=== elevator_scheduler ===
elevator_scheduler/placement.png
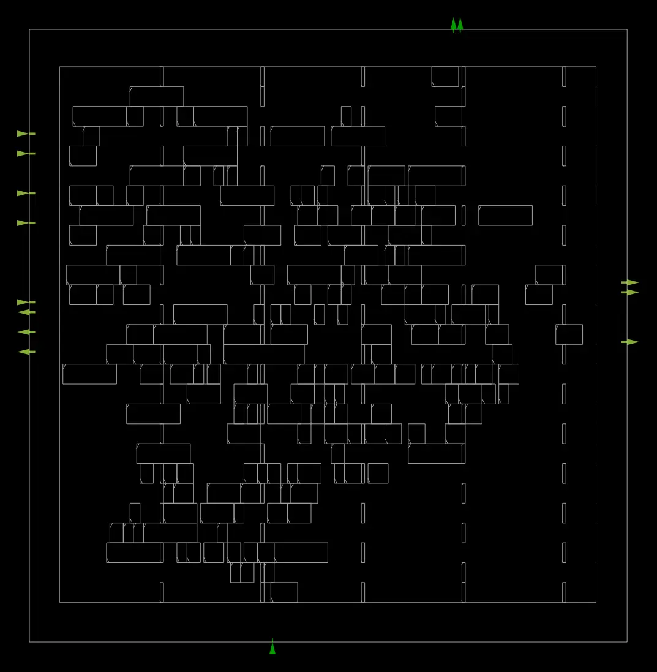

$ cat config.mk
export PLATFORM = sky130hd
export DESIGN_NAME = elevator_scheduler
export DESIGN_NICKNAME = d
export VERILOG_FILES = /design/src/rtl/elevator_pkg.sv /design/src/rtl/button_sync.sv /design/src/rtl/elevator_scheduler.sv
export SDC_FILE = /design/constraint.sdc
export NUM_CORES = 1
export LEC_CHECK = 0
export CORE_AREA = 4 4 78 80
export CTS_BUF_LIST = sky130_fd_sc_hd__clkbuf_4 sky130_fd_sc_hd__clkbuf_8
export DETAILED_ROUTE_END_ITERATION = 10
export DIE_AREA = 0 0 82 84
export HOLD_SLACK_MARGIN = 0.08
export PLACE_DENSITY = 0.48
export SYNTH_ARGS = -nofsm -noshare
export SYNTH_HDL_FRONTEND = slang
export SYNTH_SLANG_ARGS = --single-unit
$ cat constraint.sdc
create_clock -name clk_50 -period 5.05 [get_ports clk_50]
set_clock_uncertainty 0.05 [all_clocks]
set_input_delay 1.2625 -clock clk_50 [delete_from_list [all_inputs] [get_ports clk_50]]
set_output_delay 1.2625 -clock clk_50 [all_outputs]
set_load 0.02 [all_outputs]
$ cat src/rtl/elevator_pkg.sv
// Shared constants, state encoding and floor-mask helpers for the elevator scheduler.
package elevator_pkg;

  localparam int NUM_FLOORS = 3;

  localparam logic [1:0] FLOOR_0 = 2'd0;
  localparam logic [1:0] FLOOR_1 = 2'd1;
  localparam logic [1:0] FLOOR_2 = 2'd2;

  typedef enum logic [1:0] {
    ST_IDLE      = 2'd0,
    ST_MOVING    = 2'd1,
    ST_DOOR_OPEN = 2'd2
  } state_e;

  // One-hot mask of a single floor, and masks of the floors strictly above/below it.
  function automatic logic [NUM_FLOORS-1:0] floorMask(input logic [1:0] f);
    logic [NUM_FLOORS-1:0] m;
    for (int i = 0; i < NUM_FLOORS; i++) m[i] = (i == int'(f));
    return m;
  endfunction

  function automatic logic [NUM_FLOORS-1:0] aboveMask(input logic [1:0] f);
    logic [NUM_FLOORS-1:0] m;
    for (int i = 0; i < NUM_FLOORS; i++) m[i] = (i > int'(f));
    return m;
  endfunction

  function automatic logic [NUM_FLOORS-1:0] belowMask(input logic [1:0] f);
    logic [NUM_FLOORS-1:0] m;
    for (int i = 0; i < NUM_FLOORS; i++) m[i] = (i < int'(f));
    return m;
  endfunction

endpackage

$ cat src/rtl/button_sync.sv
// Two-flop synchroniser for an active-low call button plus a registered falling-edge pulse.
module button_sync (
  input  logic clk_i,
  input  logic reset_i,
  input  logic button_n_i,
  output logic fall_o
);

  logic sync1_q;
  logic sync2_q;
  logic hist_q;
  logic fall_q;

  // Flops reset to the released (high) level so a reset never looks like a press.
  always_ff @(posedge clk_i) begin
    if (reset_i) begin
      sync1_q <= 1'b1;
      sync2_q <= 1'b1;
      hist_q  <= 1'b1;
      fall_q  <= 1'b0;
    end else begin
      sync1_q <= button_n_i;
      sync2_q <= sync1_q;
      hist_q  <= sync2_q;
      fall_q  <= hist_q & ~sync2_q;
    end
  end

  assign fall_o = fall_q;

endmodule

$ cat src/rtl/elevator_scheduler.sv
// Three-floor SCAN elevator controller; define ELEVATOR_DOOR_HOLD_EN to let a
// same-floor call restart the door timer while the door is open.
module elevator_scheduler
  import elevator_pkg::*;
#(
  parameter int FLOOR_TICKS = 10,
  parameter int DOOR_TICKS  = 5
) (
  input  logic       clk_50,
  input  logic       reset,
  input  logic       tick,
  input  logic       button1,
  input  logic       button2,
  input  logic       button3,
  output logic [1:0] floor,
  output logic       moving,
  output logic       dir_up,
  output logic       door_open,
  output logic [2:0] pending
);

  localparam int MAX_TICKS = (FLOOR_TICKS > DOOR_TICKS) ? FLOOR_TICKS : DOOR_TICKS;
  localparam int CNT_W     = $clog2(MAX_TICKS + 1);
  localparam logic [CNT_W-1:0] FLOOR_LAST = CNT_W'(FLOOR_TICKS - 1);
  localparam logic [CNT_W-1:0] DOOR_LAST  = CNT_W'(DOOR_TICKS - 1);

  logic [NUM_FLOORS-1:0] press;

  button_sync u_sync0 (.clk_i(clk_50), .reset_i(reset), .button_n_i(button1), .fall_o(press[0]));
  button_sync u_sync1 (.clk_i(clk_50), .reset_i(reset), .button_n_i(button2), .fall_o(press[1]));
  button_sync u_sync2 (.clk_i(clk_50), .reset_i(reset), .button_n_i(button3), .fall_o(press[2]));

  state_e                state_q, state_d;
  logic [1:0]            floor_q, floor_d;
  logic                  dir_q, dir_d;
  logic [NUM_FLOORS-1:0] pend_q, pend_d;
  logic [CNT_W-1:0]      cnt_q, cnt_d;
  logic                  moving_q;
  logic                  door_q;

  logic [1:0]            nextFloor;
  logic [NUM_FLOORS-1:0] here, nextHere, ahead, behind;
  logic [NUM_FLOORS-1:0] setMask, clrMask;
  logic                  holdRestart;

  always_comb begin
    state_d   = state_q;
    floor_d   = floor_q;
    dir_d     = dir_q;
    cnt_d     = cnt_q;
    setMask   = press;
    clrMask   = '0;
    here      = floorMask(floor_q);
    nextFloor = dir_q ? (floor_q + 2'd1) : (floor_q - 2'd1);
    nextHere  = floorMask(nextFloor);
    ahead     = dir_q ? aboveMask(nextFloor) : belowMask(nextFloor);
    behind    = dir_q ? belowMask(nextFloor) : aboveMask(nextFloor);
`ifdef ELEVATOR_DOOR_HOLD_EN
    holdRestart = |(press & here);
`else
    holdRestart = 1'b0;
`endif

    case (state_q)
      ST_IDLE: begin
        cnt_d = '0;
        if (|(pend_q & here)) begin
          state_d = ST_DOOR_OPEN;
        end else if (|(pend_q & aboveMask(floor_q))) begin
          state_d = ST_MOVING;
          dir_d   = 1'b1;
        end else if (|(pend_q & belowMask(floor_q))) begin
          state_d = ST_MOVING;
          dir_d   = 1'b0;
        end
      end
      // Direction only survives an arrival while requests lie ahead, which keeps floor in range.
      ST_MOVING: begin
        if (tick) begin
          if (cnt_q == FLOOR_LAST) begin
            cnt_d   = '0;
            floor_d = nextFloor;
            if (|(pend_q & nextHere)) begin
              clrMask = nextHere;
              state_d = ST_DOOR_OPEN;
            end else if (|(pend_q & ahead)) begin
              state_d = ST_MOVING;
            end else if (|(pend_q & behind)) begin
              dir_d   = ~dir_q;
            end else begin
              state_d = ST_IDLE;
            end
          end else begin
            cnt_d = cnt_q + CNT_W'(1);
          end
        end
      end
      ST_DOOR_OPEN: begin
        setMask = press & ~here;
        if (holdRestart) begin
          cnt_d = '0;
        end else if (tick) begin
          if (cnt_q == DOOR_LAST) begin
            cnt_d   = '0;
            clrMask = here;
            state_d = ST_IDLE;
          end else begin
            cnt_d = cnt_q + CNT_W'(1);
          end
        end
      end
      default: begin
        state_d = ST_IDLE;
        cnt_d   = '0;
      end
    endcase

    pend_d = (pend_q | setMask) & ~clrMask;
  end

  always_ff @(posedge clk_50) begin
    if (reset) begin
      state_q  <= ST_IDLE;
      floor_q  <= FLOOR_0;
      dir_q    <= 1'b1;
      pend_q   <= '0;
      cnt_q    <= '0;
      moving_q <= 1'b0;
      door_q   <= 1'b0;
    end else begin
      state_q  <= state_d;
      floor_q  <= floor_d;
      dir_q    <= dir_d;
      pend_q   <= pend_d;
      cnt_q    <= cnt_d;
      moving_q <= (state_d == ST_MOVING);
      door_q   <= (state_d == ST_DOOR_OPEN);
    end
  end

  assign floor     = floor_q;
  assign moving    = moving_q;
  assign dir_up    = dir_q;
  assign door_open = door_q;
  assign pending   = pend_q;

endmodule

=== led_pwm_ctrl ===
--- src/rtl/led_pwm_ctrl_pkg.sv ---
// Shared register map, mode encodings and bus payload for the LED PWM controller.
package led_pwm_ctrl_pkg;

    localparam int unsigned LED_ADDR_W = 3;
    localparam int unsigned LED_DATA_W = 32;
    localparam int unsigned LED_STATUS_PHASE_BIT = 16;

    localparam logic [LED_ADDR_W-1:0] LED_PATTERN      = 3'd0;
    localparam logic [LED_ADDR_W-1:0] LED_MODE         = 3'd1;
    localparam logic [LED_ADDR_W-1:0] LED_DUTY         = 3'd2;
    localparam logic [LED_ADDR_W-1:0] LED_BLINK_PERIOD = 3'd3;
    localparam logic [LED_ADDR_W-1:0] LED_STATUS       = 3'd4;
    localparam logic [LED_ADDR_W-1:0] LED_SET          = 3'd5;
    localparam logic [LED_ADDR_W-1:0] LED_CLR          = 3'd6;

    localparam logic [1:0] LED_MODE_STATIC = 2'd0;
    localparam logic [1:0] LED_MODE_BLINK  = 2'd1;
    localparam logic [1:0] LED_MODE_PWM    = 2'd2;
    localparam logic [1:0] LED_MODE_BOTH   = 2'd3;

    typedef struct packed {
        logic                  we;
        logic [LED_ADDR_W-1:0] addr;
        logic [LED_DATA_W-1:0] wdata;
    } led_bus_wr_t;

endpackage

--- src/rtl/led_pwm_ctrl_gen.sv ---
// Free-running PWM counter plus blink half-period counter and phase.
module led_pwm_gen
#(
    parameter int unsigned PWM_BITS = 8,
    parameter int unsigned BLINK_W  = 24
)
(
    input  logic                clk,
    input  logic                rst_n,
    input  logic                restart,
    input  logic [BLINK_W-1:0]  period,
    input  logic [PWM_BITS-1:0] duty,
    output logic [PWM_BITS-1:0] pwm_cnt,
    output logic                blink_phase,
    output logic                pwm_on_c
);

    logic [PWM_BITS-1:0] pwm_cnt_q, pwm_cnt_d;
    logic [BLINK_W-1:0]  blink_cnt_q, blink_cnt_d;
    logic                blink_phase_q, blink_phase_d;

    // A zero period parks the blinker in the lit phase; a period write restarts it.
    always_comb begin
        pwm_cnt_d     = pwm_cnt_q + PWM_BITS'(1);
        blink_cnt_d   = blink_cnt_q;
        blink_phase_d = blink_phase_q;
        if (restart || (period == '0)) begin
            blink_cnt_d   = '0;
            blink_phase_d = 1'b1;
        end else if (blink_cnt_q == (period - BLINK_W'(1))) begin
            blink_cnt_d   = '0;
            blink_phase_d = ~blink_phase_q;
        end else begin
            blink_cnt_d   = blink_cnt_q + BLINK_W'(1);
        end
    end

    always_ff @(posedge clk or negedge rst_n) begin
        if (!rst_n) begin
            pwm_cnt_q     <= '0;
            blink_cnt_q   <= '0;
            blink_phase_q <= 1'b1;
        end else begin
            pwm_cnt_q     <= pwm_cnt_d;
            blink_cnt_q   <= blink_cnt_d;
            blink_phase_q <= blink_phase_d;
        end
    end

    assign pwm_cnt     = pwm_cnt_q;
    assign blink_phase = blink_phase_q;
    assign pwm_on_c    = (pwm_cnt_q < duty);

endmodule

--- src/rtl/led_pwm_ctrl.sv ---
// Memory-mapped LED controller: pattern, blink and PWM gating with registered pins.
module led_pwm_ctrl
    import led_pwm_ctrl_pkg::*;
#(
    parameter int unsigned        N_LED      = 32,
    parameter int unsigned        PWM_BITS   = 8,
    parameter int unsigned        BLINK_W    = 24,
    parameter logic [BLINK_W-1:0] BLINK_RST  = BLINK_W'(5_000_000),
    parameter bit                 ACTIVE_LOW = 1'b1
)
(
    input  logic                  clk,
    input  logic                  reset,
    input  logic                  We,
    input  logic [LED_ADDR_W-1:0] Addr,
    input  logic [LED_DATA_W-1:0] WD,
    output logic [LED_DATA_W-1:0] RD,
    output logic [N_LED-1:0]      led
);

    led_bus_wr_t         bus_c;
    logic [N_LED-1:0]    pattern_q, pattern_d;
    logic [1:0]          mode_q, mode_d;
    logic [PWM_BITS-1:0] duty_q, duty_d;
    logic [BLINK_W-1:0]  period_q, period_d;
    logic [N_LED-1:0]    led_q, led_d;
    logic                restart_c;
    logic                gate_c;
    logic [N_LED-1:0]    lit_c;
    logic [PWM_BITS-1:0] pwm_cnt;
    logic                blink_phase;
    logic                pwm_on_c;
    logic [LED_DATA_W-1:0] rd_c;

    assign bus_c     = '{we: We, addr: Addr, wdata: WD};
    assign restart_c = bus_c.we && (bus_c.addr == LED_BLINK_PERIOD);

    led_pwm_gen #(
        .PWM_BITS (PWM_BITS),
        .BLINK_W  (BLINK_W)
    ) u_gen (
        .clk         (clk),
        .rst_n       (reset),
        .restart     (restart_c),
        .period      (period_q),
        .duty        (duty_q),
        .pwm_cnt     (pwm_cnt),
        .blink_phase (blink_phase),
        .pwm_on_c    (pwm_on_c)
    );

    // Register file writes; unused upper write-data bits are dropped.
    always_comb begin
        pattern_d = pattern_q;
        mode_d    = mode_q;
        duty_d    = duty_q;
        period_d  = period_q;
        if (bus_c.we) begin
            case (bus_c.addr)
                LED_PATTERN:      pattern_d = bus_c.wdata[N_LED-1:0];
                LED_MODE:         mode_d    = bus_c.wdata[1:0];
                LED_DUTY:         duty_d    = bus_c.wdata[PWM_BITS-1:0];
                LED_BLINK_PERIOD: period_d  = bus_c.wdata[BLINK_W-1:0];
                LED_SET:          pattern_d = pattern_q | bus_c.wdata[N_LED-1:0];
                LED_CLR:          pattern_d = pattern_q & ~bus_c.wdata[N_LED-1:0];
                default:          ;
            endcase
        end
    end

    // Output gating from the current register and counter state.
    always_comb begin
        gate_c = 1'b1;
        case (mode_q)
            LED_MODE_STATIC: gate_c = 1'b1;
            LED_MODE_BLINK:  gate_c = blink_phase;
            LED_MODE_PWM:    gate_c = pwm_on_c;
            LED_MODE_BOTH:   gate_c = blink_phase & pwm_on_c;
            default:         gate_c = 1'b1;
        endcase
        lit_c = pattern_q & {N_LED{gate_c}};
        led_d = ACTIVE_LOW ? ~lit_c : lit_c;
    end

    always_ff @(posedge clk or negedge reset) begin
        if (!reset) begin
            pattern_q <= '0;
            mode_q    <= LED_MODE_STATIC;
            duty_q    <= '1;
            period_q  <= BLINK_RST;
            led_q     <= {N_LED{ACTIVE_LOW}};
        end else begin
            pattern_q <= pattern_d;
            mode_q    <= mode_d;
            duty_q    <= duty_d;
            period_q  <= period_d;
            led_q     <= led_d;
        end
    end

    // Read mux; write-only and reserved addresses read as zero.
    always_comb begin
        rd_c = '0;
        case (Addr)
            LED_PATTERN:      rd_c[N_LED-1:0]    = pattern_q;
            LED_MODE:         rd_c[1:0]          = mode_q;
            LED_DUTY:         rd_c[PWM_BITS-1:0] = duty_q;
            LED_BLINK_PERIOD: rd_c[BLINK_W-1:0]  = period_q;
            LED_STATUS: begin
                rd_c[LED_STATUS_PHASE_BIT] = blink_phase;
                rd_c[PWM_BITS-1:0]         = pwm_cnt;
            end
            default:          rd_c = '0;
        endcase
    end

    assign RD  = rd_c;
    assign led = led_q;

endmodule

--- config.mk ---
export PLATFORM = sky130hd
export DESIGN_NAME = led_pwm_ctrl
export DESIGN_NICKNAME = d
export VERILOG_FILES = /design/src/rtl/led_pwm_ctrl_pkg.sv /design/src/rtl/led_pwm_ctrl_gen.sv /design/src/rtl/led_pwm_ctrl.sv
export SDC_FILE = /design/constraint.sdc
export NUM_CORES = 1
export LEC_CHECK = 0
export CORE_MARGIN = 2
export CORE_UTILIZATION = 45
export CTS_BUF_LIST = sky130_fd_sc_hd__clkbuf_8
export DETAILED_ROUTE_END_ITERATION = 10
export GPL_TIMING_DRIVEN = 0
export PLACE_DENSITY = 0.74
export SLEW_MARGIN = 10
export SYNTH_ARGS = -nofsm -noshare
export SYNTH_HDL_FRONTEND = slang
export SYNTH_HIERARCHICAL = 1
export SYNTH_SLANG_ARGS = --single-unit
--- constraint.sdc ---
create_clock -name clk -period 5.7 [get_ports clk]
set_clock_uncertainty 0.05 [all_clocks]
set_input_delay 1.14 -clock clk [delete_from_list [all_inputs] [get_ports clk]]
set_output_delay 1.14 -clock clk [all_outputs]
set_load 0.01 [all_outputs]

==> gallery <==
Metal layers overlaid.
(a)
(4 px per um) Only two layers are drawn.
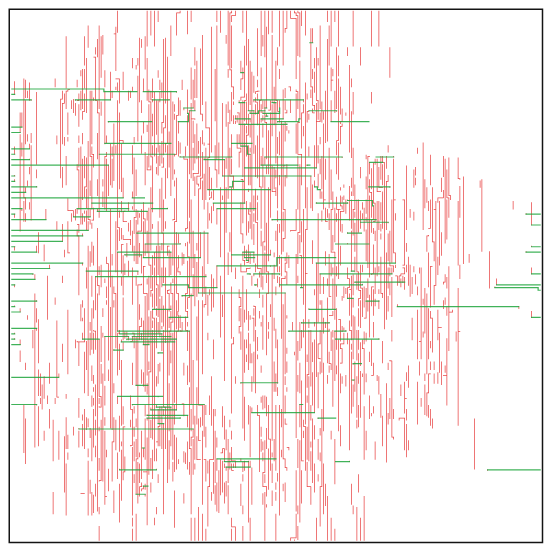
(b)
(6 px per um) Only two layers are drawn.
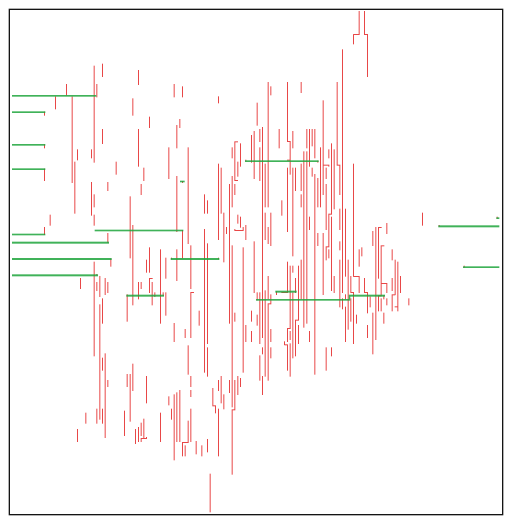
- most wire: (a)
- largest die: (a)
led_pwm_ctrl: (a)
elevator_scheduler: (b)

Key to (a):
legend:
  metal 3:
    colour: green
    wire_length: 1,310 um
  metal 2:
    colour: red
    wire_length: 9,880 um

led_pwm_ctrl/placement.png
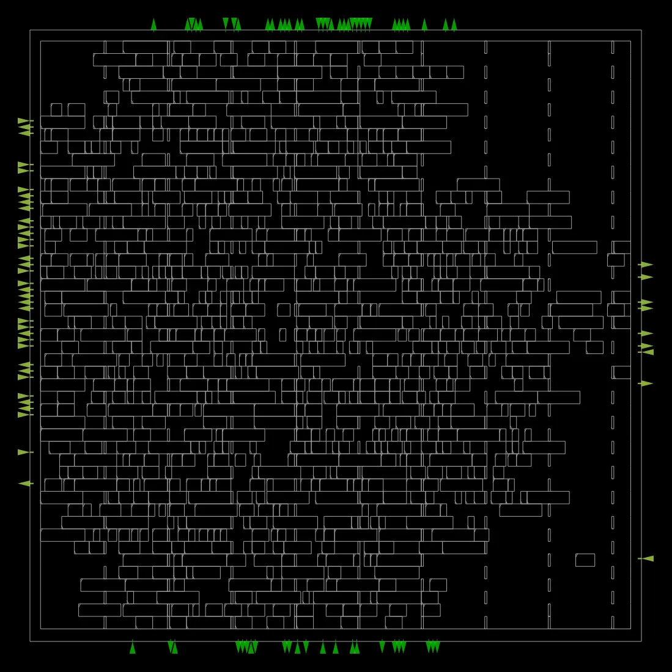
final core occ: 0.557
tap cells: 220
fin cells: 1,096
flop share of the area: 0.365

led_pwm_ctrl/sizes.png
(4 px per um)
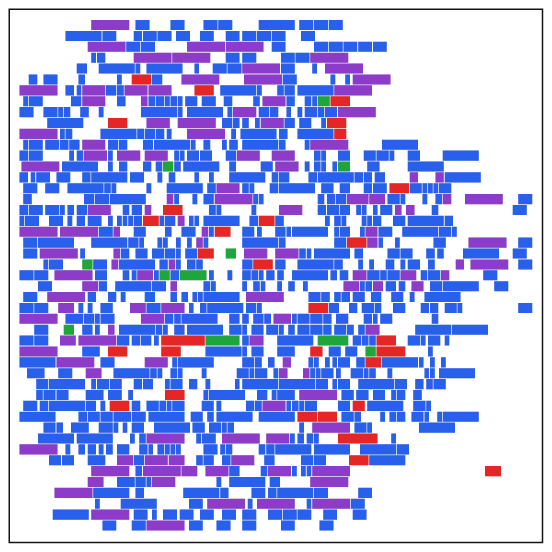
legend:
  _6 and larger:
    colour: red
    cells: 30
    share: 3.4%
  _3 and _4 cells:
    colour: green
    cells: 11
    share: 1.3%
  _0 and _1 cells:
    colour: blue
    cells: 712
    share: 81%
  _2 cells:
    colour: purple
    cells: 123
    share: 14%

==> reports/qor.csv, led_pwm_ctrl <==
stage,metric,value,unit
status,outcome,"complete, no violations",
synthesis,syn-instance-count,744,
grt,antenna_found_initial,0,
setup_path,r2r_end,u_gen/blink_cnt_q[9],
grt,grt_usage,0.240,
clocking,holdBufCountCts,0,
synthesis,synth_nets,792,
grt,grt-ovfl-total,0,
synthesis,async_flop_share,1.00,
final_layout,num_antenna_cells,0,
timing,fmax,0.201,GHz
drt,first_pass_iters,7,
synthesis,mux_area_frac,0.0313,
setup_path,rrSetupSlack,2.08,ns
synthesis,synthAdderAreaFrac,0.0167,
final_layout,buffers,148,
power_and_ir_drop,leakage,3.73,nW
setup_path,crit_fanout,10,
synthesis,postSynthSeqShare,0.446,
setup_path,cp.arrival,3.78,ns
grt,grt_pass1_wl,33.5,mm
clocking,htree_levels,4,
synthesis,synthMostInstantiatedCell,dfrtp_1,
clocking,cts-buffers-inserted,17,
final_layout,logic_area,0.00369,mm^2
grt,use_met2,0.379,
final_layout,sh_comb_area,0.404,
setup_path,critPathLaunch,Addr[0],
synthesis,yosysWarningCount,6,
drt,vias,6377,
setup_path,critical_path_class,input pin to output port,
setup_path,critical_path.most_common_cell,clkdlybuf4s50_1,
-- led_pwm_ctrl: report_power, final --
part           internal (W)  leakage [nW]  total [W]  switching (W)
clock              0.000353         0.193   0.000736       0.000383
combinational      0.000297          1.94   0.000635       0.000338
sequential          0.00106          1.59    0.00120       0.000140
total               0.00171          3.73    0.00258       0.000861
elevator_scheduler/sizes.png
(6 px per um)
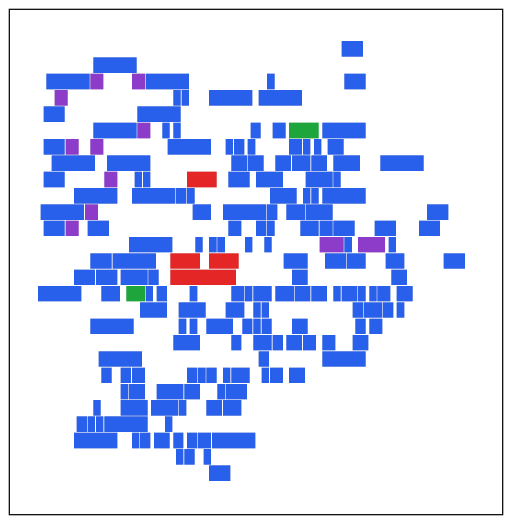
legend:
  _2 cells:
    colour: purple
    cells: 11
    share: 5.7%
  _6 and larger:
    colour: red
    cells: 4
    share: 2.1%
  _3 and _4 cells:
    colour: green
    cells: 2
    share: 1.0%
  _0 and _1 cells:
    colour: blue
    cells: 176
    share: 91%

About elevator_scheduler/placement.png:
fillcell total: 593
fin cells: 265

==> reports/qor.csv, elevator_scheduler <==
stage,metric,value,unit
synthesis,yosys.area.top_type,dfxtp_1,
drt,route.met2.wl,1.41,mm
job,warnings,35,
grt,grt-ovfl-total,0,
synthesis,synth_cell_types,46,
synthesis,ys_sh_simple,0.272,
status,outcome,"complete, no violations",
setup_path,path_buffers,1,
synthesis,ys.flops,26,
setup_path,rrSetupSlack,2.17,ns
final_layout,top_register,cnt_q,
setup_path,crit_fanout,19,
synthesis,synth_nets,206,
setup_path,path_depth,1,
timing,finalCritPeriodShare,0.602,
drt,route.met3.wl,162,um
==> elevator_scheduler: layout make-up <==
cell class,count,area [um^2],share of cell area
Timing Repair Buffer,13,130,0.0727
Inverter,12,45.0,0.0252
Multi-Input combinational cell,138,932,0.521
Sequential cell,26,520,0.291
Tap cell,72,90.1,0.0503
Clock inverter,1,30.0,0.0168
Clock buffer,3,41.3,0.0231
==> elevator_scheduler: power breakdown <==
group          internal, W  switching, W  total (W)
clock             0.000106     0.0000701   0.000176
sequential        0.000212    0.00000728   0.000219
combinational    0.0000237     0.0000270  0.0000507

=== des_feistel_f ===
des_feistel_f/io_placement.png
(4 px per um) Pins as bars across the die edge, other pins in grey.
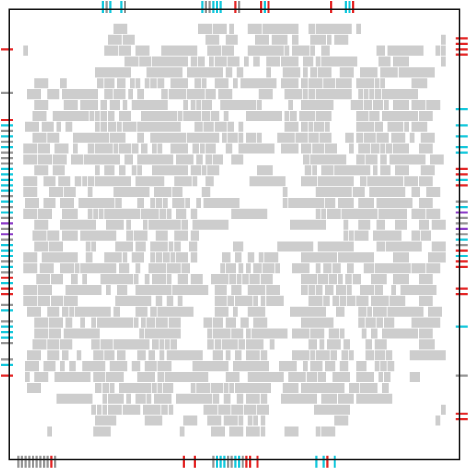

File: src/rtl/des_pkg.sv
// rtl/des_pkg.sv - shared DES f-function tables, tag width and permutation helpers
package des_pkg;

    localparam int TAG_W = 4;

    // DES bit numbers (1 = MSB) selected for each expanded output bit, output bit 1 first.
    localparam logic [5:0] E_TABLE [48] = '{
        6'd32, 6'd1,  6'd2,  6'd3,  6'd4,  6'd5,  6'd4,  6'd5,  6'd6,  6'd7,  6'd8,  6'd9,
        6'd8,  6'd9,  6'd10, 6'd11, 6'd12, 6'd13, 6'd12, 6'd13, 6'd14, 6'd15, 6'd16, 6'd17,
        6'd16, 6'd17, 6'd18, 6'd19, 6'd20, 6'd21, 6'd20, 6'd21, 6'd22, 6'd23, 6'd24, 6'd25,
        6'd24, 6'd25, 6'd26, 6'd27, 6'd28, 6'd29, 6'd28, 6'd29, 6'd30, 6'd31, 6'd32, 6'd1
    };

    // DES bit numbers of the S-box output feeding each f output bit, output bit 1 first.
    localparam logic [5:0] P_TABLE [32] = '{
        6'd16, 6'd7,  6'd20, 6'd21, 6'd29, 6'd12, 6'd28, 6'd17,
        6'd1,  6'd15, 6'd23, 6'd26, 6'd5,  6'd18, 6'd31, 6'd10,
        6'd2,  6'd8,  6'd24, 6'd14, 6'd32, 6'd27, 6'd3,  6'd9,
        6'd19, 6'd13, 6'd30, 6'd6,  6'd22, 6'd11, 6'd4,  6'd25
    };

    function automatic logic [47:0] e_expand(input logic [31:0] r);
        logic [47:0] e;
        e = '0;
        for (int i = 0; i < 48; i++) begin
            e[6'(47 - i)] = r[5'(6'd32 - E_TABLE[i])];
        end
        return e;
    endfunction

    function automatic logic [31:0] p_permute(input logic [31:0] s);
        logic [31:0] p;
        p = '0;
        for (int i = 0; i < 32; i++) begin
            p[5'(31 - i)] = s[5'(6'd32 - P_TABLE[i])];
        end
        return p;
    endfunction

endpackage

File: src/rtl/des_sbox_bank.sv
// rtl/des_sbox_bank.sv - combinational bank of the eight S-boxes, S1 in the MSBs
module des_sbox_bank (
    input  logic [47:0] x,
    output logic [31:0] s
);
    sbox1_lut u_s1 (.addr(x[47:42]), .data(s[31:28]));
    sbox2_lut u_s2 (.addr(x[41:36]), .data(s[27:24]));
    sbox3_lut u_s3 (.addr(x[35:30]), .data(s[23:20]));
    sbox4_lut u_s4 (.addr(x[29:24]), .data(s[19:16]));
    sbox5_lut u_s5 (.addr(x[23:18]), .data(s[15:12]));
    sbox6_lut u_s6 (.addr(x[17:12]), .data(s[11:8]));
    sbox7_lut u_s7 (.addr(x[11:6]),  .data(s[7:4]));
    sbox8_lut u_s8 (.addr(x[5:0]),   .data(s[3:0]));
endmodule

File: src/rtl/des_sbox_luts.sv
// rtl/des_sbox_luts.sv - the eight DES S-box lookup tables
// Each table holds 64 nibbles, row-major (row = {b1,b6}, column = b2..b5), entry 0 in the MSBs.
module sbox1_lut (input logic [5:0] addr, output logic [3:0] data);
    localparam logic [255:0] TABLE = 256'hE4D12FB83A6C5907_0F74E2D1A6CB9538_41E8D62BFC973A50_FC8249175B3EA06D;
    logic [5:0] idx;
    assign idx  = {addr[5], addr[0], addr[4:1]};
    assign data = TABLE[{~idx, 2'b11} -: 4];
endmodule

module sbox2_lut (input logic [5:0] addr, output logic [3:0] data);
    localparam logic [255:0] TABLE = 256'hF18E6B34972DC05A_3D47F28EC01A69B5_0E7BA4D158C6932F_D8A13F42B67C05E9;
    logic [5:0] idx;
    assign idx  = {addr[5], addr[0], addr[4:1]};
    assign data = TABLE[{~idx, 2'b11} -: 4];
endmodule

module sbox3_lut (input logic [5:0] addr, output logic [3:0] data);
    localparam logic [255:0] TABLE = 256'hA09E63F51DC7B428_D709346A285ECBF1_D6498F30B12C5AE7_1AD069874FE3B52C;
    logic [5:0] idx;
    assign idx  = {addr[5], addr[0], addr[4:1]};
    assign data = TABLE[{~idx, 2'b11} -: 4];
endmodule

module sbox4_lut (input logic [5:0] addr, output logic [3:0] data);
    localparam logic [255:0] TABLE = 256'h7DE3069A1285BC4F_D8B56F03472C1AE9_A690CB7DF13E5284_3F06A1D8945BC72E;
    logic [5:0] idx;
    assign idx  = {addr[5], addr[0], addr[4:1]};
    assign data = TABLE[{~idx, 2'b11} -: 4];
endmodule

module sbox5_lut (input logic [5:0] addr, output logic [3:0] data);
    localparam logic [255:0] TABLE = 256'h2C417AB6853FD0E9_EB2C47D150FA3986_421BAD78F9C5630E_B8C71E2D6F09A453;
    logic [5:0] idx;
    assign idx  = {addr[5], addr[0], addr[4:1]};
    assign data = TABLE[{~idx, 2'b11} -: 4];
endmodule

module sbox6_lut (input logic [5:0] addr, output logic [3:0] data);
    localparam logic [255:0] TABLE = 256'hC1AF92680D34E75B_AF427C9561DE0B38_9EF528C3704A1DB6_432C95FABE17608D;
    logic [5:0] idx;
    assign idx  = {addr[5], addr[0], addr[4:1]};
    assign data = TABLE[{~idx, 2'b11} -: 4];
endmodule

module sbox7_lut (input logic [5:0] addr, output logic [3:0] data);
    localparam logic [255:0] TABLE = 256'h4B2EF08D3C975A61_D0B7491AE35C2F86_14BDC37EAF680592_6BD814A7950FE23C;
    logic [5:0] idx;
    assign idx  = {addr[5], addr[0], addr[4:1]};
    assign data = TABLE[{~idx, 2'b11} -: 4];
endmodule

module sbox8_lut (input logic [5:0] addr, output logic [3:0] data);
    localparam logic [255:0] TABLE = 256'hD2846FB1A93E50C7_1FD8A374C56B0E92_7B419CE206ADF358_21E74A8DFC90356B;
    logic [5:0] idx;
    assign idx  = {addr[5], addr[0], addr[4:1]};
    assign data = TABLE[{~idx, 2'b11} -: 4];
endmodule

File: src/rtl/des_feistel_f.sv
// rtl/des_feistel_f.sv - two-stage pipelined DES round function f(R,K) with valid/ready flow control
module des_feistel_f
    import des_pkg::*;
(
    input  logic             clk,
    input  logic             rst_n,
    input  logic             in_valid,
    output logic             in_ready,
    input  logic [31:0]      r_in,
    input  logic [47:0]      subkey,
    input  logic [TAG_W-1:0] tag_in,
    output logic             out_valid,
    input  logic             out_ready,
    output logic [31:0]      f_out,
    output logic [TAG_W-1:0] tag_out
);

    logic             s1_valid;
    logic [47:0]      s1_x;
    logic [TAG_W-1:0] s1_tag;
    logic [31:0]      s_box;
    logic             s2_load;
    logic             s1_load;

    // A stage advances when it is empty or its contents move downstream this cycle.
    assign s2_load  = !out_valid || out_ready;
    assign s1_load  = !s1_valid || s2_load;
    assign in_ready = s1_load;

    des_sbox_bank u_sbox_bank (
        .x (s1_x),
        .s (s_box)
    );

    // Stage 1: capture E(R) xor K and the tag; data is only rewritten on a real input.
    always_ff @(posedge clk or negedge rst_n) begin
        if (!rst_n) begin
            s1_valid <= 1'b0;
            s1_x     <= '0;
            s1_tag   <= '0;
        end else if (s1_load) begin
            s1_valid <= in_valid;
            if (in_valid) begin
                s1_x   <= e_expand(r_in) ^ subkey;
                s1_tag <= tag_in;
            end
        end
    end

    // Stage 2: S-box substitution plus P permutation into the output register.
    always_ff @(posedge clk or negedge rst_n) begin
        if (!rst_n) begin
            out_valid <= 1'b0;
            f_out     <= '0;
            tag_out   <= '0;
        end else if (s2_load) begin
            out_valid <= s1_valid;
            if (s1_valid) begin
                f_out   <= p_permute(s_box);
                tag_out <= s1_tag;
            end
        end
    end

endmodule
File: config.mk
export PLATFORM = sky130hd
export DESIGN_NAME = des_feistel_f
export DESIGN_NICKNAME = d
export VERILOG_FILES = /design/src/rtl/des_pkg.sv /design/src/rtl/des_sbox_bank.sv /design/src/rtl/des_sbox_luts.sv /design/src/rtl/des_feistel_f.sv
export SDC_FILE = /design/constraint.sdc
export NUM_CORES = 1
export LEC_CHECK = 0
export CAP_MARGIN = 20
export CORE_MARGIN = 3
export CORE_UTILIZATION = 52
export DETAILED_ROUTE_END_ITERATION = 8
export PLACE_DENSITY = 0.81
export SYNTH_ARGS = -nofsm -noshare
export SYNTH_HDL_FRONTEND = slang
export SYNTH_SLANG_ARGS = --single-unit
File: constraint.sdc
create_clock -name clk -period 2.88 [get_ports clk]
set_clock_uncertainty 0.2 [all_clocks]
set_input_delay 0.72 -clock clk [delete_from_list [all_inputs] [get_ports clk]]
set_output_delay 0.72 -clock clk [all_outputs]
set_load 0.02 [all_outputs]
=== compressor_pwm ===
--- config.mk ---
export PLATFORM = sky130hd
export DESIGN_NAME = compressor_pwm
export DESIGN_NICKNAME = d
export VERILOG_FILES = /design/src/rtl/compressor_pwm.sv
export SDC_FILE = /design/constraint.sdc
export NUM_CORES = 1
export LEC_CHECK = 0
export ABC_AREA = 0
export CAP_MARGIN = 20
export CORE_MARGIN = 4
export CORE_UTILIZATION = 37
export DETAILED_ROUTE_END_ITERATION = 10
export GPL_ROUTABILITY_DRIVEN = 0
export PLACE_DENSITY_LB_ADDON = 0.15
export SYNTH_ARGS = -nofsm -noshare
export SYNTH_HDL_FRONTEND = slang
export SYNTH_SLANG_ARGS = --single-unit
export TNS_END_PERCENT = 30
--- constraint.sdc ---
create_clock -name clk -period 5.2 [get_ports clk]
set_input_delay 0.78 -clock clk [delete_from_list [all_inputs] [get_ports clk]]
set_output_delay 0.78 -clock clk [all_outputs]
set_load 0.01 [all_outputs]
--- src/rtl/compressor_pwm.sv ---
// Slow-PWM compressor driver with minimum on/off time protection.
// A signed Q8.8 PID output sets an 8-bit duty; a lock FSM prevents short cycling.
module compressor_pwm #(
  parameter int PRESCALE      = 100,
  parameter int MIN_ON_TICKS  = 60000,
  parameter int MIN_OFF_TICKS = 60000
) (
  input  logic               clk,
  input  logic               rst_n,
  input  logic               enable,
  input  logic signed [15:0] pid_out,
  output logic               comp_on,
  output logic [7:0]         duty,
  output logic [1:0]         state,
  output logic               short_cycle_block
);

  typedef enum logic [1:0] {
    OFF_LOCK = 2'd0,
    IDLE     = 2'd1,
    ON_LOCK  = 2'd2,
    RUN      = 2'd3
  } state_t;

  localparam int              PW            = $clog2(PRESCALE);
  localparam logic [PW-1:0]   PRESCALE_LAST = PW'(PRESCALE - 1);
  localparam logic [15:0]     ON_LAST       = 16'(MIN_ON_TICKS - 1);
  localparam logic [15:0]     OFF_LAST      = 16'(MIN_OFF_TICKS - 1);

  logic [PW-1:0] r_presc;
  logic [7:0]    r_phase;
  logic          r_enable_d;
  logic [7:0]    r_duty;
  logic [15:0]   r_timer;
  state_t        r_state;
  logic          r_comp_on;
  logic          r_scb;

  logic          w_tick;
  logic          w_period_start;
  logic [16:0]   w_demand;
  logic [9:0]    w_demand_shr;
  logic [7:0]    w_duty_next;
  logic          w_pwm_req;
  state_t        w_next;
  logic          w_comp_on_next;
  logic          w_scb_next;

  assign w_tick         = (r_presc == PRESCALE_LAST);
  assign w_period_start = (enable && !r_enable_d) || (w_tick && (r_phase == 8'd255));

  // Demand is the magnitude of negative PID output; positive output means no cooling.
  assign w_demand     = pid_out[15] ? (17'd0 - {pid_out[15], pid_out}) : 17'd0;
  assign w_demand_shr = 10'(w_demand >> 7);
  assign w_duty_next  = (|w_demand_shr[9:8]) ? 8'hFF : w_demand_shr[7:0];

  assign w_pwm_req = enable && (r_phase < r_duty);

  always_ff @(posedge clk or negedge rst_n) begin
    if (!rst_n) begin
      r_presc    <= '0;
      r_phase    <= 8'd0;
      r_enable_d <= 1'b0;
      r_duty     <= 8'd0;
    end else begin
      r_presc    <= w_tick ? '0 : r_presc + PW'(1);
      r_enable_d <= enable;
      if (!enable) begin
        r_phase <= 8'd0;
        r_duty  <= 8'd0;
      end else begin
        if (w_tick)
          r_phase <= r_phase + 8'd1;
        if (w_period_start)
          r_duty <= w_duty_next;
      end
    end
  end

  always_ff @(posedge clk or negedge rst_n) begin
    if (!rst_n) begin
      r_state   <= OFF_LOCK;
      r_timer   <= 16'd0;
      r_comp_on <= 1'b0;
      r_scb     <= 1'b0;
    end else begin
      r_state   <= w_next;
      r_comp_on <= w_comp_on_next;
      r_scb     <= w_scb_next;
      if (w_next != r_state)
        r_timer <= 16'd0;
      else if (w_tick && (r_state == OFF_LOCK || r_state == ON_LOCK))
        r_timer <= r_timer + 16'd1;
    end
  end

  always_comb begin
    w_next = r_state;
    unique case (r_state)
      OFF_LOCK: if (w_tick && (r_timer == OFF_LAST)) w_next = IDLE;
      IDLE:     if (w_pwm_req)                       w_next = ON_LOCK;
      ON_LOCK:  if (w_tick && (r_timer == ON_LAST))  w_next = RUN;
      RUN:      if (!w_pwm_req)                      w_next = OFF_LOCK;
      default:                                       w_next = OFF_LOCK;
    endcase
  end

  // Outputs decode the next state so they change on the same edge as the transition.
  always_comb begin
    w_comp_on_next = (w_next == ON_LOCK) || (w_next == RUN);
    w_scb_next     = ((w_next == OFF_LOCK) && w_pwm_req) ||
                     ((w_next == ON_LOCK) && !w_pwm_req);
  end

  assign comp_on           = r_comp_on;
  assign duty              = r_duty;
  assign state             = r_state;
  assign short_cycle_block = r_scb;

endmodule

=== muldiv_sequencer ===
$ cat src/rtl/muldiv_sequencer.sv
// muldiv_sequencer: iterative unsigned shift-add multiplier / restoring divider
module muldiv_sequencer #(
  parameter int WIDTH = 8
) (
  input  logic             clk,
  input  logic             rst,
  input  logic             start,
  input  logic             op,
  input  logic [WIDTH-1:0] a,
  input  logic [WIDTH-1:0] b,
  output logic             busy,
  output logic             done,
  output logic [WIDTH-1:0] result_lo,
  output logic [WIDTH-1:0] result_hi,
  output logic             div_by_zero
);
  localparam int CW = $clog2(WIDTH + 1);
  typedef enum logic [1:0] {IDLE, RUN, DONE} state_t;
  state_t state, state_nx;
  logic op_r, accept, dz, last;
  logic [WIDTH-1:0] m, acc, lo, acc_nx, lo_nx;
  logic [CW-1:0] cnt;
  logic [WIDTH:0] alu_a, alu_b, alu;
  assign accept = state == IDLE && start;
  assign dz     = op && b == '0;
  assign last   = cnt == CW'(WIDTH - 1);
  always_comb begin
    alu_a  = op_r ? {acc, lo[WIDTH-1]} : {1'b0, acc};
    alu_b  = {1'b0, (op_r || lo[0]) ? m : {WIDTH{1'b0}}};
    alu    = alu_a + (op_r ? ~alu_b : alu_b) + {{WIDTH{1'b0}}, op_r};
    acc_nx = op_r ? (alu[WIDTH] ? alu_a[WIDTH-1:0] : alu[WIDTH-1:0]) : alu[WIDTH:1];
    lo_nx  = op_r ? {lo[WIDTH-2:0], ~alu[WIDTH]} : {alu[0], lo[WIDTH-1:1]};
  end
  always_ff @(posedge clk)
    state <= rst ? IDLE : state_nx;
  always_comb begin
    state_nx = state;
    case (state)
      IDLE:    state_nx = accept ? (dz ? DONE : RUN) : IDLE;
      RUN:     state_nx = last ? DONE : RUN;
      default: state_nx = IDLE;
    endcase
  end
  always_comb begin
    busy = state == RUN;
    done = state == DONE;
  end
  always_ff @(posedge clk) begin
    if (rst) begin
      op_r        <= 1'b0;
      m           <= '0;
      acc         <= '0;
      lo          <= '0;
      cnt         <= '0;
      result_lo   <= '0;
      result_hi   <= '0;
      div_by_zero <= 1'b0;
    end else if (accept) begin
      op_r        <= op;
      m           <= b;
      acc         <= '0;
      lo          <= a;
      cnt         <= '0;
      div_by_zero <= dz;
      if (dz) begin
        result_lo <= '1;
        result_hi <= a;
      end
    end else if (state == RUN) begin
      acc <= acc_nx;
      lo  <= lo_nx;
      cnt <= cnt + CW'(1);
      if (last) begin
        result_lo <= lo_nx;
        result_hi <= acc_nx;
      end
    end
  end
endmodule
$ cat config.mk
export PLATFORM = sky130hd
export DESIGN_NAME = muldiv_sequencer
export DESIGN_NICKNAME = d
export VERILOG_FILES = /design/src/rtl/muldiv_sequencer.sv
export SDC_FILE = /design/constraint.sdc
export NUM_CORES = 1
export LEC_CHECK = 0
export CORE_MARGIN = 2
export CORE_UTILIZATION = 35
export DETAILED_ROUTE_END_ITERATION = 12
export DONT_BUFFER_PORTS = 1
export PLACE_DENSITY = 0.6
export REMOVE_ABC_BUFFERS = 1
export SETUP_SLACK_MARGIN = 0.15
export SLEW_MARGIN = 20
export SYNTH_ARGS = -nofsm -noshare
export SYNTH_HDL_FRONTEND = slang
export SYNTH_SLANG_ARGS = --single-unit
$ cat constraint.sdc
create_clock -name clk -period 4.7 [get_ports clk]
set_input_delay 0.47 -clock clk [delete_from_list [all_inputs] [get_ports clk]]
set_output_delay 0.47 -clock clk [all_outputs]
set_load 0.005 [all_outputs]
=== cdc_pulse_pacer ===
==> src/rtl/cdc_pulse_pacer.sv <==
// cdc_pulse_pacer: queues event pulses from several requesters, arbitrates them
// round-robin and issues them one at a time, spaced so a downstream toggle
// synchronizer can never drop or merge two events. Optionally waits for a
// return acknowledge (with timeout) before issuing the next event.
module cdc_pulse_pacer #(
    parameter int unsigned NUM_REQ     = 4,
    parameter int unsigned CNT_W       = 4,
    parameter int unsigned GAP_CYCLES  = 8,
    parameter int unsigned USE_ACK     = 0,
    parameter int unsigned ACK_TIMEOUT = 64,
    localparam int unsigned IDW        = (NUM_REQ > 2) ? $clog2(NUM_REQ) : 1
) (
    input  logic               clk,
    input  logic               rstn,
    input  logic [NUM_REQ-1:0] req_pulse,
    input  logic               ovf_clear,
    input  logic               ack_pulse,
    output logic               issue_pulse,
    output logic [IDW-1:0]     issue_id,
    output logic               pending_any,
    output logic               busy,
    output logic [NUM_REQ-1:0] overflow,
    output logic               timeout_pulse
);

    localparam int unsigned GAP_W = $clog2(GAP_CYCLES + 1);
    localparam int unsigned ACK_W = $clog2(ACK_TIMEOUT + 1);
    localparam logic [CNT_W-1:0] CNT_MAX = '1;

    typedef enum logic [1:0] {
        IDLE = 2'd0,
        GAP  = 2'd1,
        ACK  = 2'd2
    } state_t;

    state_t             state;
    state_t             state_next;
    logic [CNT_W-1:0]   cnt      [NUM_REQ];
    logic [CNT_W-1:0]   cnt_next [NUM_REQ];
    logic [NUM_REQ-1:0] ovf_next;
    logic               any_next;
    logic [IDW-1:0]     ptr;
    logic [IDW-1:0]     ptr_next;
    logic [GAP_W-1:0]   gap_cnt;
    logic [GAP_W-1:0]   gap_next;
    logic [ACK_W-1:0]   ack_cnt;
    logic [ACK_W-1:0]   ack_next;
    logic               ack_seen;
    logic               ack_seen_next;
    logic               issue_next;
    logic [IDW-1:0]     id_next;
    logic               timeout_next;
    logic               found;
    logic [IDW-1:0]     win;
    logic [NUM_REQ-1:0] grant;

    // Round-robin search: first nonzero count starting just after the last winner.
    always_comb begin
        found = 1'b0;
        win   = '0;
        for (int unsigned k = 1; k <= NUM_REQ; k++) begin
            if (!found && cnt[IDW'((32'(ptr) + k) % NUM_REQ)] != '0) begin
                found = 1'b1;
                win   = IDW'((32'(ptr) + k) % NUM_REQ);
            end
        end
    end

    // One-hot grant, only when the pacer is free to issue.
    always_comb begin
        grant = '0;
        if (state == IDLE && found) begin
            grant[win] = 1'b1;
        end
    end

    // Per-requester pending counters with saturation and sticky overflow flags.
    always_comb begin
        any_next = 1'b0;
        ovf_next = overflow;
        for (int i = 0; i < NUM_REQ; i++) begin
            cnt_next[i] = cnt[i];
            if (req_pulse[i] && !grant[i]) begin
                if (cnt[i] == CNT_MAX) begin
                    ovf_next[i] = 1'b1;
                end else begin
                    cnt_next[i] = cnt[i] + CNT_W'(1);
                end
            end else if (!req_pulse[i] && grant[i]) begin
                cnt_next[i] = cnt[i] - CNT_W'(1);
            end
            if (ovf_clear) begin
                ovf_next[i] = 1'b0;
            end
            any_next = any_next | (cnt_next[i] != '0);
        end
    end

    // Pacing FSM: next state, timers and registered-output next values.
    always_comb begin
        state_next    = state;
        ptr_next      = ptr;
        gap_next      = gap_cnt;
        ack_next      = ack_cnt;
        ack_seen_next = ack_seen;
        issue_next    = 1'b0;
        id_next       = issue_id;
        timeout_next  = 1'b0;
        unique case (state)
            IDLE: begin
                if (found) begin
                    issue_next    = 1'b1;
                    id_next       = win;
                    ptr_next      = win;
                    gap_next      = GAP_W'(GAP_CYCLES - 2);
                    ack_next      = ACK_W'(ACK_TIMEOUT - 1);
                    ack_seen_next = 1'b0;
                    state_next    = GAP;
                end
            end
            GAP: begin
                if (gap_cnt != '0) begin
                    gap_next = gap_cnt - GAP_W'(1);
                end
                if (ack_cnt != '0) begin
                    ack_next = ack_cnt - ACK_W'(1);
                end
                if (ack_pulse) begin
                    ack_seen_next = 1'b1;
                end
                if (gap_cnt == '0) begin
                    if (USE_ACK == 0 || ack_seen || ack_pulse) begin
                        state_next = IDLE;
                    end else begin
                        state_next = ACK;
                    end
                end
            end
            ACK: begin
                if (ack_cnt != '0) begin
                    ack_next = ack_cnt - ACK_W'(1);
                end
                if (ack_pulse) begin
                    state_next = IDLE;
                end else if (ack_cnt == '0) begin
                    // Acknowledge never came: drop the event, do not retry.
                    timeout_next = 1'b1;
                    state_next   = IDLE;
                end
            end
            default: begin
                state_next = IDLE;
            end
        endcase
    end

    // State, counters and all outputs registered; synchronous active-low reset.
    always_ff @(posedge clk) begin
        if (!rstn) begin
            state         <= IDLE;
            ptr           <= IDW'(NUM_REQ - 1);
            gap_cnt       <= '0;
            ack_cnt       <= '0;
            ack_seen      <= 1'b0;
            issue_pulse   <= 1'b0;
            issue_id      <= '0;
            pending_any   <= 1'b0;
            busy          <= 1'b0;
            overflow      <= '0;
            timeout_pulse <= 1'b0;
            for (int i = 0; i < NUM_REQ; i++) begin
                cnt[i] <= '0;
            end
        end else begin
            state         <= state_next;
            ptr           <= ptr_next;
            gap_cnt       <= gap_next;
            ack_cnt       <= ack_next;
            ack_seen      <= ack_seen_next;
            issue_pulse   <= issue_next;
            issue_id      <= id_next;
            pending_any   <= any_next;
            busy          <= (state_next != IDLE);
            overflow      <= ovf_next;
            timeout_pulse <= timeout_next;
            for (int i = 0; i < NUM_REQ; i++) begin
                cnt[i] <= cnt_next[i];
            end
        end
    end

endmodule

==> config.mk <==
export PLATFORM = sky130hd
export DESIGN_NAME = cdc_pulse_pacer
export DESIGN_NICKNAME = d
export VERILOG_FILES = /design/src/rtl/cdc_pulse_pacer.sv
export SDC_FILE = /design/constraint.sdc
export NUM_CORES = 1
export LEC_CHECK = 0
export CORE_ASPECT_RATIO = 1.25
export CORE_MARGIN = 4
export CORE_UTILIZATION = 34
export CTS_CLUSTER_SIZE = 10
export DETAILED_ROUTE_END_ITERATION = 16
export SETUP_SLACK_MARGIN = 0.05
export SLEW_MARGIN = 20
export SYNTH_ARGS = -nofsm -noshare
export SYNTH_HDL_FRONTEND = slang
export SYNTH_SLANG_ARGS = --single-unit
==> constraint.sdc <==
create_clock -name clk -period 9.75 [get_ports clk]
set_input_delay 1.95 -clock clk [delete_from_list [all_inputs] [get_ports clk]]
set_output_delay 1.95 -clock clk [all_outputs]
set_load 0.02 [all_outputs]
=== rand_board_fill ===
<file path="src/rtl/rand_board_fill.sv">
`default_nettype none
// ============================================================================
//  Module      : rand_board_fill
//  Description : Fills a square board with pseudo-random colour codes, one
//                cell per clock, in row-major order. Colours come from a
//                16-bit Galois LFSR reduced modulo the requested colour count.
//  Revision    : 1.0 - initial release
// ============================================================================
module rand_board_fill (
  input  logic        CLOCK,
  input  logic        RESET,
  input  logic        NEW_BOARD,
  input  logic [15:0] SEED,
  input  logic [4:0]  SIZE,
  input  logic [3:0]  COLOR_NUM,
  output logic        CELL_WE,
  output logic [4:0]  CELL_ROW,
  output logic [4:0]  CELL_COL,
  output logic [2:0]  CELL_COLOR,
  output logic        BUSY,
  output logic        READY
);

  // LFSR feedback mask and the substitute seed used when SEED is zero
  localparam logic [15:0] c_lfsr_taps   = 16'hB400;
  localparam logic [15:0] c_lfsr_default = 16'hACE1;

  // Legal ranges for the latched board parameters
  localparam logic [4:0] c_size_min  = 5'd2;
  localparam logic [4:0] c_size_max  = 5'd26;
  localparam logic [3:0] c_color_min = 4'd2;
  localparam logic [3:0] c_color_max = 4'd8;

  typedef enum logic [1:0] {
    ST_IDLE = 2'd0,
    ST_FILL = 2'd1,
    ST_DONE = 2'd2
  } state_t;

  state_t      r_state;
  state_t      w_state_next;

  logic        r_nb_q;        // previous NEW_BOARD for edge detection
  logic [15:0] r_lfsr;
  logic [4:0]  r_size;        // clamped board edge length
  logic [3:0]  r_ncol;        // clamped colour count
  logic [4:0]  r_row;
  logic [4:0]  r_col;
  logic [2:0]  r_color_hold;  // colour of the most recent write

  logic        w_accept;
  logic        w_last_cell;
  logic [15:0] w_seed_load;
  logic [15:0] w_lfsr_next;
  logic [4:0]  w_size_clamp;
  logic [3:0]  w_ncol_clamp;
  logic [2:0]  w_color;

  // Small modulo by repeated subtraction: v <= 7 and n >= 2, so three
  // conditional subtractions always reach a remainder below n.
  function automatic logic [2:0] color_mod(input logic [2:0] v, input logic [3:0] n);
    logic [3:0] r;
    r = {1'b0, v};
    for (int k = 0; k < 3; k++) begin
      if (r >= n) begin
        r = r - n;
      end
    end
    return r[2:0];
  endfunction

  // A rising request is only honoured when no fill is in progress
  assign w_accept = NEW_BOARD & ~r_nb_q & (r_state != ST_FILL);

  assign w_seed_load = (SEED == 16'h0000) ? c_lfsr_default : SEED;

  assign w_lfsr_next = (r_lfsr >> 1) ^ (r_lfsr[0] ? c_lfsr_taps : 16'h0000);

  assign w_size_clamp = (SIZE < c_size_min) ? c_size_min :
                        (SIZE > c_size_max) ? c_size_max : SIZE;

  assign w_ncol_clamp = (COLOR_NUM < c_color_min) ? c_color_min :
                        (COLOR_NUM > c_color_max) ? c_color_max : COLOR_NUM;

  assign w_last_cell = (r_row == (r_size - 5'd1)) && (r_col == (r_size - 5'd1));

  assign w_color = color_mod(r_lfsr[2:0], r_ncol);

  // State register
  always_ff @(posedge CLOCK or posedge RESET) begin
    if (RESET) begin
      r_state <= ST_IDLE;
    end else begin
      r_state <= w_state_next;
    end
  end

  // Next-state logic: start on an accepted request, finish after the last cell
  always_comb begin
    w_state_next = r_state;
    case (r_state)
      ST_IDLE: begin
        if (w_accept) begin
          w_state_next = ST_FILL;
        end
      end
      ST_FILL: begin
        if (w_last_cell) begin
          w_state_next = ST_DONE;
        end
      end
      ST_DONE: begin
        if (w_accept) begin
          w_state_next = ST_FILL;
        end
      end
      default: begin
        w_state_next = ST_IDLE;
      end
    endcase
  end

  // Request history, parameter latch, LFSR and scan position
  always_ff @(posedge CLOCK or posedge RESET) begin
    if (RESET) begin
      r_nb_q       <= 1'b1;
      r_lfsr       <= c_lfsr_default;
      r_size       <= c_size_min;
      r_ncol       <= c_color_min;
      r_row        <= 5'd0;
      r_col        <= 5'd0;
      r_color_hold <= 3'd0;
    end else begin
      r_nb_q <= NEW_BOARD;
      if (w_accept) begin
        r_lfsr <= w_seed_load;
        r_size <= w_size_clamp;
        r_ncol <= w_ncol_clamp;
        r_row  <= 5'd0;
        r_col  <= 5'd0;
      end else if (r_state == ST_FILL) begin
        r_lfsr       <= w_lfsr_next;
        r_color_hold <= w_color;
        // The final cell leaves row/col parked on the last written position
        if (!w_last_cell) begin
          if (r_col == (r_size - 5'd1)) begin
            r_col <= 5'd0;
            r_row <= r_row + 5'd1;
          end else begin
            r_col <= r_col + 5'd1;
          end
        end
      end
    end
  end

  assign CELL_WE    = (r_state == ST_FILL);
  assign BUSY       = (r_state == ST_FILL);
  assign READY      = (r_state == ST_DONE);
  assign CELL_ROW   = r_row;
  assign CELL_COL   = r_col;
  assign CELL_COLOR = (r_state == ST_FILL) ? w_color : r_color_hold;

endmodule
`default_nettype wire

</file>
<file path="config.mk">
export PLATFORM = sky130hd
export DESIGN_NAME = rand_board_fill
export DESIGN_NICKNAME = d
export VERILOG_FILES = /design/src/rtl/rand_board_fill.sv
export SDC_FILE = /design/constraint.sdc
export NUM_CORES = 1
export LEC_CHECK = 0
export ABC_AREA = 1
export CELL_PAD_IN_SITES_DETAIL_PLACEMENT = 0
export CELL_PAD_IN_SITES_GLOBAL_PLACEMENT = 1
export CORE_ASPECT_RATIO = 2
export CORE_MARGIN = 4
export CORE_UTILIZATION = 37
export CTS_BUF_LIST = sky130_fd_sc_hd__clkbuf_8
export DETAILED_ROUTE_END_ITERATION = 16
export HOLD_SLACK_MARGIN = 0.08
export MAX_ROUTING_LAYER = met4
export PLACE_DENSITY_LB_ADDON = 0.1
export RECOVER_POWER = 100
export SLEW_MARGIN = 40
export SYNTH_ARGS = -nofsm -noshare
export SYNTH_HDL_FRONTEND = slang
export SYNTH_SLANG_ARGS = --single-unit
</file>
<file path="constraint.sdc">
create_clock -name CLOCK -period 5.4 [get_ports CLOCK]
set_input_delay 1.35 -clock CLOCK [delete_from_list [all_inputs] [get_ports CLOCK]]
set_output_delay 1.35 -clock CLOCK [all_outputs]
set_load 0.03 [all_outputs]
</file>
rand_board_fill/sizes.png
(4 px per um)
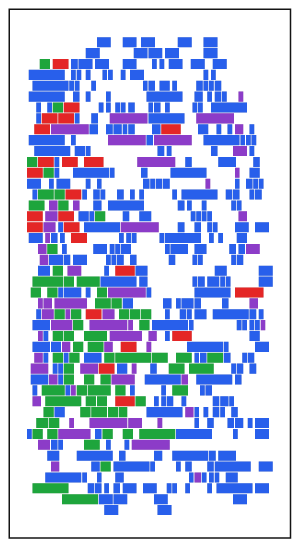
legend:
  _6 and larger:
    colour: red
    cells: 23
    share: 4.8%
  _2 cells:
    colour: purple
    cells: 59
    share: 12%
  _3 and _4 cells:
    colour: green
    cells: 69
    share: 14%
  _0 and _1 cells:
    colour: blue
    cells: 327
    share: 68%

rand_board_fill/wires.png
(4 px per um) Only two layers are drawn.
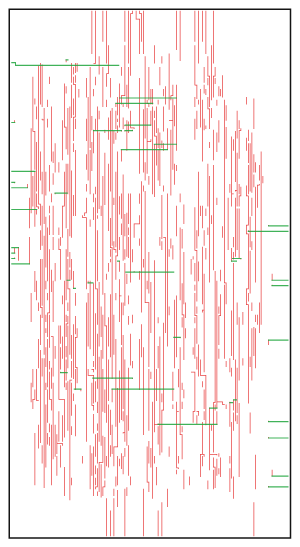
legend:
  metal 3:
    colour: green
    wire_length: 222 um
  metal 2:
    colour: red
    wire_length: 4,970 um

==> reports/qor.csv, rand_board_fill <==
stage,metric,value,unit
status,outcome,"complete, but fails checks",
status,violations,"capacitance limit, slew limit, setup timing",
final_layout,buffers,102,
setup_path,critPathLaunchType,register,
setup_path,endpoint_kind,output port,
job,maxCapViolations,1,
final_layout,area_delta_synth_final,46.4,%
timing,setup_slack,-0.259,ns
synthesis,ys.flop_type,dfrtp_1,
synthesis,ys_sh_simple,0.322,
clocking,clock.latency.late_pin,0.31,ns
setup_path,path_buffers,7,
timing,slew_viol_final,42,
grt,grt_pass1_vias,2991,
clocking,postCtsSetupBuffers,30,
final_layout,signal_buffer_area_fraction,0.223,
grt,grt_pass1_wl,13.6,mm
final_layout,regArea,0.00104,mm^2
die,die_h,132,um
timing,setup_viol,4,
die,fp_util,0.384,
placed_design,placedCellCount,524,
timing,worst_pin_slew,2.24,ns
final_layout,final_util,0.563,
synthesis,yosys.area.top_type_share,0.265,
clocking,cts_resized,36,
drt,route.met2.wl,4.97,mm
timing,whs,0.479,ns
rand_board_fill: registers in the layout (all words and copies together) (netlist names):
signal        cells
r_color_hold      3
r_nb_q            1
CELL_ROW          5
r_ncol            4
CELL_COL          5
r_size            5
r_lfsr           16
r_state           2
rand_board_fill: synthesized netlist by cell type, types with 6 or more instances:
master / instances
ha_1: 14
inv_1: 38
dfstp_2: 11
nand2_1: 105
nor2_1: 29
o22ai_1: 6
inv_2: 6
o21ai_0: 18
xor2_1: 6
a21oi_1: 17
dfrtp_1: 30
nand3_1: 38
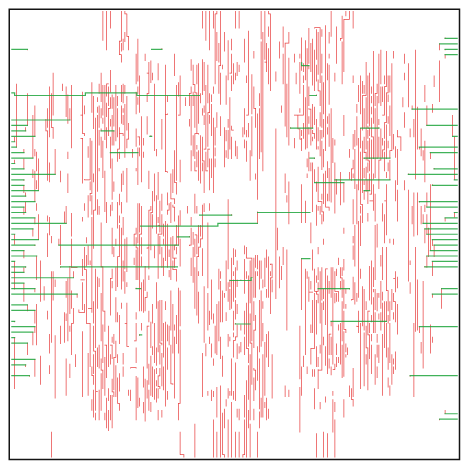
des_feistel_f/wires.png
(4 px per um) Only two layers are drawn.
legend:
  metal 2:
    colour: red
    wire_length: 6,530 um
  metal 3:
    colour: green
    wire_length: 671 um

des_feistel_f/io_fan.png
(2 px per um)
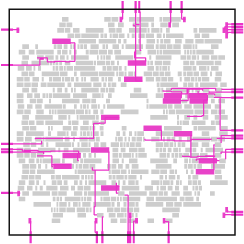
legend:
  f_out:
    colour: magenta
    bits: 32
    direction: output
    edge: 14 right, 7 bottom, 6 left, 5 top
    end_cells: 32
    wire: 724 um

## Picture notes: des_feistel_f/io_placement.png
legend:
  f_out:
    colour: red
    pins: 32
    direction: output
    edge: 14 right, 7 bottom, 6 left, 5 top
  subkey:
    colour: cyan
    pins: 48
    direction: input
    edge: 20 left, 10 top, 10 right, 8 bottom
  tag_out:
    colour: purple
    pins: 4
    direction: output
    edge: 2 right, 2 left
all pins by edge: 45 left, 32 right, 29 bottom, 20 top

==> reports/qor.csv, des_feistel_f <==
stage,metric,value,unit
setup_path,critPathRequiredTime,1.96,ns
timing,relSlewSlack,0.589,
setup_path,r2r_cells,6,
setup_path,cp.arrival,1.55,ns
drt,route.met2.wl,6.53,mm
final_layout,sh_seq_area,0.259,
status,outcome,"complete, no violations",
synthesis,synth-cells-yosys,649,
die,boundaryPins,126,
setup_path,rrSetupSlack,0.43,ns
drt,vias,4845,
final_layout,comb.multi_input.count,497,
drt,routedWlPerCell,14.7,um
synthesis,ys.flop_type,dfrtp_1,
timing,setup_slack,0.413,ns
setup_path,critical_path_class,input pin to output port,
drt,routed.top_layer,met4,
final_layout,signal_buffer_area_fraction,0.156,
final_layout,ff_count,74,
final_layout,top_register,s1_x,
clocking,postCtsSetupBuffers,0,
placed_design,place.port_buffers,99,
grt,use_met2,0.358,
drt,ant_nets,0,
clocking,cts_tree,built,
job,maxCapViolations,0,
clocking,htree_levels,3,
grt,grt_usage,0.208,
drt,remaining_drc_errors,0,
synthesis,ys_top_cells_by_area,"dfrtp_1 32%, ha_1 11%, mux2_2 5.2%",
die,row_count,38,
==> des_feistel_f: cell families after synthesis <==
kind of cell,count (synthesis),synth area share
and+or+nand+nor,174,0.140
AOI/OAI and AO/OA,166,0.186
buffers and inverters,93,0.0863
DFF,74,0.316
adders and majority gates,50,0.107
muxes,49,0.102
xor gates and xnor gates,42,0.0628
other,1,0.000640
==> des_feistel_f: critical path, cell delays in order <==
cell and delay (ns):
clkdlybuf4s50_1 0.47, nand3b_1 0.12, dlymetal6s2s_1 0.23
cdc_pulse_pacer/sizes.png
(4 px per um)
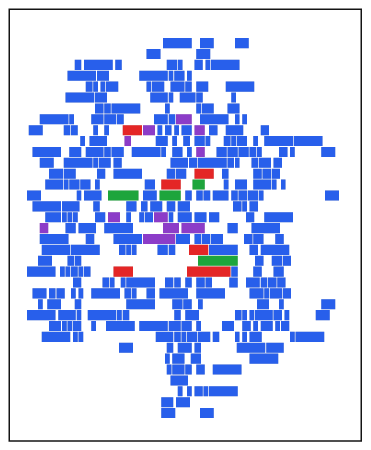
legend:
  _2 cells:
    colour: purple
    cells: 11
    share: 3.3%
  _6 and larger:
    colour: red
    cells: 6
    share: 1.8%
  _3 and _4 cells:
    colour: green
    cells: 4
    share: 1.2%
  _0 and _1 cells:
    colour: blue
    cells: 317
    share: 94%

cdc_pulse_pacer/placement.png
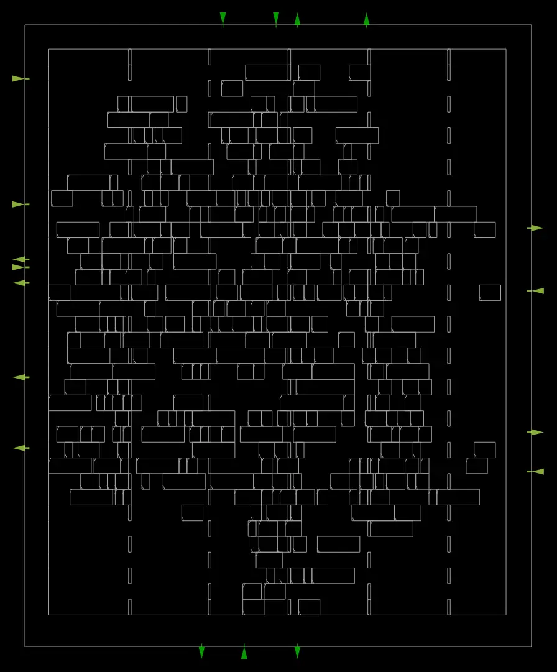
Core Area: 0.00775 mm^2
flop share of the area: 0.283
fillcell total: 807
final core occ: 0.393
Flops: 43

==> reports/qor.csv, cdc_pulse_pacer <==
stage,metric,value,unit
synthesis,synth_cell_types,61,
setup_path,critPathLaunch,cnt[3][1],
die,die_h,108,um
grt,use_met2,0.232,
job,warnings,34,
setup_path,r2r_cells,9,
drt,drt_iter0_drc,150,
synthesis,synthAdderAreaFrac,0.0696,
final_layout,num_antenna_cells,0,
clocking,clockBufferDepth,2,
timing,whs,0.479,ns
synthesis,yosys.area.top_type,dfxtp_1,
setup_path,cpPeakStageDelay,0.86,ns
grt,grt_max_degree,23,
synthesis,logic_family,simple AND/OR/NAND/NOR gates,
drt,ant_nets,0,
die,die_area,0.00943,mm^2
synthesis,postSynthSeqShare,0.319,
clocking,postCtsSetupBuffers,0,
synthesis,ys.flop_type,dfxtp_1,
synthesis,mux_area_frac,0.0306,
synthesis,ys.flops,43,
grt,met3_usage,0.0253,
grt,grt.busiest_layer,met2,
timing,setup_viol,0,
timing,tns,0,ns
final_layout,regArea,861,um^2
final_layout,logic_area,0.00168,mm^2
synthesis,netlist_area,0.00270,mm^2
drt,first_pass_iters,4,
synthesis,ys_sh_aoi,0.240,
synthesis,ys_top_cells_by_area,"dfxtp_1 32%, ha_1 7.0%, nor2_1 5.2%",
drt,route.met3.wl,193,um
setup_path,critPathLaunchType,register,
clocking,htree_levels,2,
setup_path,critical_path_class,register to register,
final_layout,final_common_cell,dfxtp_1,
placed_design,place.port_buffers,17,
grt,grt_usage,0.143,
clocking,cts_root_buf,clkbuf_8,
status,outcome,"complete, no violations",
placed_design,hpwl,4.67,mm
die,die_w,87.7,um
==> cdc_pulse_pacer: area by class of cell <==
type,count,share of cell area
multi-input combinational,243,0.552
sequential,43,0.283
timing repair buffer,17,0.0559
tap,95,0.0390
inverter,27,0.0333
clock buffer,5,0.0226
clock inverter,3,0.0144
==> cdc_pulse_pacer: sequential cells by signal, summed over array words and instances (netlist names), named ones only <==
signal,flops
ack_cnt,7
busy,1
cnt,16
gap_cnt,4
issue_id,2
issue_pulse,1
overflow,4
pending_any,1
ptr,2
state,2
timeout_pulse,1
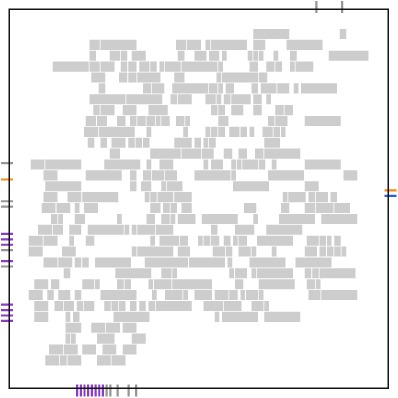
compressor_pwm/io_placement.png
(4 px per um) Pins as bars across the die edge, other pins in grey.
legend:
  short_cycle_block:
    colour: blue
    pins: 1
    direction: output
    edge: right
  state:
    colour: orange
    pins: 2
    direction: output
    edge: 1 right, 1 left
  pid_out:
    colour: purple
    pins: 16
    direction: input
    edge: 8 bottom, 8 left
all pins by edge: 14 left, 13 bottom, 2 top, 2 right

==> reports/qor.csv, compressor_pwm <==
stage,metric,value,unit
status,outcome,"complete, no violations",
drt,routedWlPerCell,13.8,um
final_layout,fin_cells,427,
setup_path,crit_end,r_timer[14],
final_layout,largest_class,multi-input combinational cells,
grt,grt_max_degree,45,
timing,worst_pin_slew,0.684,ns
drt,route.met3.wl,271,um
grt,use_met2,0.212,
grt,met3_usage,0.0311,
final_layout,final_nets,356,
synthesis,yosysWarningCount,0,
final_layout,nFillCells,727,
setup_path,rrSetupSlack,2.75,ns
grt,grt_usage,0.141,
synthesis,syn-instance-count,299,
final_layout,sh_seq_area,0.336,
final_layout,layout_top_cells,"44 x dfrtp_1, 29 x clkdlybuf4s50_1, 28 x nand3_1, 26 x nand2_1, 22 x nor2_1",
synthesis,synth_area_per_cell,9.24,um^2
die,boundaryPins,31,
drt,wl,5.90,mm
grt,grt-ovfl-total,0,
clocking,clockBufferDepth,2,
grt,grt_pass1_wl,10.1,mm
die,die_h,94.4,um
synthesis,postSynthSeqShare,0.399,
grt,grt_pass1_vias,2140,
die,die_area,0.00891,mm^2
timing,relSlewSlack,0.544,
timing,setup_viol,0,
setup_path,crit_fanout,15,
synthesis,ys.flops,44,
final_layout,final_common_cell,dfrtp_1,
die,row_count,31,
final_layout,area_delta_synth_final,18.6,%
die,fp_util,0.381,
setup_path,endpoint_kind,register,
hold_path,hold_class,input pin to asynchronous set/reset pin,
grt,antenna_found_initial,0,
die,num_tap_cells,99,
timing,tns,0,ns
final_layout,largest_reg_flops,16,
setup_path,cpPeakStageDelay,0.62,ns
final_layout,regArea,0.00110,mm^2
setup_path,path_depth,7,
final_layout,logic_area,0.00155,mm^2
setup_path,critical_path_class,input pin to register,
timing,hold_viol_final,0,
timing,slew_viol_final,0,
final_layout,comb.multi_input.count,229,
die,core-area,0.00725,mm^2
grt,grt_util_met1,0.206,
placed_design,dpl_cell_area,0.00313,mm^2
drt,drt_iter0_drc,103,
setup_path,r2r_cells,5,
## compressor_pwm: cell families (layout without fill, tap and decap cells)
kind of cell             after synthesis  count (layout)  share of synthesized area
buffers and inverters                 26              55                     0.0408
AND-OR/OR-AND                         57              57                      0.149
multiplexers                          10              10                     0.0367
AND/OR/NAND/NOR                      139             139                      0.288
flip-flops                            44              44                      0.399
adder cells (fa/ha/maj)               10              10                     0.0453
XOR/XNOR                              13              13                     0.0412
muldiv_sequencer/wires.png
(4 px per um) Only two layers are drawn.
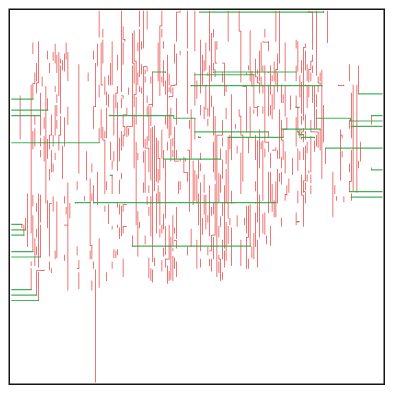
legend:
  metal 3:
    colour: green
    wire_length: 413 um
  metal 2:
    colour: red
    wire_length: 3,020 um

muldiv_sequencer/io_placement.png
(4 px per um) Pins as bars across the die edge, other pins in grey.
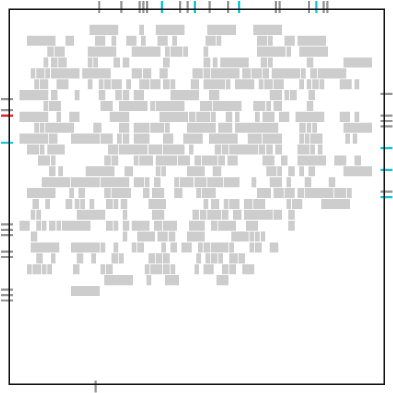
legend:
  result_hi:
    colour: cyan
    pins: 8
    direction: output
    edge: 4 top, 3 right, 1 left
  busy:
    colour: red
    pins: 1
    direction: output
    edge: left

==> reports/qor.csv, muldiv_sequencer <==
stage,metric,value,unit
setup_path,r2r_cells,12,
clocking,cts_root_buf,clkbuf_8,
synthesis,ys.flops,48,
die,num_tap_cells,102,
timing,setup_slack,0.939,ns
final_layout,signal_buffer_area_fraction,0.00758,
grt,use_met2,0.242,
clocking,postCtsSetupBuffers,0,
die,row_count,32,
timing,whs,0.223,ns
setup_path,cp.arrival,3.98,ns
timing,fin_skew,0.0136,ns
drt,routedWlPerCell,15.3,um
die,core-area,0.00773,mm^2
die,fp_util,0.362,
clocking,clock.latency.late_pin,0.31,ns
grt,met3_usage,0.0387,
setup_path,r2r_start,op_r,
setup_path,critical_path_class,register to register,
final_layout,layout_top_cells,"55 x nand2_1, 48 x a21oi_1, 48 x dfxtp_1, 44 x nor2_1, 21 x o21ai_0",
final_layout,nFillCells,805,
drt,routed.top_layer,met4,
drt,vias_per_cell,5.45,
final_layout,buffers,3,
clocking,cts_tree,built,
final_layout,sh_comb_area,0.577,
placed_design,routabilityCongestion,0.778,
final_layout,logic_area,0.00172,mm^2
status,outcome,"complete, no violations",
setup_path,r2r_end,result_hi[2],
synthesis,ys_sh_simple,0.228,
[muldiv_sequencer: state kept, by name, summed over array words and instances (netlist names)]
name / flops
result_lo: 8
cnt: 4
state: 2
result_hi: 8
acc: 8
op_r: 1
m: 8
div_by_zero: 1
lo: 8

=== sprite_mover ===
sprite_mover/io_fan.png
(3 px per um)
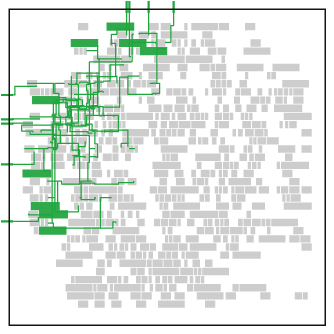

**src/rtl/sprite_mover.sv**
```systemverilog
// sprite_mover: position engine for one sprite.
// Holds the current heading and one buffered turn request. On each move tick
// it asks the maze wall lookup (req/ack) whether the target cell is free, then
// commits the step. Stepping off one edge of the playfield wraps to the other.
// Build option: define SPRITE_ACK_TIMEOUT_EN to stop waiting on a wall query
// after ACK_TIMEOUT wall_req cycles. The query is then treated as blocked and
// ack_err pulses. Without it the block waits for wall_ack indefinitely.

module sprite_mover #(
    parameter int WIDTH       = 96,
    parameter int HEIGHT      = 72,
    parameter int XW          = 10,
    parameter int YW          = 9,
    parameter int X_START     = 46,
    parameter int Y_START     = 7,
    parameter int ACK_TIMEOUT = 15
) (
    input  logic          clk,
    input  logic          reset_n,
    input  logic          start,
    input  logic          tick,
    input  logic          dir_valid,
    input  logic [1:0]    dir_in,
    output logic          wall_req,
    output logic [XW-1:0] wall_x,
    output logic [YW-1:0] wall_y,
    input  logic          wall_ack,
    input  logic          wall_blocked,
    output logic [XW-1:0] x_loc,
    output logic [YW-1:0] y_loc,
    output logic [1:0]    dir_cur,
    output logic          moving,
    output logic          move_done,
    output logic          tick_drop,
    output logic          ack_err
);

    localparam logic [XW-1:0] X_INIT = XW'(X_START);
    localparam logic [YW-1:0] Y_INIT = YW'(Y_START);
    localparam logic [XW-1:0] X_MAX  = XW'(WIDTH);
    localparam logic [YW-1:0] Y_MAX  = YW'(HEIGHT);
    localparam logic [XW-1:0] X_ONE  = XW'(1);
    localparam logic [YW-1:0] Y_ONE  = YW'(1);

    typedef enum logic [1:0] {
        IDLE  = 2'd0,
        QUERY = 2'd1,
        RETRY = 2'd2
    } state_t;

    state_t        state_reg;
    logic [XW-1:0] x_reg;
    logic [YW-1:0] y_reg;
    logic [1:0]    dir_reg;
    logic          moving_reg;
    logic          pend_v_reg;
    logic [1:0]    pend_dir_reg;
    logic [1:0]    cand_reg;
    logic          cand_pend_reg;
    logic          wall_req_reg;
    logic [XW-1:0] wall_x_reg;
    logic [YW-1:0] wall_y_reg;
    logic          commit_reg;
    logic          move_done_reg;
    logic          tick_drop_reg;

    // One-step neighbour of the current cell in each of the four headings
    // (0 up, 1 down, 2 left, 3 right), already wrapped into 1..WIDTH/HEIGHT.
    logic [XW-1:0] tgt_x [4];
    logic [YW-1:0] tgt_y [4];

    genvar gi;
    generate
        for (gi = 0; gi < 4; gi++) begin : g_tgt
            if (gi == 2) begin : g_x_left
                assign tgt_x[gi] = (x_reg == X_ONE) ? X_MAX : x_reg - X_ONE;
            end else if (gi == 3) begin : g_x_right
                assign tgt_x[gi] = (x_reg == X_MAX) ? X_ONE : x_reg + X_ONE;
            end else begin : g_x_hold
                assign tgt_x[gi] = x_reg;
            end

            if (gi == 0) begin : g_y_up
                assign tgt_y[gi] = (y_reg == Y_ONE) ? Y_MAX : y_reg - Y_ONE;
            end else if (gi == 1) begin : g_y_down
                assign tgt_y[gi] = (y_reg == Y_MAX) ? Y_ONE : y_reg + Y_ONE;
            end else begin : g_y_hold
                assign tgt_y[gi] = y_reg;
            end
        end
    endgenerate

    // A buffered turn takes priority over continuing straight.
    logic [1:0] idle_cand;
    assign idle_cand = pend_v_reg ? pend_dir_reg : dir_reg;

    // Query outcome seen this cycle: a real ack, or (optionally) a timeout.
    logic timeout_hit;
    logic resp_valid;
    logic resp_blocked;

`ifdef SPRITE_ACK_TIMEOUT_EN
    localparam int CNT_W = $clog2(ACK_TIMEOUT + 1);

    logic [CNT_W-1:0] wait_cnt_reg;
    logic             ack_err_reg;

    assign timeout_hit = wall_req_reg && !wall_ack &&
                         (wait_cnt_reg == CNT_W'(ACK_TIMEOUT - 1));

    // Count wall_req cycles of the current query; flag the one that expires.
    always_ff @(posedge clk or negedge reset_n) begin
        if (!reset_n) begin
            wait_cnt_reg <= '0;
            ack_err_reg  <= 1'b0;
        end else if (start) begin
            wait_cnt_reg <= '0;
            ack_err_reg  <= 1'b0;
        end else begin
            ack_err_reg <= timeout_hit;
            if (!wall_req_reg || wall_ack || timeout_hit) begin
                wait_cnt_reg <= '0;
            end else begin
                wait_cnt_reg <= wait_cnt_reg + 1'b1;
            end
        end
    end

    assign ack_err = ack_err_reg;
`else
    assign timeout_hit = 1'b0;
    // No timeout in this build. The compare is constant 0 for any legal
    // ACK_TIMEOUT, so ack_err stays low and the parameter list stays the same.
    assign ack_err = (ACK_TIMEOUT < 0);
`endif

    assign resp_valid   = wall_req_reg && (wall_ack || timeout_hit);
    assign resp_blocked = wall_blocked || timeout_hit;

    // Main sequencer: turn buffer, wall handshake and position commit.
    always_ff @(posedge clk or negedge reset_n) begin
        if (!reset_n) begin
            state_reg     <= IDLE;
            x_reg         <= X_INIT;
            y_reg         <= Y_INIT;
            dir_reg       <= 2'd0;
            moving_reg    <= 1'b0;
            pend_v_reg    <= 1'b0;
            pend_dir_reg  <= 2'd0;
            cand_reg      <= 2'd0;
            cand_pend_reg <= 1'b0;
            wall_req_reg  <= 1'b0;
            wall_x_reg    <= X_INIT;
            wall_y_reg    <= Y_INIT;
            commit_reg    <= 1'b0;
            move_done_reg <= 1'b0;
            tick_drop_reg <= 1'b0;
        end else if (start) begin
            state_reg     <= IDLE;
            x_reg         <= X_INIT;
            y_reg         <= Y_INIT;
            dir_reg       <= 2'd0;
            moving_reg    <= 1'b0;
            pend_v_reg    <= 1'b0;
            pend_dir_reg  <= 2'd0;
            cand_reg      <= 2'd0;
            cand_pend_reg <= 1'b0;
            wall_req_reg  <= 1'b0;
            wall_x_reg    <= X_INIT;
            wall_y_reg    <= Y_INIT;
            commit_reg    <= 1'b0;
            move_done_reg <= 1'b0;
            tick_drop_reg <= 1'b0;
        end else begin
            // move_done trails the position update by one cycle.
            commit_reg    <= 1'b0;
            move_done_reg <= commit_reg;
            tick_drop_reg <= 1'b0;

            // The latest request always overwrites the buffer.
            if (dir_valid) begin
                pend_v_reg   <= 1'b1;
                pend_dir_reg <= dir_in;
            end

            case (state_reg)
                IDLE: begin
                    if (tick && (pend_v_reg || moving_reg)) begin
                        cand_reg      <= idle_cand;
                        cand_pend_reg <= pend_v_reg;
                        wall_x_reg    <= tgt_x[idle_cand];
                        wall_y_reg    <= tgt_y[idle_cand];
                        wall_req_reg  <= 1'b1;
                        state_reg     <= QUERY;
                    end
                end

                QUERY: begin
                    tick_drop_reg <= tick;
                    if (resp_valid) begin
                        wall_req_reg <= 1'b0;
                        if (!resp_blocked) begin
                            x_reg      <= wall_x_reg;
                            y_reg      <= wall_y_reg;
                            dir_reg    <= cand_reg;
                            moving_reg <= 1'b1;
                            commit_reg <= 1'b1;
                            // A request arriving on this very edge is kept.
                            if (cand_pend_reg && !dir_valid) begin
                                pend_v_reg <= 1'b0;
                            end
                            state_reg <= IDLE;
                        end else if (cand_pend_reg && moving_reg &&
                                     (dir_reg != cand_reg)) begin
                            // Turn not possible yet: keep going straight and
                            // leave the turn buffered for the next corner.
                            cand_reg      <= dir_reg;
                            cand_pend_reg <= 1'b0;
                            state_reg     <= RETRY;
                        end else begin
                            moving_reg <= 1'b0;
                            state_reg  <= IDLE;
                        end
                    end
                end

                RETRY: begin
                    tick_drop_reg <= tick;
                    if (!wall_req_reg) begin
                        // Gap cycle between the two queries: load the new target.
                        wall_x_reg   <= tgt_x[cand_reg];
                        wall_y_reg   <= tgt_y[cand_reg];
                        wall_req_reg <= 1'b1;
                    end else if (resp_valid) begin
                        wall_req_reg <= 1'b0;
                        state_reg    <= IDLE;
                        if (!resp_blocked) begin
                            x_reg      <= wall_x_reg;
                            y_reg      <= wall_y_reg;
                            dir_reg    <= cand_reg;
                            moving_reg <= 1'b1;
                            commit_reg <= 1'b1;
                        end else begin
                            moving_reg <= 1'b0;
                        end
                    end
                end

                default: begin
                    wall_req_reg <= 1'b0;
                    state_reg    <= IDLE;
                end
            endcase
        end
    end

    assign wall_req  = wall_req_reg;
    assign wall_x    = wall_x_reg;
    assign wall_y    = wall_y_reg;
    assign x_loc     = x_reg;
    assign y_loc     = y_reg;
    assign dir_cur   = dir_reg;
    assign moving    = moving_reg;
    assign move_done = move_done_reg;
    assign tick_drop = tick_drop_reg;

endmodule

```
**config.mk**
```make
export PLATFORM = sky130hd
export DESIGN_NAME = sprite_mover
export DESIGN_NICKNAME = d
export VERILOG_FILES = /design/src/rtl/sprite_mover.sv
export SDC_FILE = /design/constraint.sdc
export NUM_CORES = 1
export LEC_CHECK = 0
export CAP_MARGIN = 20
export CORE_MARGIN = 4
export CORE_UTILIZATION = 46
export DETAILED_ROUTE_END_ITERATION = 16
export PLACE_DENSITY = 0.76
export SLEW_MARGIN = 20
export SYNTH_ARGS = -nofsm -noshare
export SYNTH_HDL_FRONTEND = slang
export SYNTH_SLANG_ARGS = --single-unit
```
**constraint.sdc**
```tcl
create_clock -name clk -period 3.1 [get_ports clk]
set_clock_uncertainty 0.1 [all_clocks]
set_input_delay 0.31 -clock clk [delete_from_list [all_inputs] [get_ports clk]]
set_output_delay 0.31 -clock clk [all_outputs]
set_load 0.02 [all_outputs]
```
=== cdb_arbiter ===
$ cat config.mk
export PLATFORM = sky130hd
export DESIGN_NAME = cdb_arbiter
export DESIGN_NICKNAME = d
export VERILOG_FILES = /design/src/rtl/cdb_arbiter.sv
export SDC_FILE = /design/constraint.sdc
export NUM_CORES = 1
export LEC_CHECK = 0
export CORE_UTILIZATION = 25
export DETAILED_ROUTE_END_ITERATION = 10
export PLACE_DENSITY = 0.61
export SYNTH_ARGS = -nofsm -noshare
export SYNTH_HDL_FRONTEND = slang
export SYNTH_SLANG_ARGS = --single-unit
$ cat constraint.sdc
create_clock -name clk -period 4.9 [get_ports clk]
set_clock_uncertainty 0.15 [all_clocks]
set_input_delay 1.47 -clock clk [delete_from_list [all_inputs] [get_ports clk]]
set_output_delay 1.47 -clock clk [all_outputs]
set_load 0.005 [all_outputs]
$ cat src/rtl/cdb_arbiter.sv
// Common Data Bus arbiter: round-robin selection among four result sources
// with a registered bus word and a flush input that suppresses grants.
module cdb_arbiter #(
    parameter int DATA_W = 32,
    parameter int TAG_W  = 6,
    parameter int NREQ   = 4
) (
    input  logic                   clk,
    input  logic                   rst,
    input  logic [NREQ-1:0]        req_valid,
    input  logic [NREQ*DATA_W-1:0] req_data,
    input  logic [NREQ*TAG_W-1:0]  req_tag,
    input  logic [NREQ-1:0]        req_branch,
    input  logic [NREQ-1:0]        req_taken,
    output logic [NREQ-1:0]        req_ready,
    input  logic                   flush,
    output logic [DATA_W-1:0]      cdb_data,
    output logic [TAG_W-1:0]       cdb_tag,
    output logic                   cdb_valid,
    output logic                   cdb_branch,
    output logic                   cdb_branch_taken,
    output logic [1:0]             cdb_grant_id
);

    logic [1:0]        ptr;
    logic [1:0]        grant_idx;
    logic [1:0]        scan_idx;
    logic              grant_any;
    logic [DATA_W-1:0] sel_data;
    logic [TAG_W-1:0]  sel_tag;
    logic              sel_branch;
    logic              sel_taken;

    // Scan from ptr upward with 2-bit wraparound; first valid requester wins.
    always_comb begin
        req_ready = '0;
        grant_any = 1'b0;
        grant_idx = ptr;
        scan_idx  = ptr;
        if (rst && !flush) begin
            for (int i = 0; i < NREQ; i++) begin
                scan_idx = ptr + 2'(i);
                if (!grant_any && req_valid[scan_idx]) begin
                    grant_any = 1'b1;
                    grant_idx = scan_idx;
                end
            end
            if (grant_any) begin
                req_ready[grant_idx] = 1'b1;
            end
        end
    end

    always_comb begin
        sel_data   = '0;
        sel_tag    = '0;
        sel_branch = 1'b0;
        sel_taken  = 1'b0;
        for (int k = 0; k < NREQ; k++) begin
            if (grant_idx == 2'(k)) begin
                sel_data   = req_data[k*DATA_W +: DATA_W];
                sel_tag    = req_tag[k*TAG_W +: TAG_W];
                sel_branch = req_branch[k];
                sel_taken  = req_taken[k];
            end
        end
    end

    // Idle cycles keep the last word's payload but clear valid and taken.
    always_ff @(posedge clk) begin
        if (!rst) begin
            ptr              <= 2'd0;
            cdb_valid        <= 1'b0;
            cdb_data         <= '0;
            cdb_tag          <= '0;
            cdb_branch       <= 1'b0;
            cdb_branch_taken <= 1'b0;
            cdb_grant_id     <= 2'd0;
        end else if (grant_any) begin
            ptr              <= grant_idx + 2'd1;
            cdb_valid        <= 1'b1;
            cdb_data         <= sel_data;
            cdb_tag          <= sel_tag;
            cdb_branch       <= sel_branch;
            cdb_branch_taken <= sel_branch & sel_taken;
            cdb_grant_id     <= grant_idx;
        end else begin
            cdb_valid        <= 1'b0;
            cdb_branch_taken <= 1'b0;
        end
    end

endmodule

=== asym_byte_to_word_fifo_flat ===
[src/rtl/asym_byte_to_word_fifo_if.sv]
// Producer/consumer bus of the byte-in / word-out FIFO.
// The master modport drives pushes, pops and flush; the slave modport is the FIFO.
interface asym_byte_to_word_fifo_if #(
   parameter int WIDTHA     = 8,
   parameter int WIDTHB     = 32,
   parameter int ADDRWIDTHB = 6
);
   logic                  clr;
   logic                  wr_en;
   logic [WIDTHA-1:0]     wr_data;
   logic                  full;
   logic                  rd_en;
   logic [WIDTHB-1:0]     rd_data;
   logic                  rd_valid;
   logic                  empty;
   logic [ADDRWIDTHB:0]   word_count;
   logic                  overflow;
   logic                  underflow;

   modport master (
      output clr, wr_en, wr_data, rd_en,
      input  full, rd_data, rd_valid, empty, word_count, overflow, underflow
   );

   modport slave (
      input  clr, wr_en, wr_data, rd_en,
      output full, rd_data, rd_valid, empty, word_count, overflow, underflow
   );
endinterface

[src/rtl/asym_byte_to_word_fifo.sv]
// Single-clock FIFO: bytes pushed on the narrow side, packed little-endian words popped on the wide side.
// Flags are registered from the post-update byte count so they are clean for the next cycle.
module asym_byte_to_word_fifo #(
   parameter int WIDTHA     = 8,
   parameter int SIZEA      = 256,
   parameter int ADDRWIDTHA = 8,
   parameter int WIDTHB     = 32,
   parameter int SIZEB      = 64,
   parameter int ADDRWIDTHB = 6
) (
   input logic                    clk,
   input logic                    rst,
   asym_byte_to_word_fifo_if.slave bus
);
   localparam int RATIO = WIDTHB / WIDTHA;
   localparam int LOG2R = $clog2(RATIO);

   typedef logic [ADDRWIDTHA:0] bytePtr_t;
   typedef logic [ADDRWIDTHB:0] wordPtr_t;

   logic [WIDTHA-1:0] ram [SIZEB*RATIO];

   bytePtr_t          wptr, wptrNext, byteCntNext;
   wordPtr_t          rptr, rptrNext;
   logic              pushOk, popOk;
   logic [WIDTHB-1:0] rdWord;

   assign pushOk      = bus.wr_en && !bus.full;
   assign popOk       = bus.rd_en && !bus.empty;
   assign wptrNext    = wptr + bytePtr_t'(pushOk);
   assign rptrNext    = rptr + wordPtr_t'(popOk);
   // Word pointer scaled to bytes; wrap bits line up so the difference is the true occupancy.
   assign byteCntNext = wptrNext - {rptrNext, {LOG2R{1'b0}}};

   // Lowest byte address lands in the least significant lane.
   for (genvar k = 0; k < RATIO; k++) begin : gLane
      assign rdWord[k*WIDTHA +: WIDTHA] = ram[{rptr[ADDRWIDTHB-1:0], LOG2R'(k)}];
   end

   always_ff @(posedge clk) begin
      if (pushOk && !bus.clr)
         ram[wptr[ADDRWIDTHA-1:0]] <= bus.wr_data;
   end

   always_ff @(posedge clk or posedge rst) begin
      if (rst) begin
         wptr           <= '0;
         rptr           <= '0;
         bus.full       <= 1'b0;
         bus.empty      <= 1'b1;
         bus.word_count <= '0;
         bus.overflow   <= 1'b0;
         bus.underflow  <= 1'b0;
         bus.rd_valid   <= 1'b0;
         bus.rd_data    <= '0;
      end else if (bus.clr) begin
         // Flush wins over this cycle's push/pop; rd_data keeps its last word.
         wptr           <= '0;
         rptr           <= '0;
         bus.full       <= 1'b0;
         bus.empty      <= 1'b1;
         bus.word_count <= '0;
         bus.overflow   <= 1'b0;
         bus.underflow  <= 1'b0;
         bus.rd_valid   <= 1'b0;
      end else begin
         wptr           <= wptrNext;
         rptr           <= rptrNext;
         bus.full       <= (byteCntNext == bytePtr_t'(SIZEA));
         bus.empty      <= (byteCntNext < bytePtr_t'(RATIO));
         bus.word_count <= byteCntNext[ADDRWIDTHA:LOG2R];
         bus.rd_valid   <= popOk;
         if (popOk)
            bus.rd_data <= rdWord;
         if (bus.wr_en && bus.full)
            bus.overflow <= 1'b1;
         if (bus.rd_en && bus.empty)
            bus.underflow <= 1'b1;
      end
   end
endmodule

[src/flat_wrapper.sv]
// flat-port wrapper written by rule: the top's interface ports become plain ports
module asym_byte_to_word_fifo_flat 
#(
   parameter int WIDTHA     = 8,
   parameter int SIZEA      = 256,
   parameter int ADDRWIDTHA = 8,
   parameter int WIDTHB     = 32,
   parameter int SIZEB      = 64,
   parameter int ADDRWIDTHB = 6
)
  (clk, rst, bus_clr, bus_wr_en, bus_wr_data, bus_rd_en, bus_full, bus_rd_data, bus_rd_valid, bus_empty, bus_word_count, bus_overflow, bus_underflow);
  asym_byte_to_word_fifo_if #(.WIDTHA(WIDTHA), .WIDTHB(WIDTHB), .ADDRWIDTHB(ADDRWIDTHB)) bus_i ();
  input logic clk;
  input logic rst;
  input wire logic [$bits(bus_i.clr)-1:0] bus_clr;
  input wire logic [$bits(bus_i.wr_en)-1:0] bus_wr_en;
  input wire logic [$bits(bus_i.wr_data)-1:0] bus_wr_data;
  input wire logic [$bits(bus_i.rd_en)-1:0] bus_rd_en;
  output wire logic [$bits(bus_i.full)-1:0] bus_full;
  output wire logic [$bits(bus_i.rd_data)-1:0] bus_rd_data;
  output wire logic [$bits(bus_i.rd_valid)-1:0] bus_rd_valid;
  output wire logic [$bits(bus_i.empty)-1:0] bus_empty;
  output wire logic [$bits(bus_i.word_count)-1:0] bus_word_count;
  output wire logic [$bits(bus_i.overflow)-1:0] bus_overflow;
  output wire logic [$bits(bus_i.underflow)-1:0] bus_underflow;
  assign bus_i.clr = bus_clr;
  assign bus_i.wr_en = bus_wr_en;
  assign bus_i.wr_data = bus_wr_data;
  assign bus_i.rd_en = bus_rd_en;
  assign bus_full = bus_i.full;
  assign bus_rd_data = bus_i.rd_data;
  assign bus_rd_valid = bus_i.rd_valid;
  assign bus_empty = bus_i.empty;
  assign bus_word_count = bus_i.word_count;
  assign bus_overflow = bus_i.overflow;
  assign bus_underflow = bus_i.underflow;
  asym_byte_to_word_fifo #(.WIDTHA(WIDTHA), .SIZEA(SIZEA), .ADDRWIDTHA(ADDRWIDTHA), .WIDTHB(WIDTHB), .SIZEB(SIZEB), .ADDRWIDTHB(ADDRWIDTHB)) u_core (.clk(clk), .rst(rst), .bus(bus_i));
endmodule
[config.mk]
export PLATFORM = sky130hd
export DESIGN_NAME = asym_byte_to_word_fifo_flat
export DESIGN_NICKNAME = d
export VERILOG_FILES = /design/src/rtl/asym_byte_to_word_fifo_if.sv /design/src/rtl/asym_byte_to_word_fifo.sv /design/src/flat_wrapper.sv
export SDC_FILE = /design/constraint.sdc
export NUM_CORES = 2
export LEC_CHECK = 0
export CAP_MARGIN = 20
export CORE_ASPECT_RATIO = 1.1
export CORE_UTILIZATION = 45
export CTS_BUF_LIST = sky130_fd_sc_hd__clkbuf_8
export DETAILED_ROUTE_END_ITERATION = 7
export GPL_TIMING_DRIVEN = 0
export PLACE_DENSITY = 0.62
export RECOVER_POWER = 100
export SLEW_MARGIN = 0
export SYNTH_ARGS = -nofsm -noshare
export SYNTH_HDL_FRONTEND = slang
export SYNTH_SLANG_ARGS = --single-unit
[constraint.sdc]
create_clock -name clk -period 3.9 [get_ports clk]
set_input_delay 0.78 -clock clk [delete_from_list [all_inputs] [get_ports clk]]
set_output_delay 0.78 -clock clk [all_outputs]
set_load 0.005 [all_outputs]
=== cdf_pipe_sequencer ===
### src/rtl/cdf_pipe_sequencer.sv
// Run-level sequencer for the CDF pipeline: arms the fetch stage, counts bins,
// delays per-bin valid to the store stage, drains, and reports done or error.
module cdf_pipe_sequencer #(
  parameter int NUM_BINS   = 256,
  parameter int PIPE_DEPTH = 3,
  parameter int TIMEOUT    = 64
) (
  input  logic       clock,
  input  logic       reset_n,
  input  logic       go,
  input  logic       abort,
  input  logic       stage_valid,
  output logic       start_out,
  output logic       wr_en_out,
  output logic [8:0] bin_count,
  output logic       busy,
  output logic       done,
  output logic       error,
  output logic [2:0] state_dbg
);

  localparam logic [2:0] S_IDLE  = 3'd0;
  localparam logic [2:0] S_ARM   = 3'd1;
  localparam logic [2:0] S_RUN   = 3'd2;
  localparam logic [2:0] S_DRAIN = 3'd3;
  localparam logic [2:0] S_DONE  = 3'd4;
  localparam logic [2:0] S_ERR   = 3'd5;

  localparam int TW = $clog2(TIMEOUT + 1);
  localparam int DW = $clog2(PIPE_DEPTH + 1);

  localparam logic [TW-1:0] TO_LAST  = TW'(TIMEOUT - 1);
  localparam logic [DW-1:0] DR_LAST  = DW'(PIPE_DEPTH - 1);
  localparam logic [8:0]    BIN_MAX  = 9'(NUM_BINS);
  localparam logic [8:0]    BIN_LAST = 9'(NUM_BINS - 1);

  logic [2:0]            state;
  logic [2:0]            state_nx;
  logic [TW-1:0]         tcnt;
  logic [DW-1:0]         dcnt;
  logic [PIPE_DEPTH-1:0] wr_sr;
  logic                  run_valid;

  assign run_valid = stage_valid && (state == S_RUN);
  assign wr_en_out = wr_sr[PIPE_DEPTH-1];
  assign state_dbg = state;

  always_comb begin
    state_nx = state;
    case (state)
      S_IDLE:  if (go && !abort) state_nx = S_ARM;
      S_ARM:   state_nx = S_RUN;
      S_RUN: begin
        if (stage_valid && bin_count == BIN_LAST)
          state_nx = S_DRAIN;
        else if (!stage_valid && tcnt == TO_LAST)
          state_nx = S_ERR;
      end
      S_DRAIN: if (dcnt == DR_LAST) state_nx = S_DONE;
      S_DONE:  state_nx = S_IDLE;
      S_ERR:   state_nx = S_IDLE;
      default: state_nx = S_IDLE;
    endcase
    if (abort) state_nx = S_IDLE;
  end

  always_ff @(posedge clock or negedge reset_n) begin
    if (!reset_n) begin
      state     <= S_IDLE;
      start_out <= 1'b0;
      busy      <= 1'b0;
      done      <= 1'b0;
      error     <= 1'b0;
      bin_count <= 9'd0;
      tcnt      <= '0;
      dcnt      <= '0;
    end else begin
      state     <= state_nx;
      start_out <= (state_nx == S_RUN) || (state_nx == S_DRAIN);
      busy      <= (state_nx != S_IDLE);
      done      <= (state_nx == S_DONE);
      if (state_nx == S_ERR)
        error <= 1'b1;
      if (state == S_IDLE && state_nx == S_ARM) begin
        bin_count <= 9'd0;
        tcnt      <= '0;
        error     <= 1'b0;
      end else if (state == S_RUN && !abort) begin
        if (stage_valid) begin
          tcnt <= '0;
          if (bin_count != BIN_MAX)
            bin_count <= bin_count + 9'd1;
        end else begin
          tcnt <= tcnt + TW'(1);
        end
      end
      if (state == S_DRAIN)
        dcnt <= dcnt + DW'(1);
      else
        dcnt <= '0;
    end
  end

  // abort discards bins still in flight toward the store stage
  always_ff @(posedge clock or negedge reset_n) begin
    if (!reset_n) begin
      wr_sr <= '0;
    end else if (abort) begin
      wr_sr <= '0;
    end else begin
      wr_sr[0] <= run_valid;
      for (int i = 1; i < PIPE_DEPTH; i++)
        wr_sr[i] <= wr_sr[i-1];
    end
  end

endmodule

### config.mk
export PLATFORM = sky130hd
export DESIGN_NAME = cdf_pipe_sequencer
export DESIGN_NICKNAME = d
export VERILOG_FILES = /design/src/rtl/cdf_pipe_sequencer.sv
export SDC_FILE = /design/constraint.sdc
export NUM_CORES = 1
export LEC_CHECK = 0
export ABC_CLOCK_PERIOD_IN_PS = 3600
export CAP_MARGIN = 20
export CORE_MARGIN = 3
export CORE_UTILIZATION = 57
export CTS_CLUSTER_SIZE = 10
export DETAILED_ROUTE_END_ITERATION = 6
export GPL_ROUTABILITY_DRIVEN = 0
export HOLD_SLACK_MARGIN = 0.08
export PLACE_DENSITY = 0.84
export SETUP_SLACK_MARGIN = 0.05
export SYNTH_ARGS = -nofsm -noshare
export SYNTH_HDL_FRONTEND = slang
export SYNTH_SLANG_ARGS = --single-unit
### constraint.sdc
create_clock -name clock -period 3.6 [get_ports clock]
set_input_delay 0.72 -clock clock [delete_from_list [all_inputs] [get_ports clock]]
set_output_delay 0.72 -clock clock [all_outputs]
set_load 0.01 [all_outputs]

## Gallery

Cell outlines without signal wires.
image #1
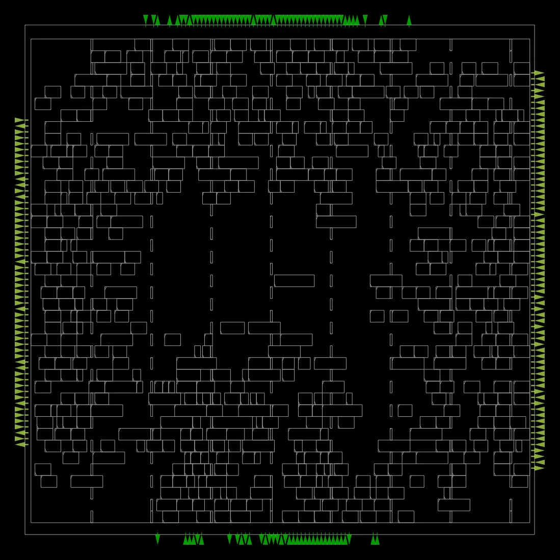
image #2
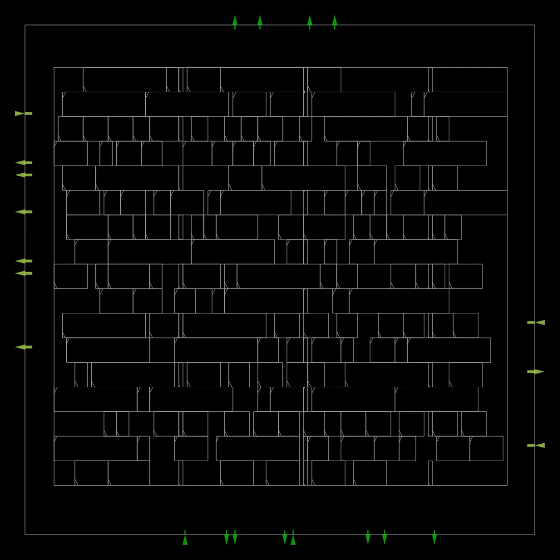
image #3
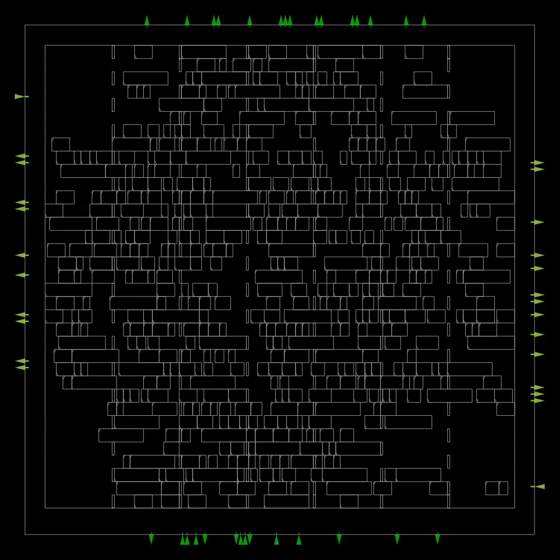
image #4
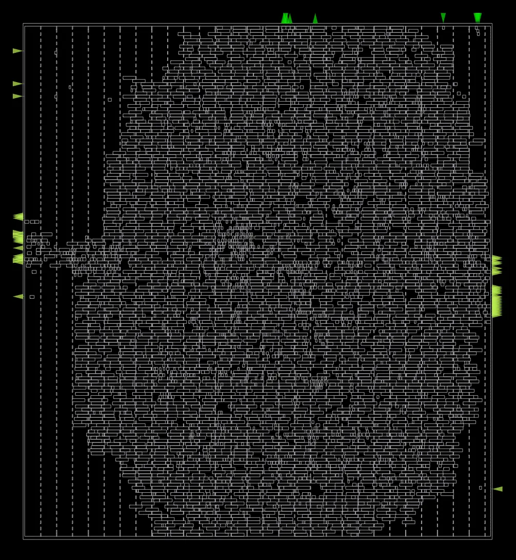
cdf_pipe_sequencer: image #2
asym_byte_to_word_fifo_flat: image #4
cdb_arbiter: image #1
sprite_mover: image #3

sprite_mover/io_placement.png
(4 px per um) Pins as bars across the die edge, other pins in grey.
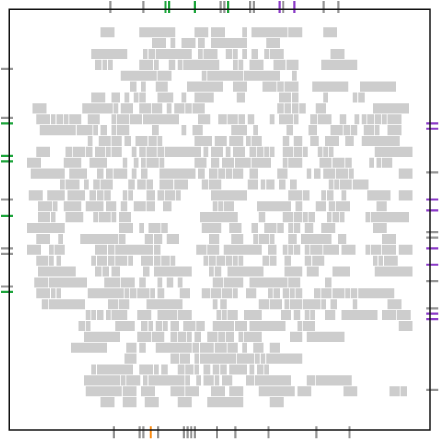
legend:
  x_loc:
    colour: purple
    pins: 10
    direction: output
    edge: 8 right, 2 top
  y_loc:
    colour: green
    pins: 9
    direction: output
    edge: 5 left, 4 top
  dir_valid:
    colour: orange
    pins: 1
    direction: input
    edge: bottom

Notes on sprite_mover/io_fan.png above:
legend:
  y_loc:
    colour: green
    bits: 9
    direction: output
    edge: 5 left, 4 top
    end_cells: 9
    wire: 991 um

==> reports/qor.csv, sprite_mover <==
stage,metric,value,unit
timing,whs,0.00649,ns
final_layout,ff_count,53,
die,num_tap_cells,111,
synthesis,ys_area,0.00431,mm^2
synthesis,synth-edff-count,0,
final_layout,largest_class,multi-input combinational cells,
synthesis,netlist_area,0.00431,mm^2
drt,vias,4505,
placed_design,hpwl,9.04,mm
clocking,holdBufCountCts,0,
setup_path,cp.arrival,2.77,ns
final_layout,logic_area,0.00272,mm^2
status,outcome,"complete, no violations",
final_layout,nFillCells,855,
timing,slew_viol_final,0,
setup_path,cpMaxStageDelayCell,dfrtp_1,
clocking,htree_levels,2,
setup_path,endpoint_kind,register,
setup_path,crit_chain,inv_1 > ha_1 > or4b_1 > nor3_2 > o21ai_0 > nand2_1 > a21boi_0 > o31a_1,
synthesis,ys_top_cells_by_area,"dfrtp_1 23%, dfstp_2 8.5%, nand2_1 7.3%",
timing,worst_pin_slew,0.857,ns
final_layout,final_area,0.00493,mm^2
setup_path,critPathLaunchType,register,
drt,route.met3.wl,1.25,mm
timing,setup_slack,0.489,ns
die,die_h,105,um
grt,grt_pass1_vias,4221,
synthesis,ys.flop_type,dfrtp_1,
die,core-area,0.00920,mm^2
drt,routedWlPerCell,20.2,um
timing,finalCritPeriodShare,0.842,
grt,grt_max_degree,54,
grt,grt_pass1_wl,22.1,mm
clocking,cts_tree,built,
drt,remaining_drc_errors,0,
die,die_w,105,um
timing,rsz0062_at_grt,false,
drt,ant_nets,0,
drt,wl,13.6,mm
clocking,path_clk_slew,0.11,ns
die,boundaryPins,54,
setup_path,critPathRequiredTime,3.26,ns
synthesis,ys_sh_aoi,0.261,
final_layout,sh_comb_area,0.552,
drt,first_pass_iters,5,
final_layout,final_layout_size_suffix_gt1_frac,0.114,
power_and_ir_drop,power_frac_comb,0.293,
synthesis,synthMostInstantiatedCell,nand2_1,
timing,fmax,0.383,GHz
sprite_mover: final timing paths:
kind / slack (ns) / startpoint / end / cells past startpoint
worst min-delay path: 0.006 / reset_n / move_done / 2
worst min register to register: 0.38 / commit_reg / move_done / 1
max in group asynchronous: 2.41 / reset_n / x_loc[7] / 2
worst max-delay path: 0.49 / x_loc[0] / wall_x[2] / 8
min in group clk: 0.38 / commit_reg / move_done / 1
worst max register to register: 0.49 / x_loc[0] / wall_x[2] / 8
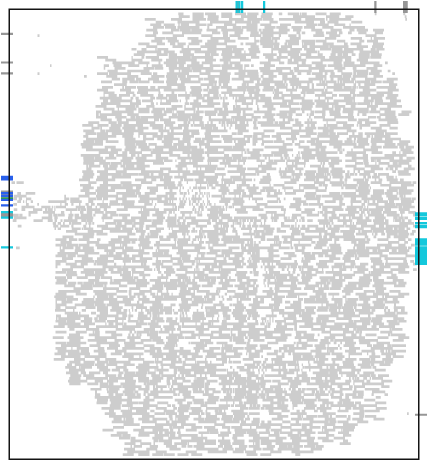
asym_byte_to_word_fifo_flat/io_placement.png
(1 px per um) Pins as bars across the die edge, other pins in grey.
legend:
  bus_word_count:
    colour: blue
    pins: 7
    direction: output
    edge: left
  bus_empty:
    colour: green
    pins: 1
    direction: output
    edge: left
  bus_rd_data:
    colour: cyan
    pins: 32
    direction: output
    edge: 25 right, 4 top, 3 left
all pins by edge: 26 right, 20 left, 11 top

==> reports/qor.csv, asym_byte_to_word_fifo_flat <==
stage,metric,value,unit
timing,setup_viol,535,
drt,routedWlPerCell,40.2,um
job,maxCapViolations,13,
synthesis,synth_nets,4031,
synthesis,common_cells,"2,048 x edfxtp_1, 416 x mux4_2, 300 x nor2_1",
timing,setup_slack,-0.292,ns
setup_path,critPathRequiredTime,4.87,ns
final_layout,inv_count,6,
synthesis,postSynthSeqShare,0.772,
timing,rsz0062_at_grt,true,
status,outcome,"complete, but fails checks",
timing,slew_viol_final,1681,
final_layout,layout_top_cells,"2,048 x edfxtp_1, 416 x mux4_2, 360 x clkbuf_8, 206 x mux2i_1, 166 x nor2_1",
placed_design,place.port_buffers,56,
final_layout,final_layout_size_suffix_gt1_frac,0.257,
final_layout,ff_count,2108,
clocking,cts-buffers-inserted,347,
synthesis,synth_cell_types,55,
synthesis,ys.flops,2108,
synthesis,logic_family,multiplexers,
timing,finalCritPeriodShare,1.07,
final_layout,clock_area_frac,0.0679,
final_layout,area_delta_synth_final,13.7,%
timing,whs,0.345,ns
clocking,cts_resized,154,
setup_path,crit_fanout,10,
clocking,cts_root_buf,clkbuf_8,
drt,vias,46605,
power_and_ir_drop,total_power,0.0487,W
placed_design,dp_slack,-1.59,ns
drt,first_pass_iters,6,
setup_path,critPathLaunchType,register,
status,violations,"capacitance limit, slew limit, setup timing",
power_and_ir_drop,vdd_drop_max,0.430,mV
die,die_h,449,um
power_and_ir_drop,p_clk_frac,0.377,
clocking,htree_levels,5,
timing,fin_crit,4.19,ns
final_layout,num_antenna_cells,9,
-- asym_byte_to_word_fifo_flat: metal layers --
layer | GRT usage | vias up | wire (um)
met5 | 0 | - | 250
met4 | 0.185 | 16 | 19800
met3 | 0.106 | 788 | 40400
met2 | 0.438 | 3775 | 123000
met1 | 0.414 | 24504 | 103000
li1 | - | 17522 | -
-- asym_byte_to_word_fifo_flat: worst max-delay path: stages, from the launching register on --
cell	delay [ns]
dfrtp_2	0.52
clkbuf_2	0.39
clkbuf_2	0.57
clkbuf_1	0.55
buf_2	0.42
mux4_2	0.37
a22oi_1	0.66
nand3_1	0.20
o32a_1	0.37
cdb_arbiter/wires.png
(4 px per um) Only two layers are drawn.
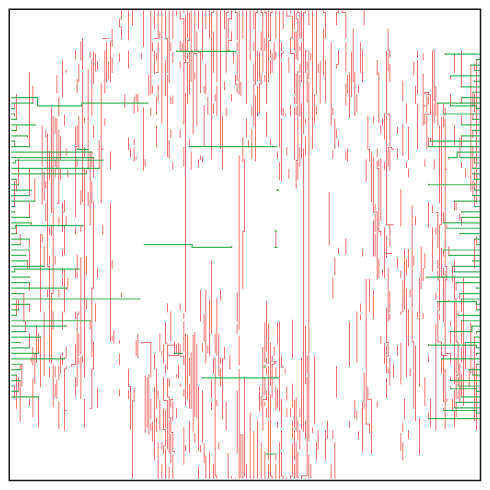
legend:
  metal 2:
    colour: red
    wire_length: 5,940 um
  metal 3:
    colour: green
    wire_length: 845 um

==> reports/qor.csv, cdb_arbiter <==
stage,metric,value,unit
status,outcome,"complete, no violations",
final_layout,sh_seq_area,0.156,
final_layout,signal_buffer_area_fraction,0.400,
power_and_ir_drop,p_clk_frac,0.238,
placed_design,dpl_cell_area,0.00561,mm^2
setup_path,r2r_end,cdb_branch_taken,
drt,remaining_drc_errors,0,
drt,drt_iter0_drc,115,
hold_path,hold_class,register to register,
drt,routedWlPerCell,16.2,um
drt,route.met3.wl,844,um
synthesis,netlist_area,0.00333,mm^2
setup_path,cp.arrival,3.21,ns
clocking,holdBufCountCts,0,
clocking,htree_levels,2,
timing,setup_slack,0.0663,ns
final_layout,inv_count,41,
final_layout,largest_reg_flops,32,
clocking,cts-buffers-inserted,5,
power_and_ir_drop,power.group.top,combinational cells,
placed_design,hpwl,8.85,mm
setup_path,crit_chain,clkdlybuf4s50_1 > buf_4 > a21boi_1 > o21bai_1 > nand4_2 > nor2_1 > clkdlybuf4s50_1,
die,fp_util,0.260,
synthesis,postSynthSeqShare,0.270,
job,warnings,29,
synthesis,yosys.area.top_type_share,0.276,
clocking,path_clk_slew,0.06,ns
timing,relSlewSlack,0.522,
setup_path,endpoint_kind,output port,
power_and_ir_drop,switching_share,0.313,
setup_path,r2r_cells,11,
synthesis,yosys.area.top_type,a21oi_2,
setup_path,critPathLaunchType,input pin,
synthesis,common_cells,"105 x a21oi_2, 45 x dfxtp_1, 40 x inv_1",
power_and_ir_drop,total_power,0.00143,W
final_layout,num_antenna_cells,0,
timing,finalCritPeriodShare,0.986,
drt,first_pass_iters,4,
timing,fmax,0.207,GHz
setup_path,critical_path.most_common_cell,clkdlybuf4s50_1,
final_layout,largest_class,buffers,
synthesis,synth-cells-yosys,371,
drt,ant_nets,0,
drt,routed.top_layer,met4,
setup_path,cpPeakStageDelay,0.51,ns
clocking,numClockSinks,45,
## cdb_arbiter: kinds of logic (layout without fill, tap and decap cells)
| group | count (synthesis) | in the layout | synth area share |
|---|---|---|---|
| and+or+nand+nor | 27 | 27 | 0.0499 |
| DFF | 45 | 45 | 0.270 |
| buffers and inverters | 82 | 280 | 0.128 |
| AOI/OAI and AO/OA | 211 | 211 | 0.530 |
| adders and majority gates | 4 | 4 | 0.0150 |
| muxes | 2 | 2 | 0.00638 |
cdf_pipe_sequencer/io_fan.png
(4 px per um)
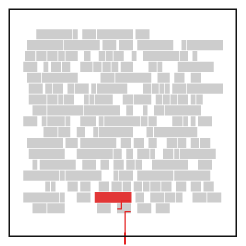
legend:
  busy:
    colour: red
    bits: 1
    direction: output
    edge: bottom
    end_cells: 1
    wire: 12.2 um

cdf_pipe_sequencer/wires.png
(8 px per um) Only two layers are drawn.
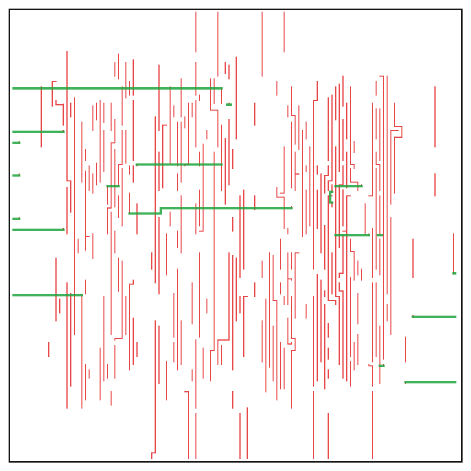
legend:
  metal 3:
    colour: green
    wire_length: 104 um
  metal 2:
    colour: red
    wire_length: 1,530 um

==> reports/qor.csv, cdf_pipe_sequencer <==
stage,metric,value,unit
timing,fin_crit,2.54,ns
grt,grt-ovfl-total,0,
drt,routed.top_layer,met4,
setup_path,cp.arrival,2.81,ns
final_layout,regArea,701,um^2
timing,whs,0.435,ns
synthesis,ys.flops,28,
final_layout,ff_count,28,
grt,grt_max_degree,29,
power_and_ir_drop,vdd_drop_max,0.267,mV
synthesis,yosys.area.top_type_share,0.484,
synthesis,ys_sh_aoi,0.151,
power_and_ir_drop,power.group.top,registers,
drt,remaining_drc_errors,0,
grt,grt_util_met1,0.281,
status,outcome,"complete, no violations",
die,fp_util,0.624,
drt,route.met3.wl,103,um
final_layout,final_util,0.750,
-- cdf_pipe_sequencer: worst paths after layout --
| kind | from | endpoint | slack, ns | depth (start not counted) |
|---|---|---|---|---|
| max | abort | tcnt[6] | 1.06 | 5 |
| min | dcnt[0] | dcnt[0] | 0.44 | 1 |
| max reg2reg | state_dbg[0] | tcnt[6] | 1.45 | 4 |
| min reg2reg | dcnt[0] | dcnt[0] | 0.44 | 1 |
| max in group asynchronous | reset_n | tcnt[1] | 2.60 | 2 |
| min in group asynchronous | reset_n | state_dbg[1] | 0.74 | 2 |

=== cache_control ===
==> src/rtl/cache_control.sv <==
// Sequencing FSM for the 4-way write-back/write-allocate cache datapath.
// Optional performance counters are built when CACHE_PERF_CNT_EN is defined.
//
// state       | meaning
// IDLE        | waiting for a CPU request, all outputs low
// COMPARE     | tag compare; hit completes, miss picks writeback or refill
// WRITEBACK   | dirty PLRU victim written to pmem
// ALLOCATE    | line fetched from pmem and written into the victim way
// REFILL_WAIT | one cycle for the synchronous array read-back
module cache_control #(
    parameter int CNT_WIDTH = 32
) (
    input  logic                 clk,
    input  logic                 rst,
    input  logic                 mem_read,
    input  logic                 mem_write,
    output logic                 mem_resp,
    output logic                 pmem_read,
    output logic                 pmem_write,
    input  logic                 pmem_resp,
    input  logic                 hit_sig,
    input  logic                 dirty_sig,
    output logic                 allo_sig,
    output logic                 rep_sig,
    output logic                 load_data,
    output logic                 load_tag,
    output logic                 load_valid,
    output logic                 load_dirty,
    output logic                 load_plru,
    output logic                 valid_i,
    output logic                 dirty_i
`ifdef CACHE_PERF_CNT_EN
    ,
    output logic [CNT_WIDTH-1:0] hit_cnt,
    output logic [CNT_WIDTH-1:0] miss_cnt,
    output logic [CNT_WIDTH-1:0] wb_cnt
`endif
);

    typedef enum logic [2:0] {
        IDLE,
        COMPARE,
        WRITEBACK,
        ALLOCATE,
        REFILL_WAIT
    } state_t;

    state_t state_q, state_d;

    always_ff @(posedge clk or posedge rst) begin
        if (rst) state_q <= IDLE;
        else     state_q <= state_d;
    end

    always_comb begin
        state_d    = state_q;
        mem_resp   = 1'b0;
        pmem_read  = 1'b0;
        pmem_write = 1'b0;
        allo_sig   = 1'b0;
        rep_sig    = 1'b0;
        load_data  = 1'b0;
        load_tag   = 1'b0;
        load_valid = 1'b0;
        load_dirty = 1'b0;
        load_plru  = 1'b0;
        valid_i    = 1'b0;
        dirty_i    = 1'b0;
        case (state_q)
            IDLE: begin
                if (mem_read || mem_write) state_d = COMPARE;
            end
            COMPARE: begin
                if (hit_sig) begin
                    mem_resp  = 1'b1;
                    load_plru = 1'b1;
                    // a simultaneous read+write request is serviced as a write
                    if (mem_write) begin
                        load_data  = 1'b1;
                        load_dirty = 1'b1;
                        dirty_i    = 1'b1;
                    end
                    state_d = IDLE;
                end else begin
                    state_d = dirty_sig ? WRITEBACK : ALLOCATE;
                end
            end
            WRITEBACK: begin
                rep_sig    = 1'b1;
                pmem_write = 1'b1;
                if (pmem_resp) state_d = ALLOCATE;
            end
            ALLOCATE: begin
                allo_sig  = 1'b1;
                rep_sig   = 1'b1;
                pmem_read = 1'b1;
                if (pmem_resp) begin
                    load_data  = 1'b1;
                    load_tag   = 1'b1;
                    load_valid = 1'b1;
                    valid_i    = 1'b1;
                    load_dirty = 1'b1;
                    dirty_i    = 1'b0;
                    state_d    = REFILL_WAIT;
                end
            end
            REFILL_WAIT: begin
                state_d = COMPARE;
            end
            default: begin
                state_d = IDLE;
            end
        endcase
    end

`ifdef CACHE_PERF_CNT_EN
    logic                 from_refill_q, from_refill_d;
    logic [CNT_WIDTH-1:0] hit_cnt_q, hit_cnt_d;
    logic [CNT_WIDTH-1:0] miss_cnt_q, miss_cnt_d;
    logic [CNT_WIDTH-1:0] wb_cnt_q, wb_cnt_d;

    // the guaranteed hit after a refill is not a real CPU hit
    always_comb begin
        from_refill_d = (state_q == REFILL_WAIT);
        hit_cnt_d     = hit_cnt_q;
        miss_cnt_d    = miss_cnt_q;
        wb_cnt_d      = wb_cnt_q;
        if (state_q == COMPARE && hit_sig && !from_refill_q && hit_cnt_q != '1)
            hit_cnt_d = hit_cnt_q + CNT_WIDTH'(1);
        if (state_q == COMPARE && !hit_sig && miss_cnt_q != '1)
            miss_cnt_d = miss_cnt_q + CNT_WIDTH'(1);
        if (state_q == WRITEBACK && pmem_resp && wb_cnt_q != '1)
            wb_cnt_d = wb_cnt_q + CNT_WIDTH'(1);
    end

    always_ff @(posedge clk or posedge rst) begin
        if (rst) begin
            from_refill_q <= 1'b0;
            hit_cnt_q     <= '0;
            miss_cnt_q    <= '0;
            wb_cnt_q      <= '0;
        end else begin
            from_refill_q <= from_refill_d;
            hit_cnt_q     <= hit_cnt_d;
            miss_cnt_q    <= miss_cnt_d;
            wb_cnt_q      <= wb_cnt_d;
        end
    end

    assign hit_cnt  = hit_cnt_q;
    assign miss_cnt = miss_cnt_q;
    assign wb_cnt   = wb_cnt_q;
`else
    // counters compiled out; CNT_WIDTH only sizes them when enabled
    if (CNT_WIDTH > 0) begin : g_no_perf
    end
`endif

endmodule

==> config.mk <==
export PLATFORM = sky130hd
export DESIGN_NAME = cache_control
export DESIGN_NICKNAME = d
export VERILOG_FILES = /design/src/rtl/cache_control.sv
export SDC_FILE = /design/constraint.sdc
export NUM_CORES = 1
export LEC_CHECK = 0
export ABC_AREA = 1
export CAP_MARGIN = 30
export CORE_AREA = 4 4 41 43
export CTS_BUF_LIST = sky130_fd_sc_hd__clkbuf_8
export DETAILED_ROUTE_END_ITERATION = 7
export DIE_AREA = 0 0 45 47
export GPL_TIMING_DRIVEN = 0
export SYNTH_ARGS = -nofsm -noshare
export SYNTH_HDL_FRONTEND = slang
export SYNTH_SLANG_ARGS = --single-unit
==> constraint.sdc <==
create_clock -name clk -period 1 [get_ports clk]
set_input_delay 0.15 -clock clk [delete_from_list [all_inputs] [get_ports clk]]
set_output_delay 0.15 -clock clk [all_outputs]
set_load 0.01 [all_outputs]
cache_control/logic_types.png
(10 px per um)
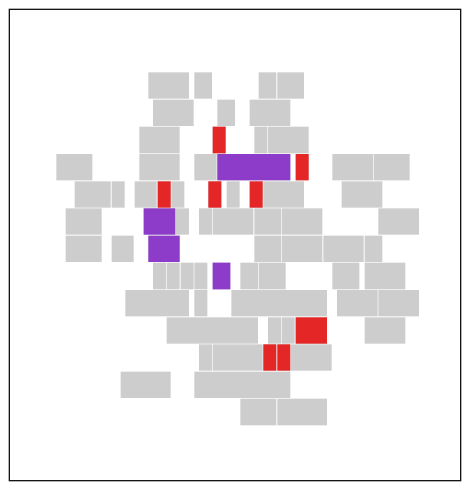
legend:
  inverting AOI/OAI gates:
    colour: purple
    cells: 4
    where: centre
  inverters:
    colour: red
    cells: 8

==> reports/qor.csv <==
stage,metric,value,unit
final_layout,comb.multi_input.count,26,
setup_path,crit_end,load_dirty,
timing,hold_viol_final,0,
grt,antenna_found_initial,0,
drt,vias,355,
drt,wl_met1,283,um
setup_path,cpMaxStageDelayCell,dfrtp_2,
timing,setup_slack,-0.374,ns
timing,setup_viol,14,
final_layout,final_common_cell,buf_6,
synthesis,ys_top_cells_by_area,"dfrtp_1 28%, buf_4 14%, nand2_1 13%",
synthesis,logic_family,simple AND/OR/NAND/NOR gates,
power_and_ir_drop,pg_seq,0.000262,W
placed_design,dpl_cell_area,523,um^2
setup_path,crit_fanout,4,
final_layout,top_regs,state_q (3),
grt,grt_util_met1,0.0843,
clocking,cts_tree,built,
status,outcome,"complete, but fails checks",
final_layout,sh_seq_area,0.121,
synthesis,async_flop_share,1.00,
synthesis,ys_sh_aoi,0.0943,
synthesis,syn-instance-count,42,
final_layout,sh_comb_area,0.277,
die,num_tap_cells,15,
die,die_w,45,um
final_layout,clock_area_frac,0.0703,
timing,relSlewSlack,0.878,
timing,fmax,0.728,GHz
drt,ant_nets,0,
final_layout,final_nets,79,
status,violations,setup timing,
final_layout,logic_area,178,um^2
timing,fin_skew,0.00849,ns
hold_path,hold_class,input pin to asynchronous set/reset pin,
setup_path,critPathRequiredTime,0.85,ns
drt,remaining_drc_errors,0,
synthesis,ys.flops,3,
synthesis,synth_xor_xnor_area_share,0,
synthesis,synth_area_per_cell,6.32,um^2
power_and_ir_drop,powerComb,0.00123,W
placed_design,routabilityCongestion,0.686,
cache_control/io_fan.png
(6 px per um)
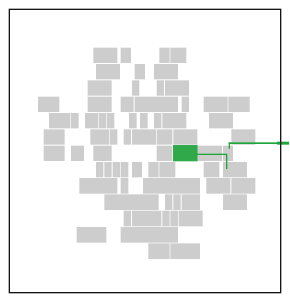
legend:
  load_tag:
    colour: green
    bits: 1
    direction: output
    edge: right
    end_cells: 1
    wire: 16.3 um

## timing repair
item,4_1_cts,5_1_grt
buffers inserted,5,2
setup endpoints to repair,14,14
pin swaps,8,2
gates resized,65,0
## worst register-to-register path, cell delays in order (launching register included)
cell     delay (ns)
dfrtp_2        0.43
inv_2          0.09
nand3_4        0.11
buf_4          0.16
buf_6          0.11
o21ai_2        0.09
nand2_1        0.07
nand2_1        0.06
## Yosys cell counts (3+ instances only)
cell type,number
nor2_1,8
dfrtp_1,3
buf_4,5
inv_1,6
nand2_1,9


==> layout pictures side by side <==
Sizing map.
shot_01.png
(8 px per um)
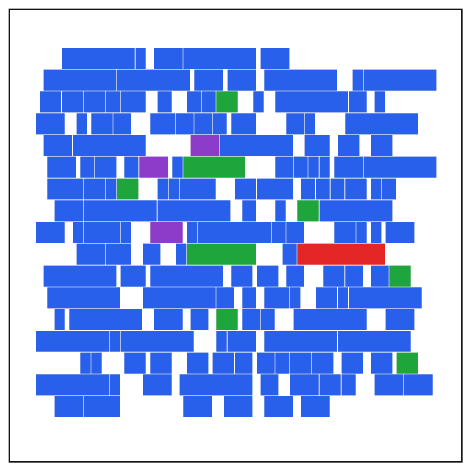
shot_02.png
(4 px per um)
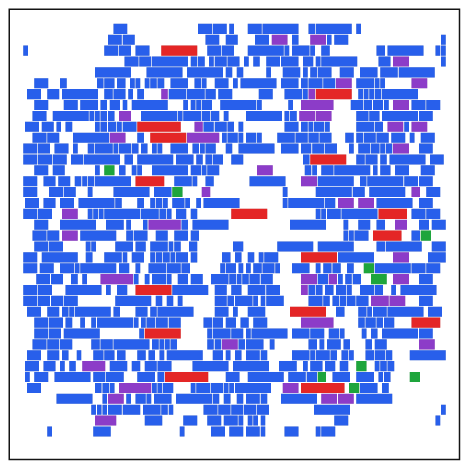
shot_03.png
(4 px per um)
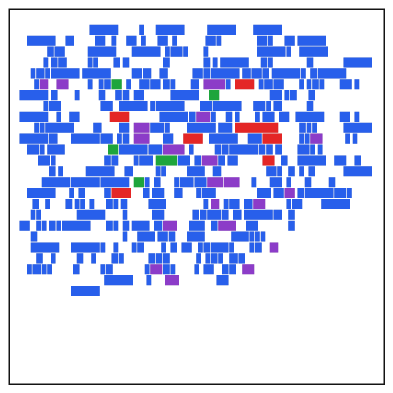
shot_04.png
(4 px per um)
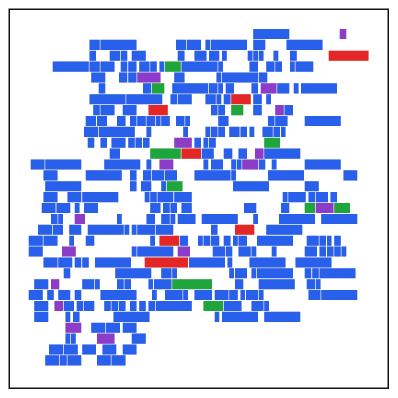
shot_05.png
(4 px per um)
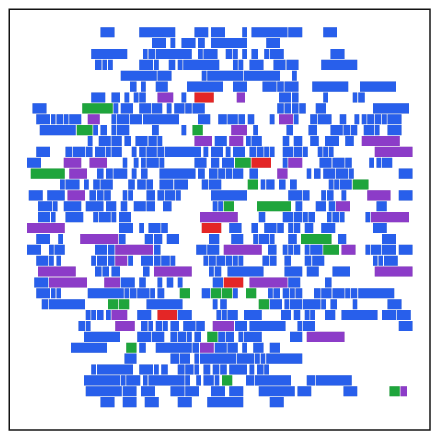
shot_06.png
(4 px per um)
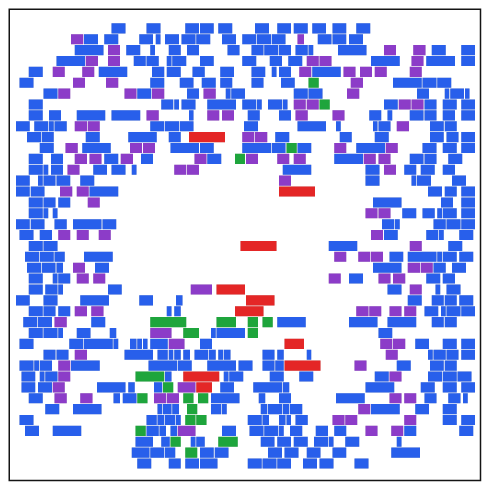
shot_05.png -> sprite_mover
shot_02.png -> des_feistel_f
shot_03.png -> muldiv_sequencer
shot_04.png -> compressor_pwm
shot_01.png -> cdf_pipe_sequencer
shot_06.png -> cdb_arbiter
Of these, fewest cells: shot_01.png


==> layout pictures side by side <==
Nets reached from selected ports.
panel A
(1 px per um)
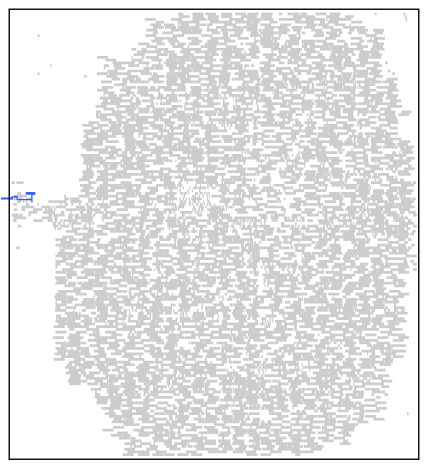
panel B
(3 px per um)
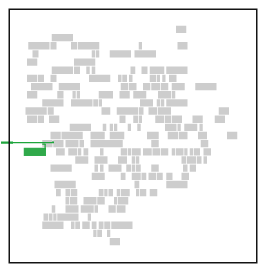
panel C
(2 px per um)
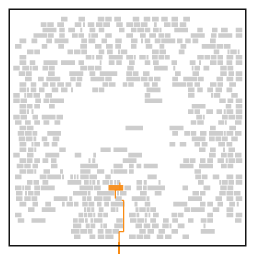
panel D
(3 px per um)
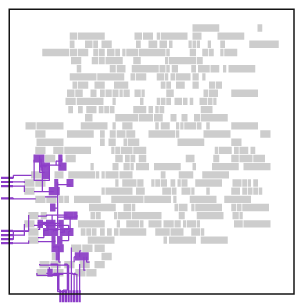
panel E
(2 px per um)
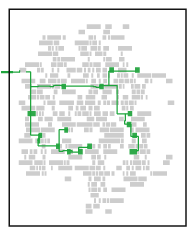
panel F
(3 px per um)
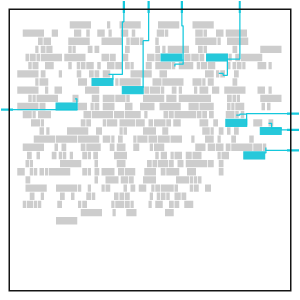
- largest die: panel A
- fewest cells: panel B
Panel D is compressor_pwm.
Panel C is cdb_arbiter.
Panel F is muldiv_sequencer.
Panel E is cdc_pulse_pacer.
Panel A is asym_byte_to_word_fifo_flat.
Panel B is elevator_scheduler.

Key to panel E:
legend:
  rstn:
    colour: green
    bits: 1
    direction: input
    edge: left
    end_cells: 16
    wire: 210 um

Power and IR drop assume default switching activity.
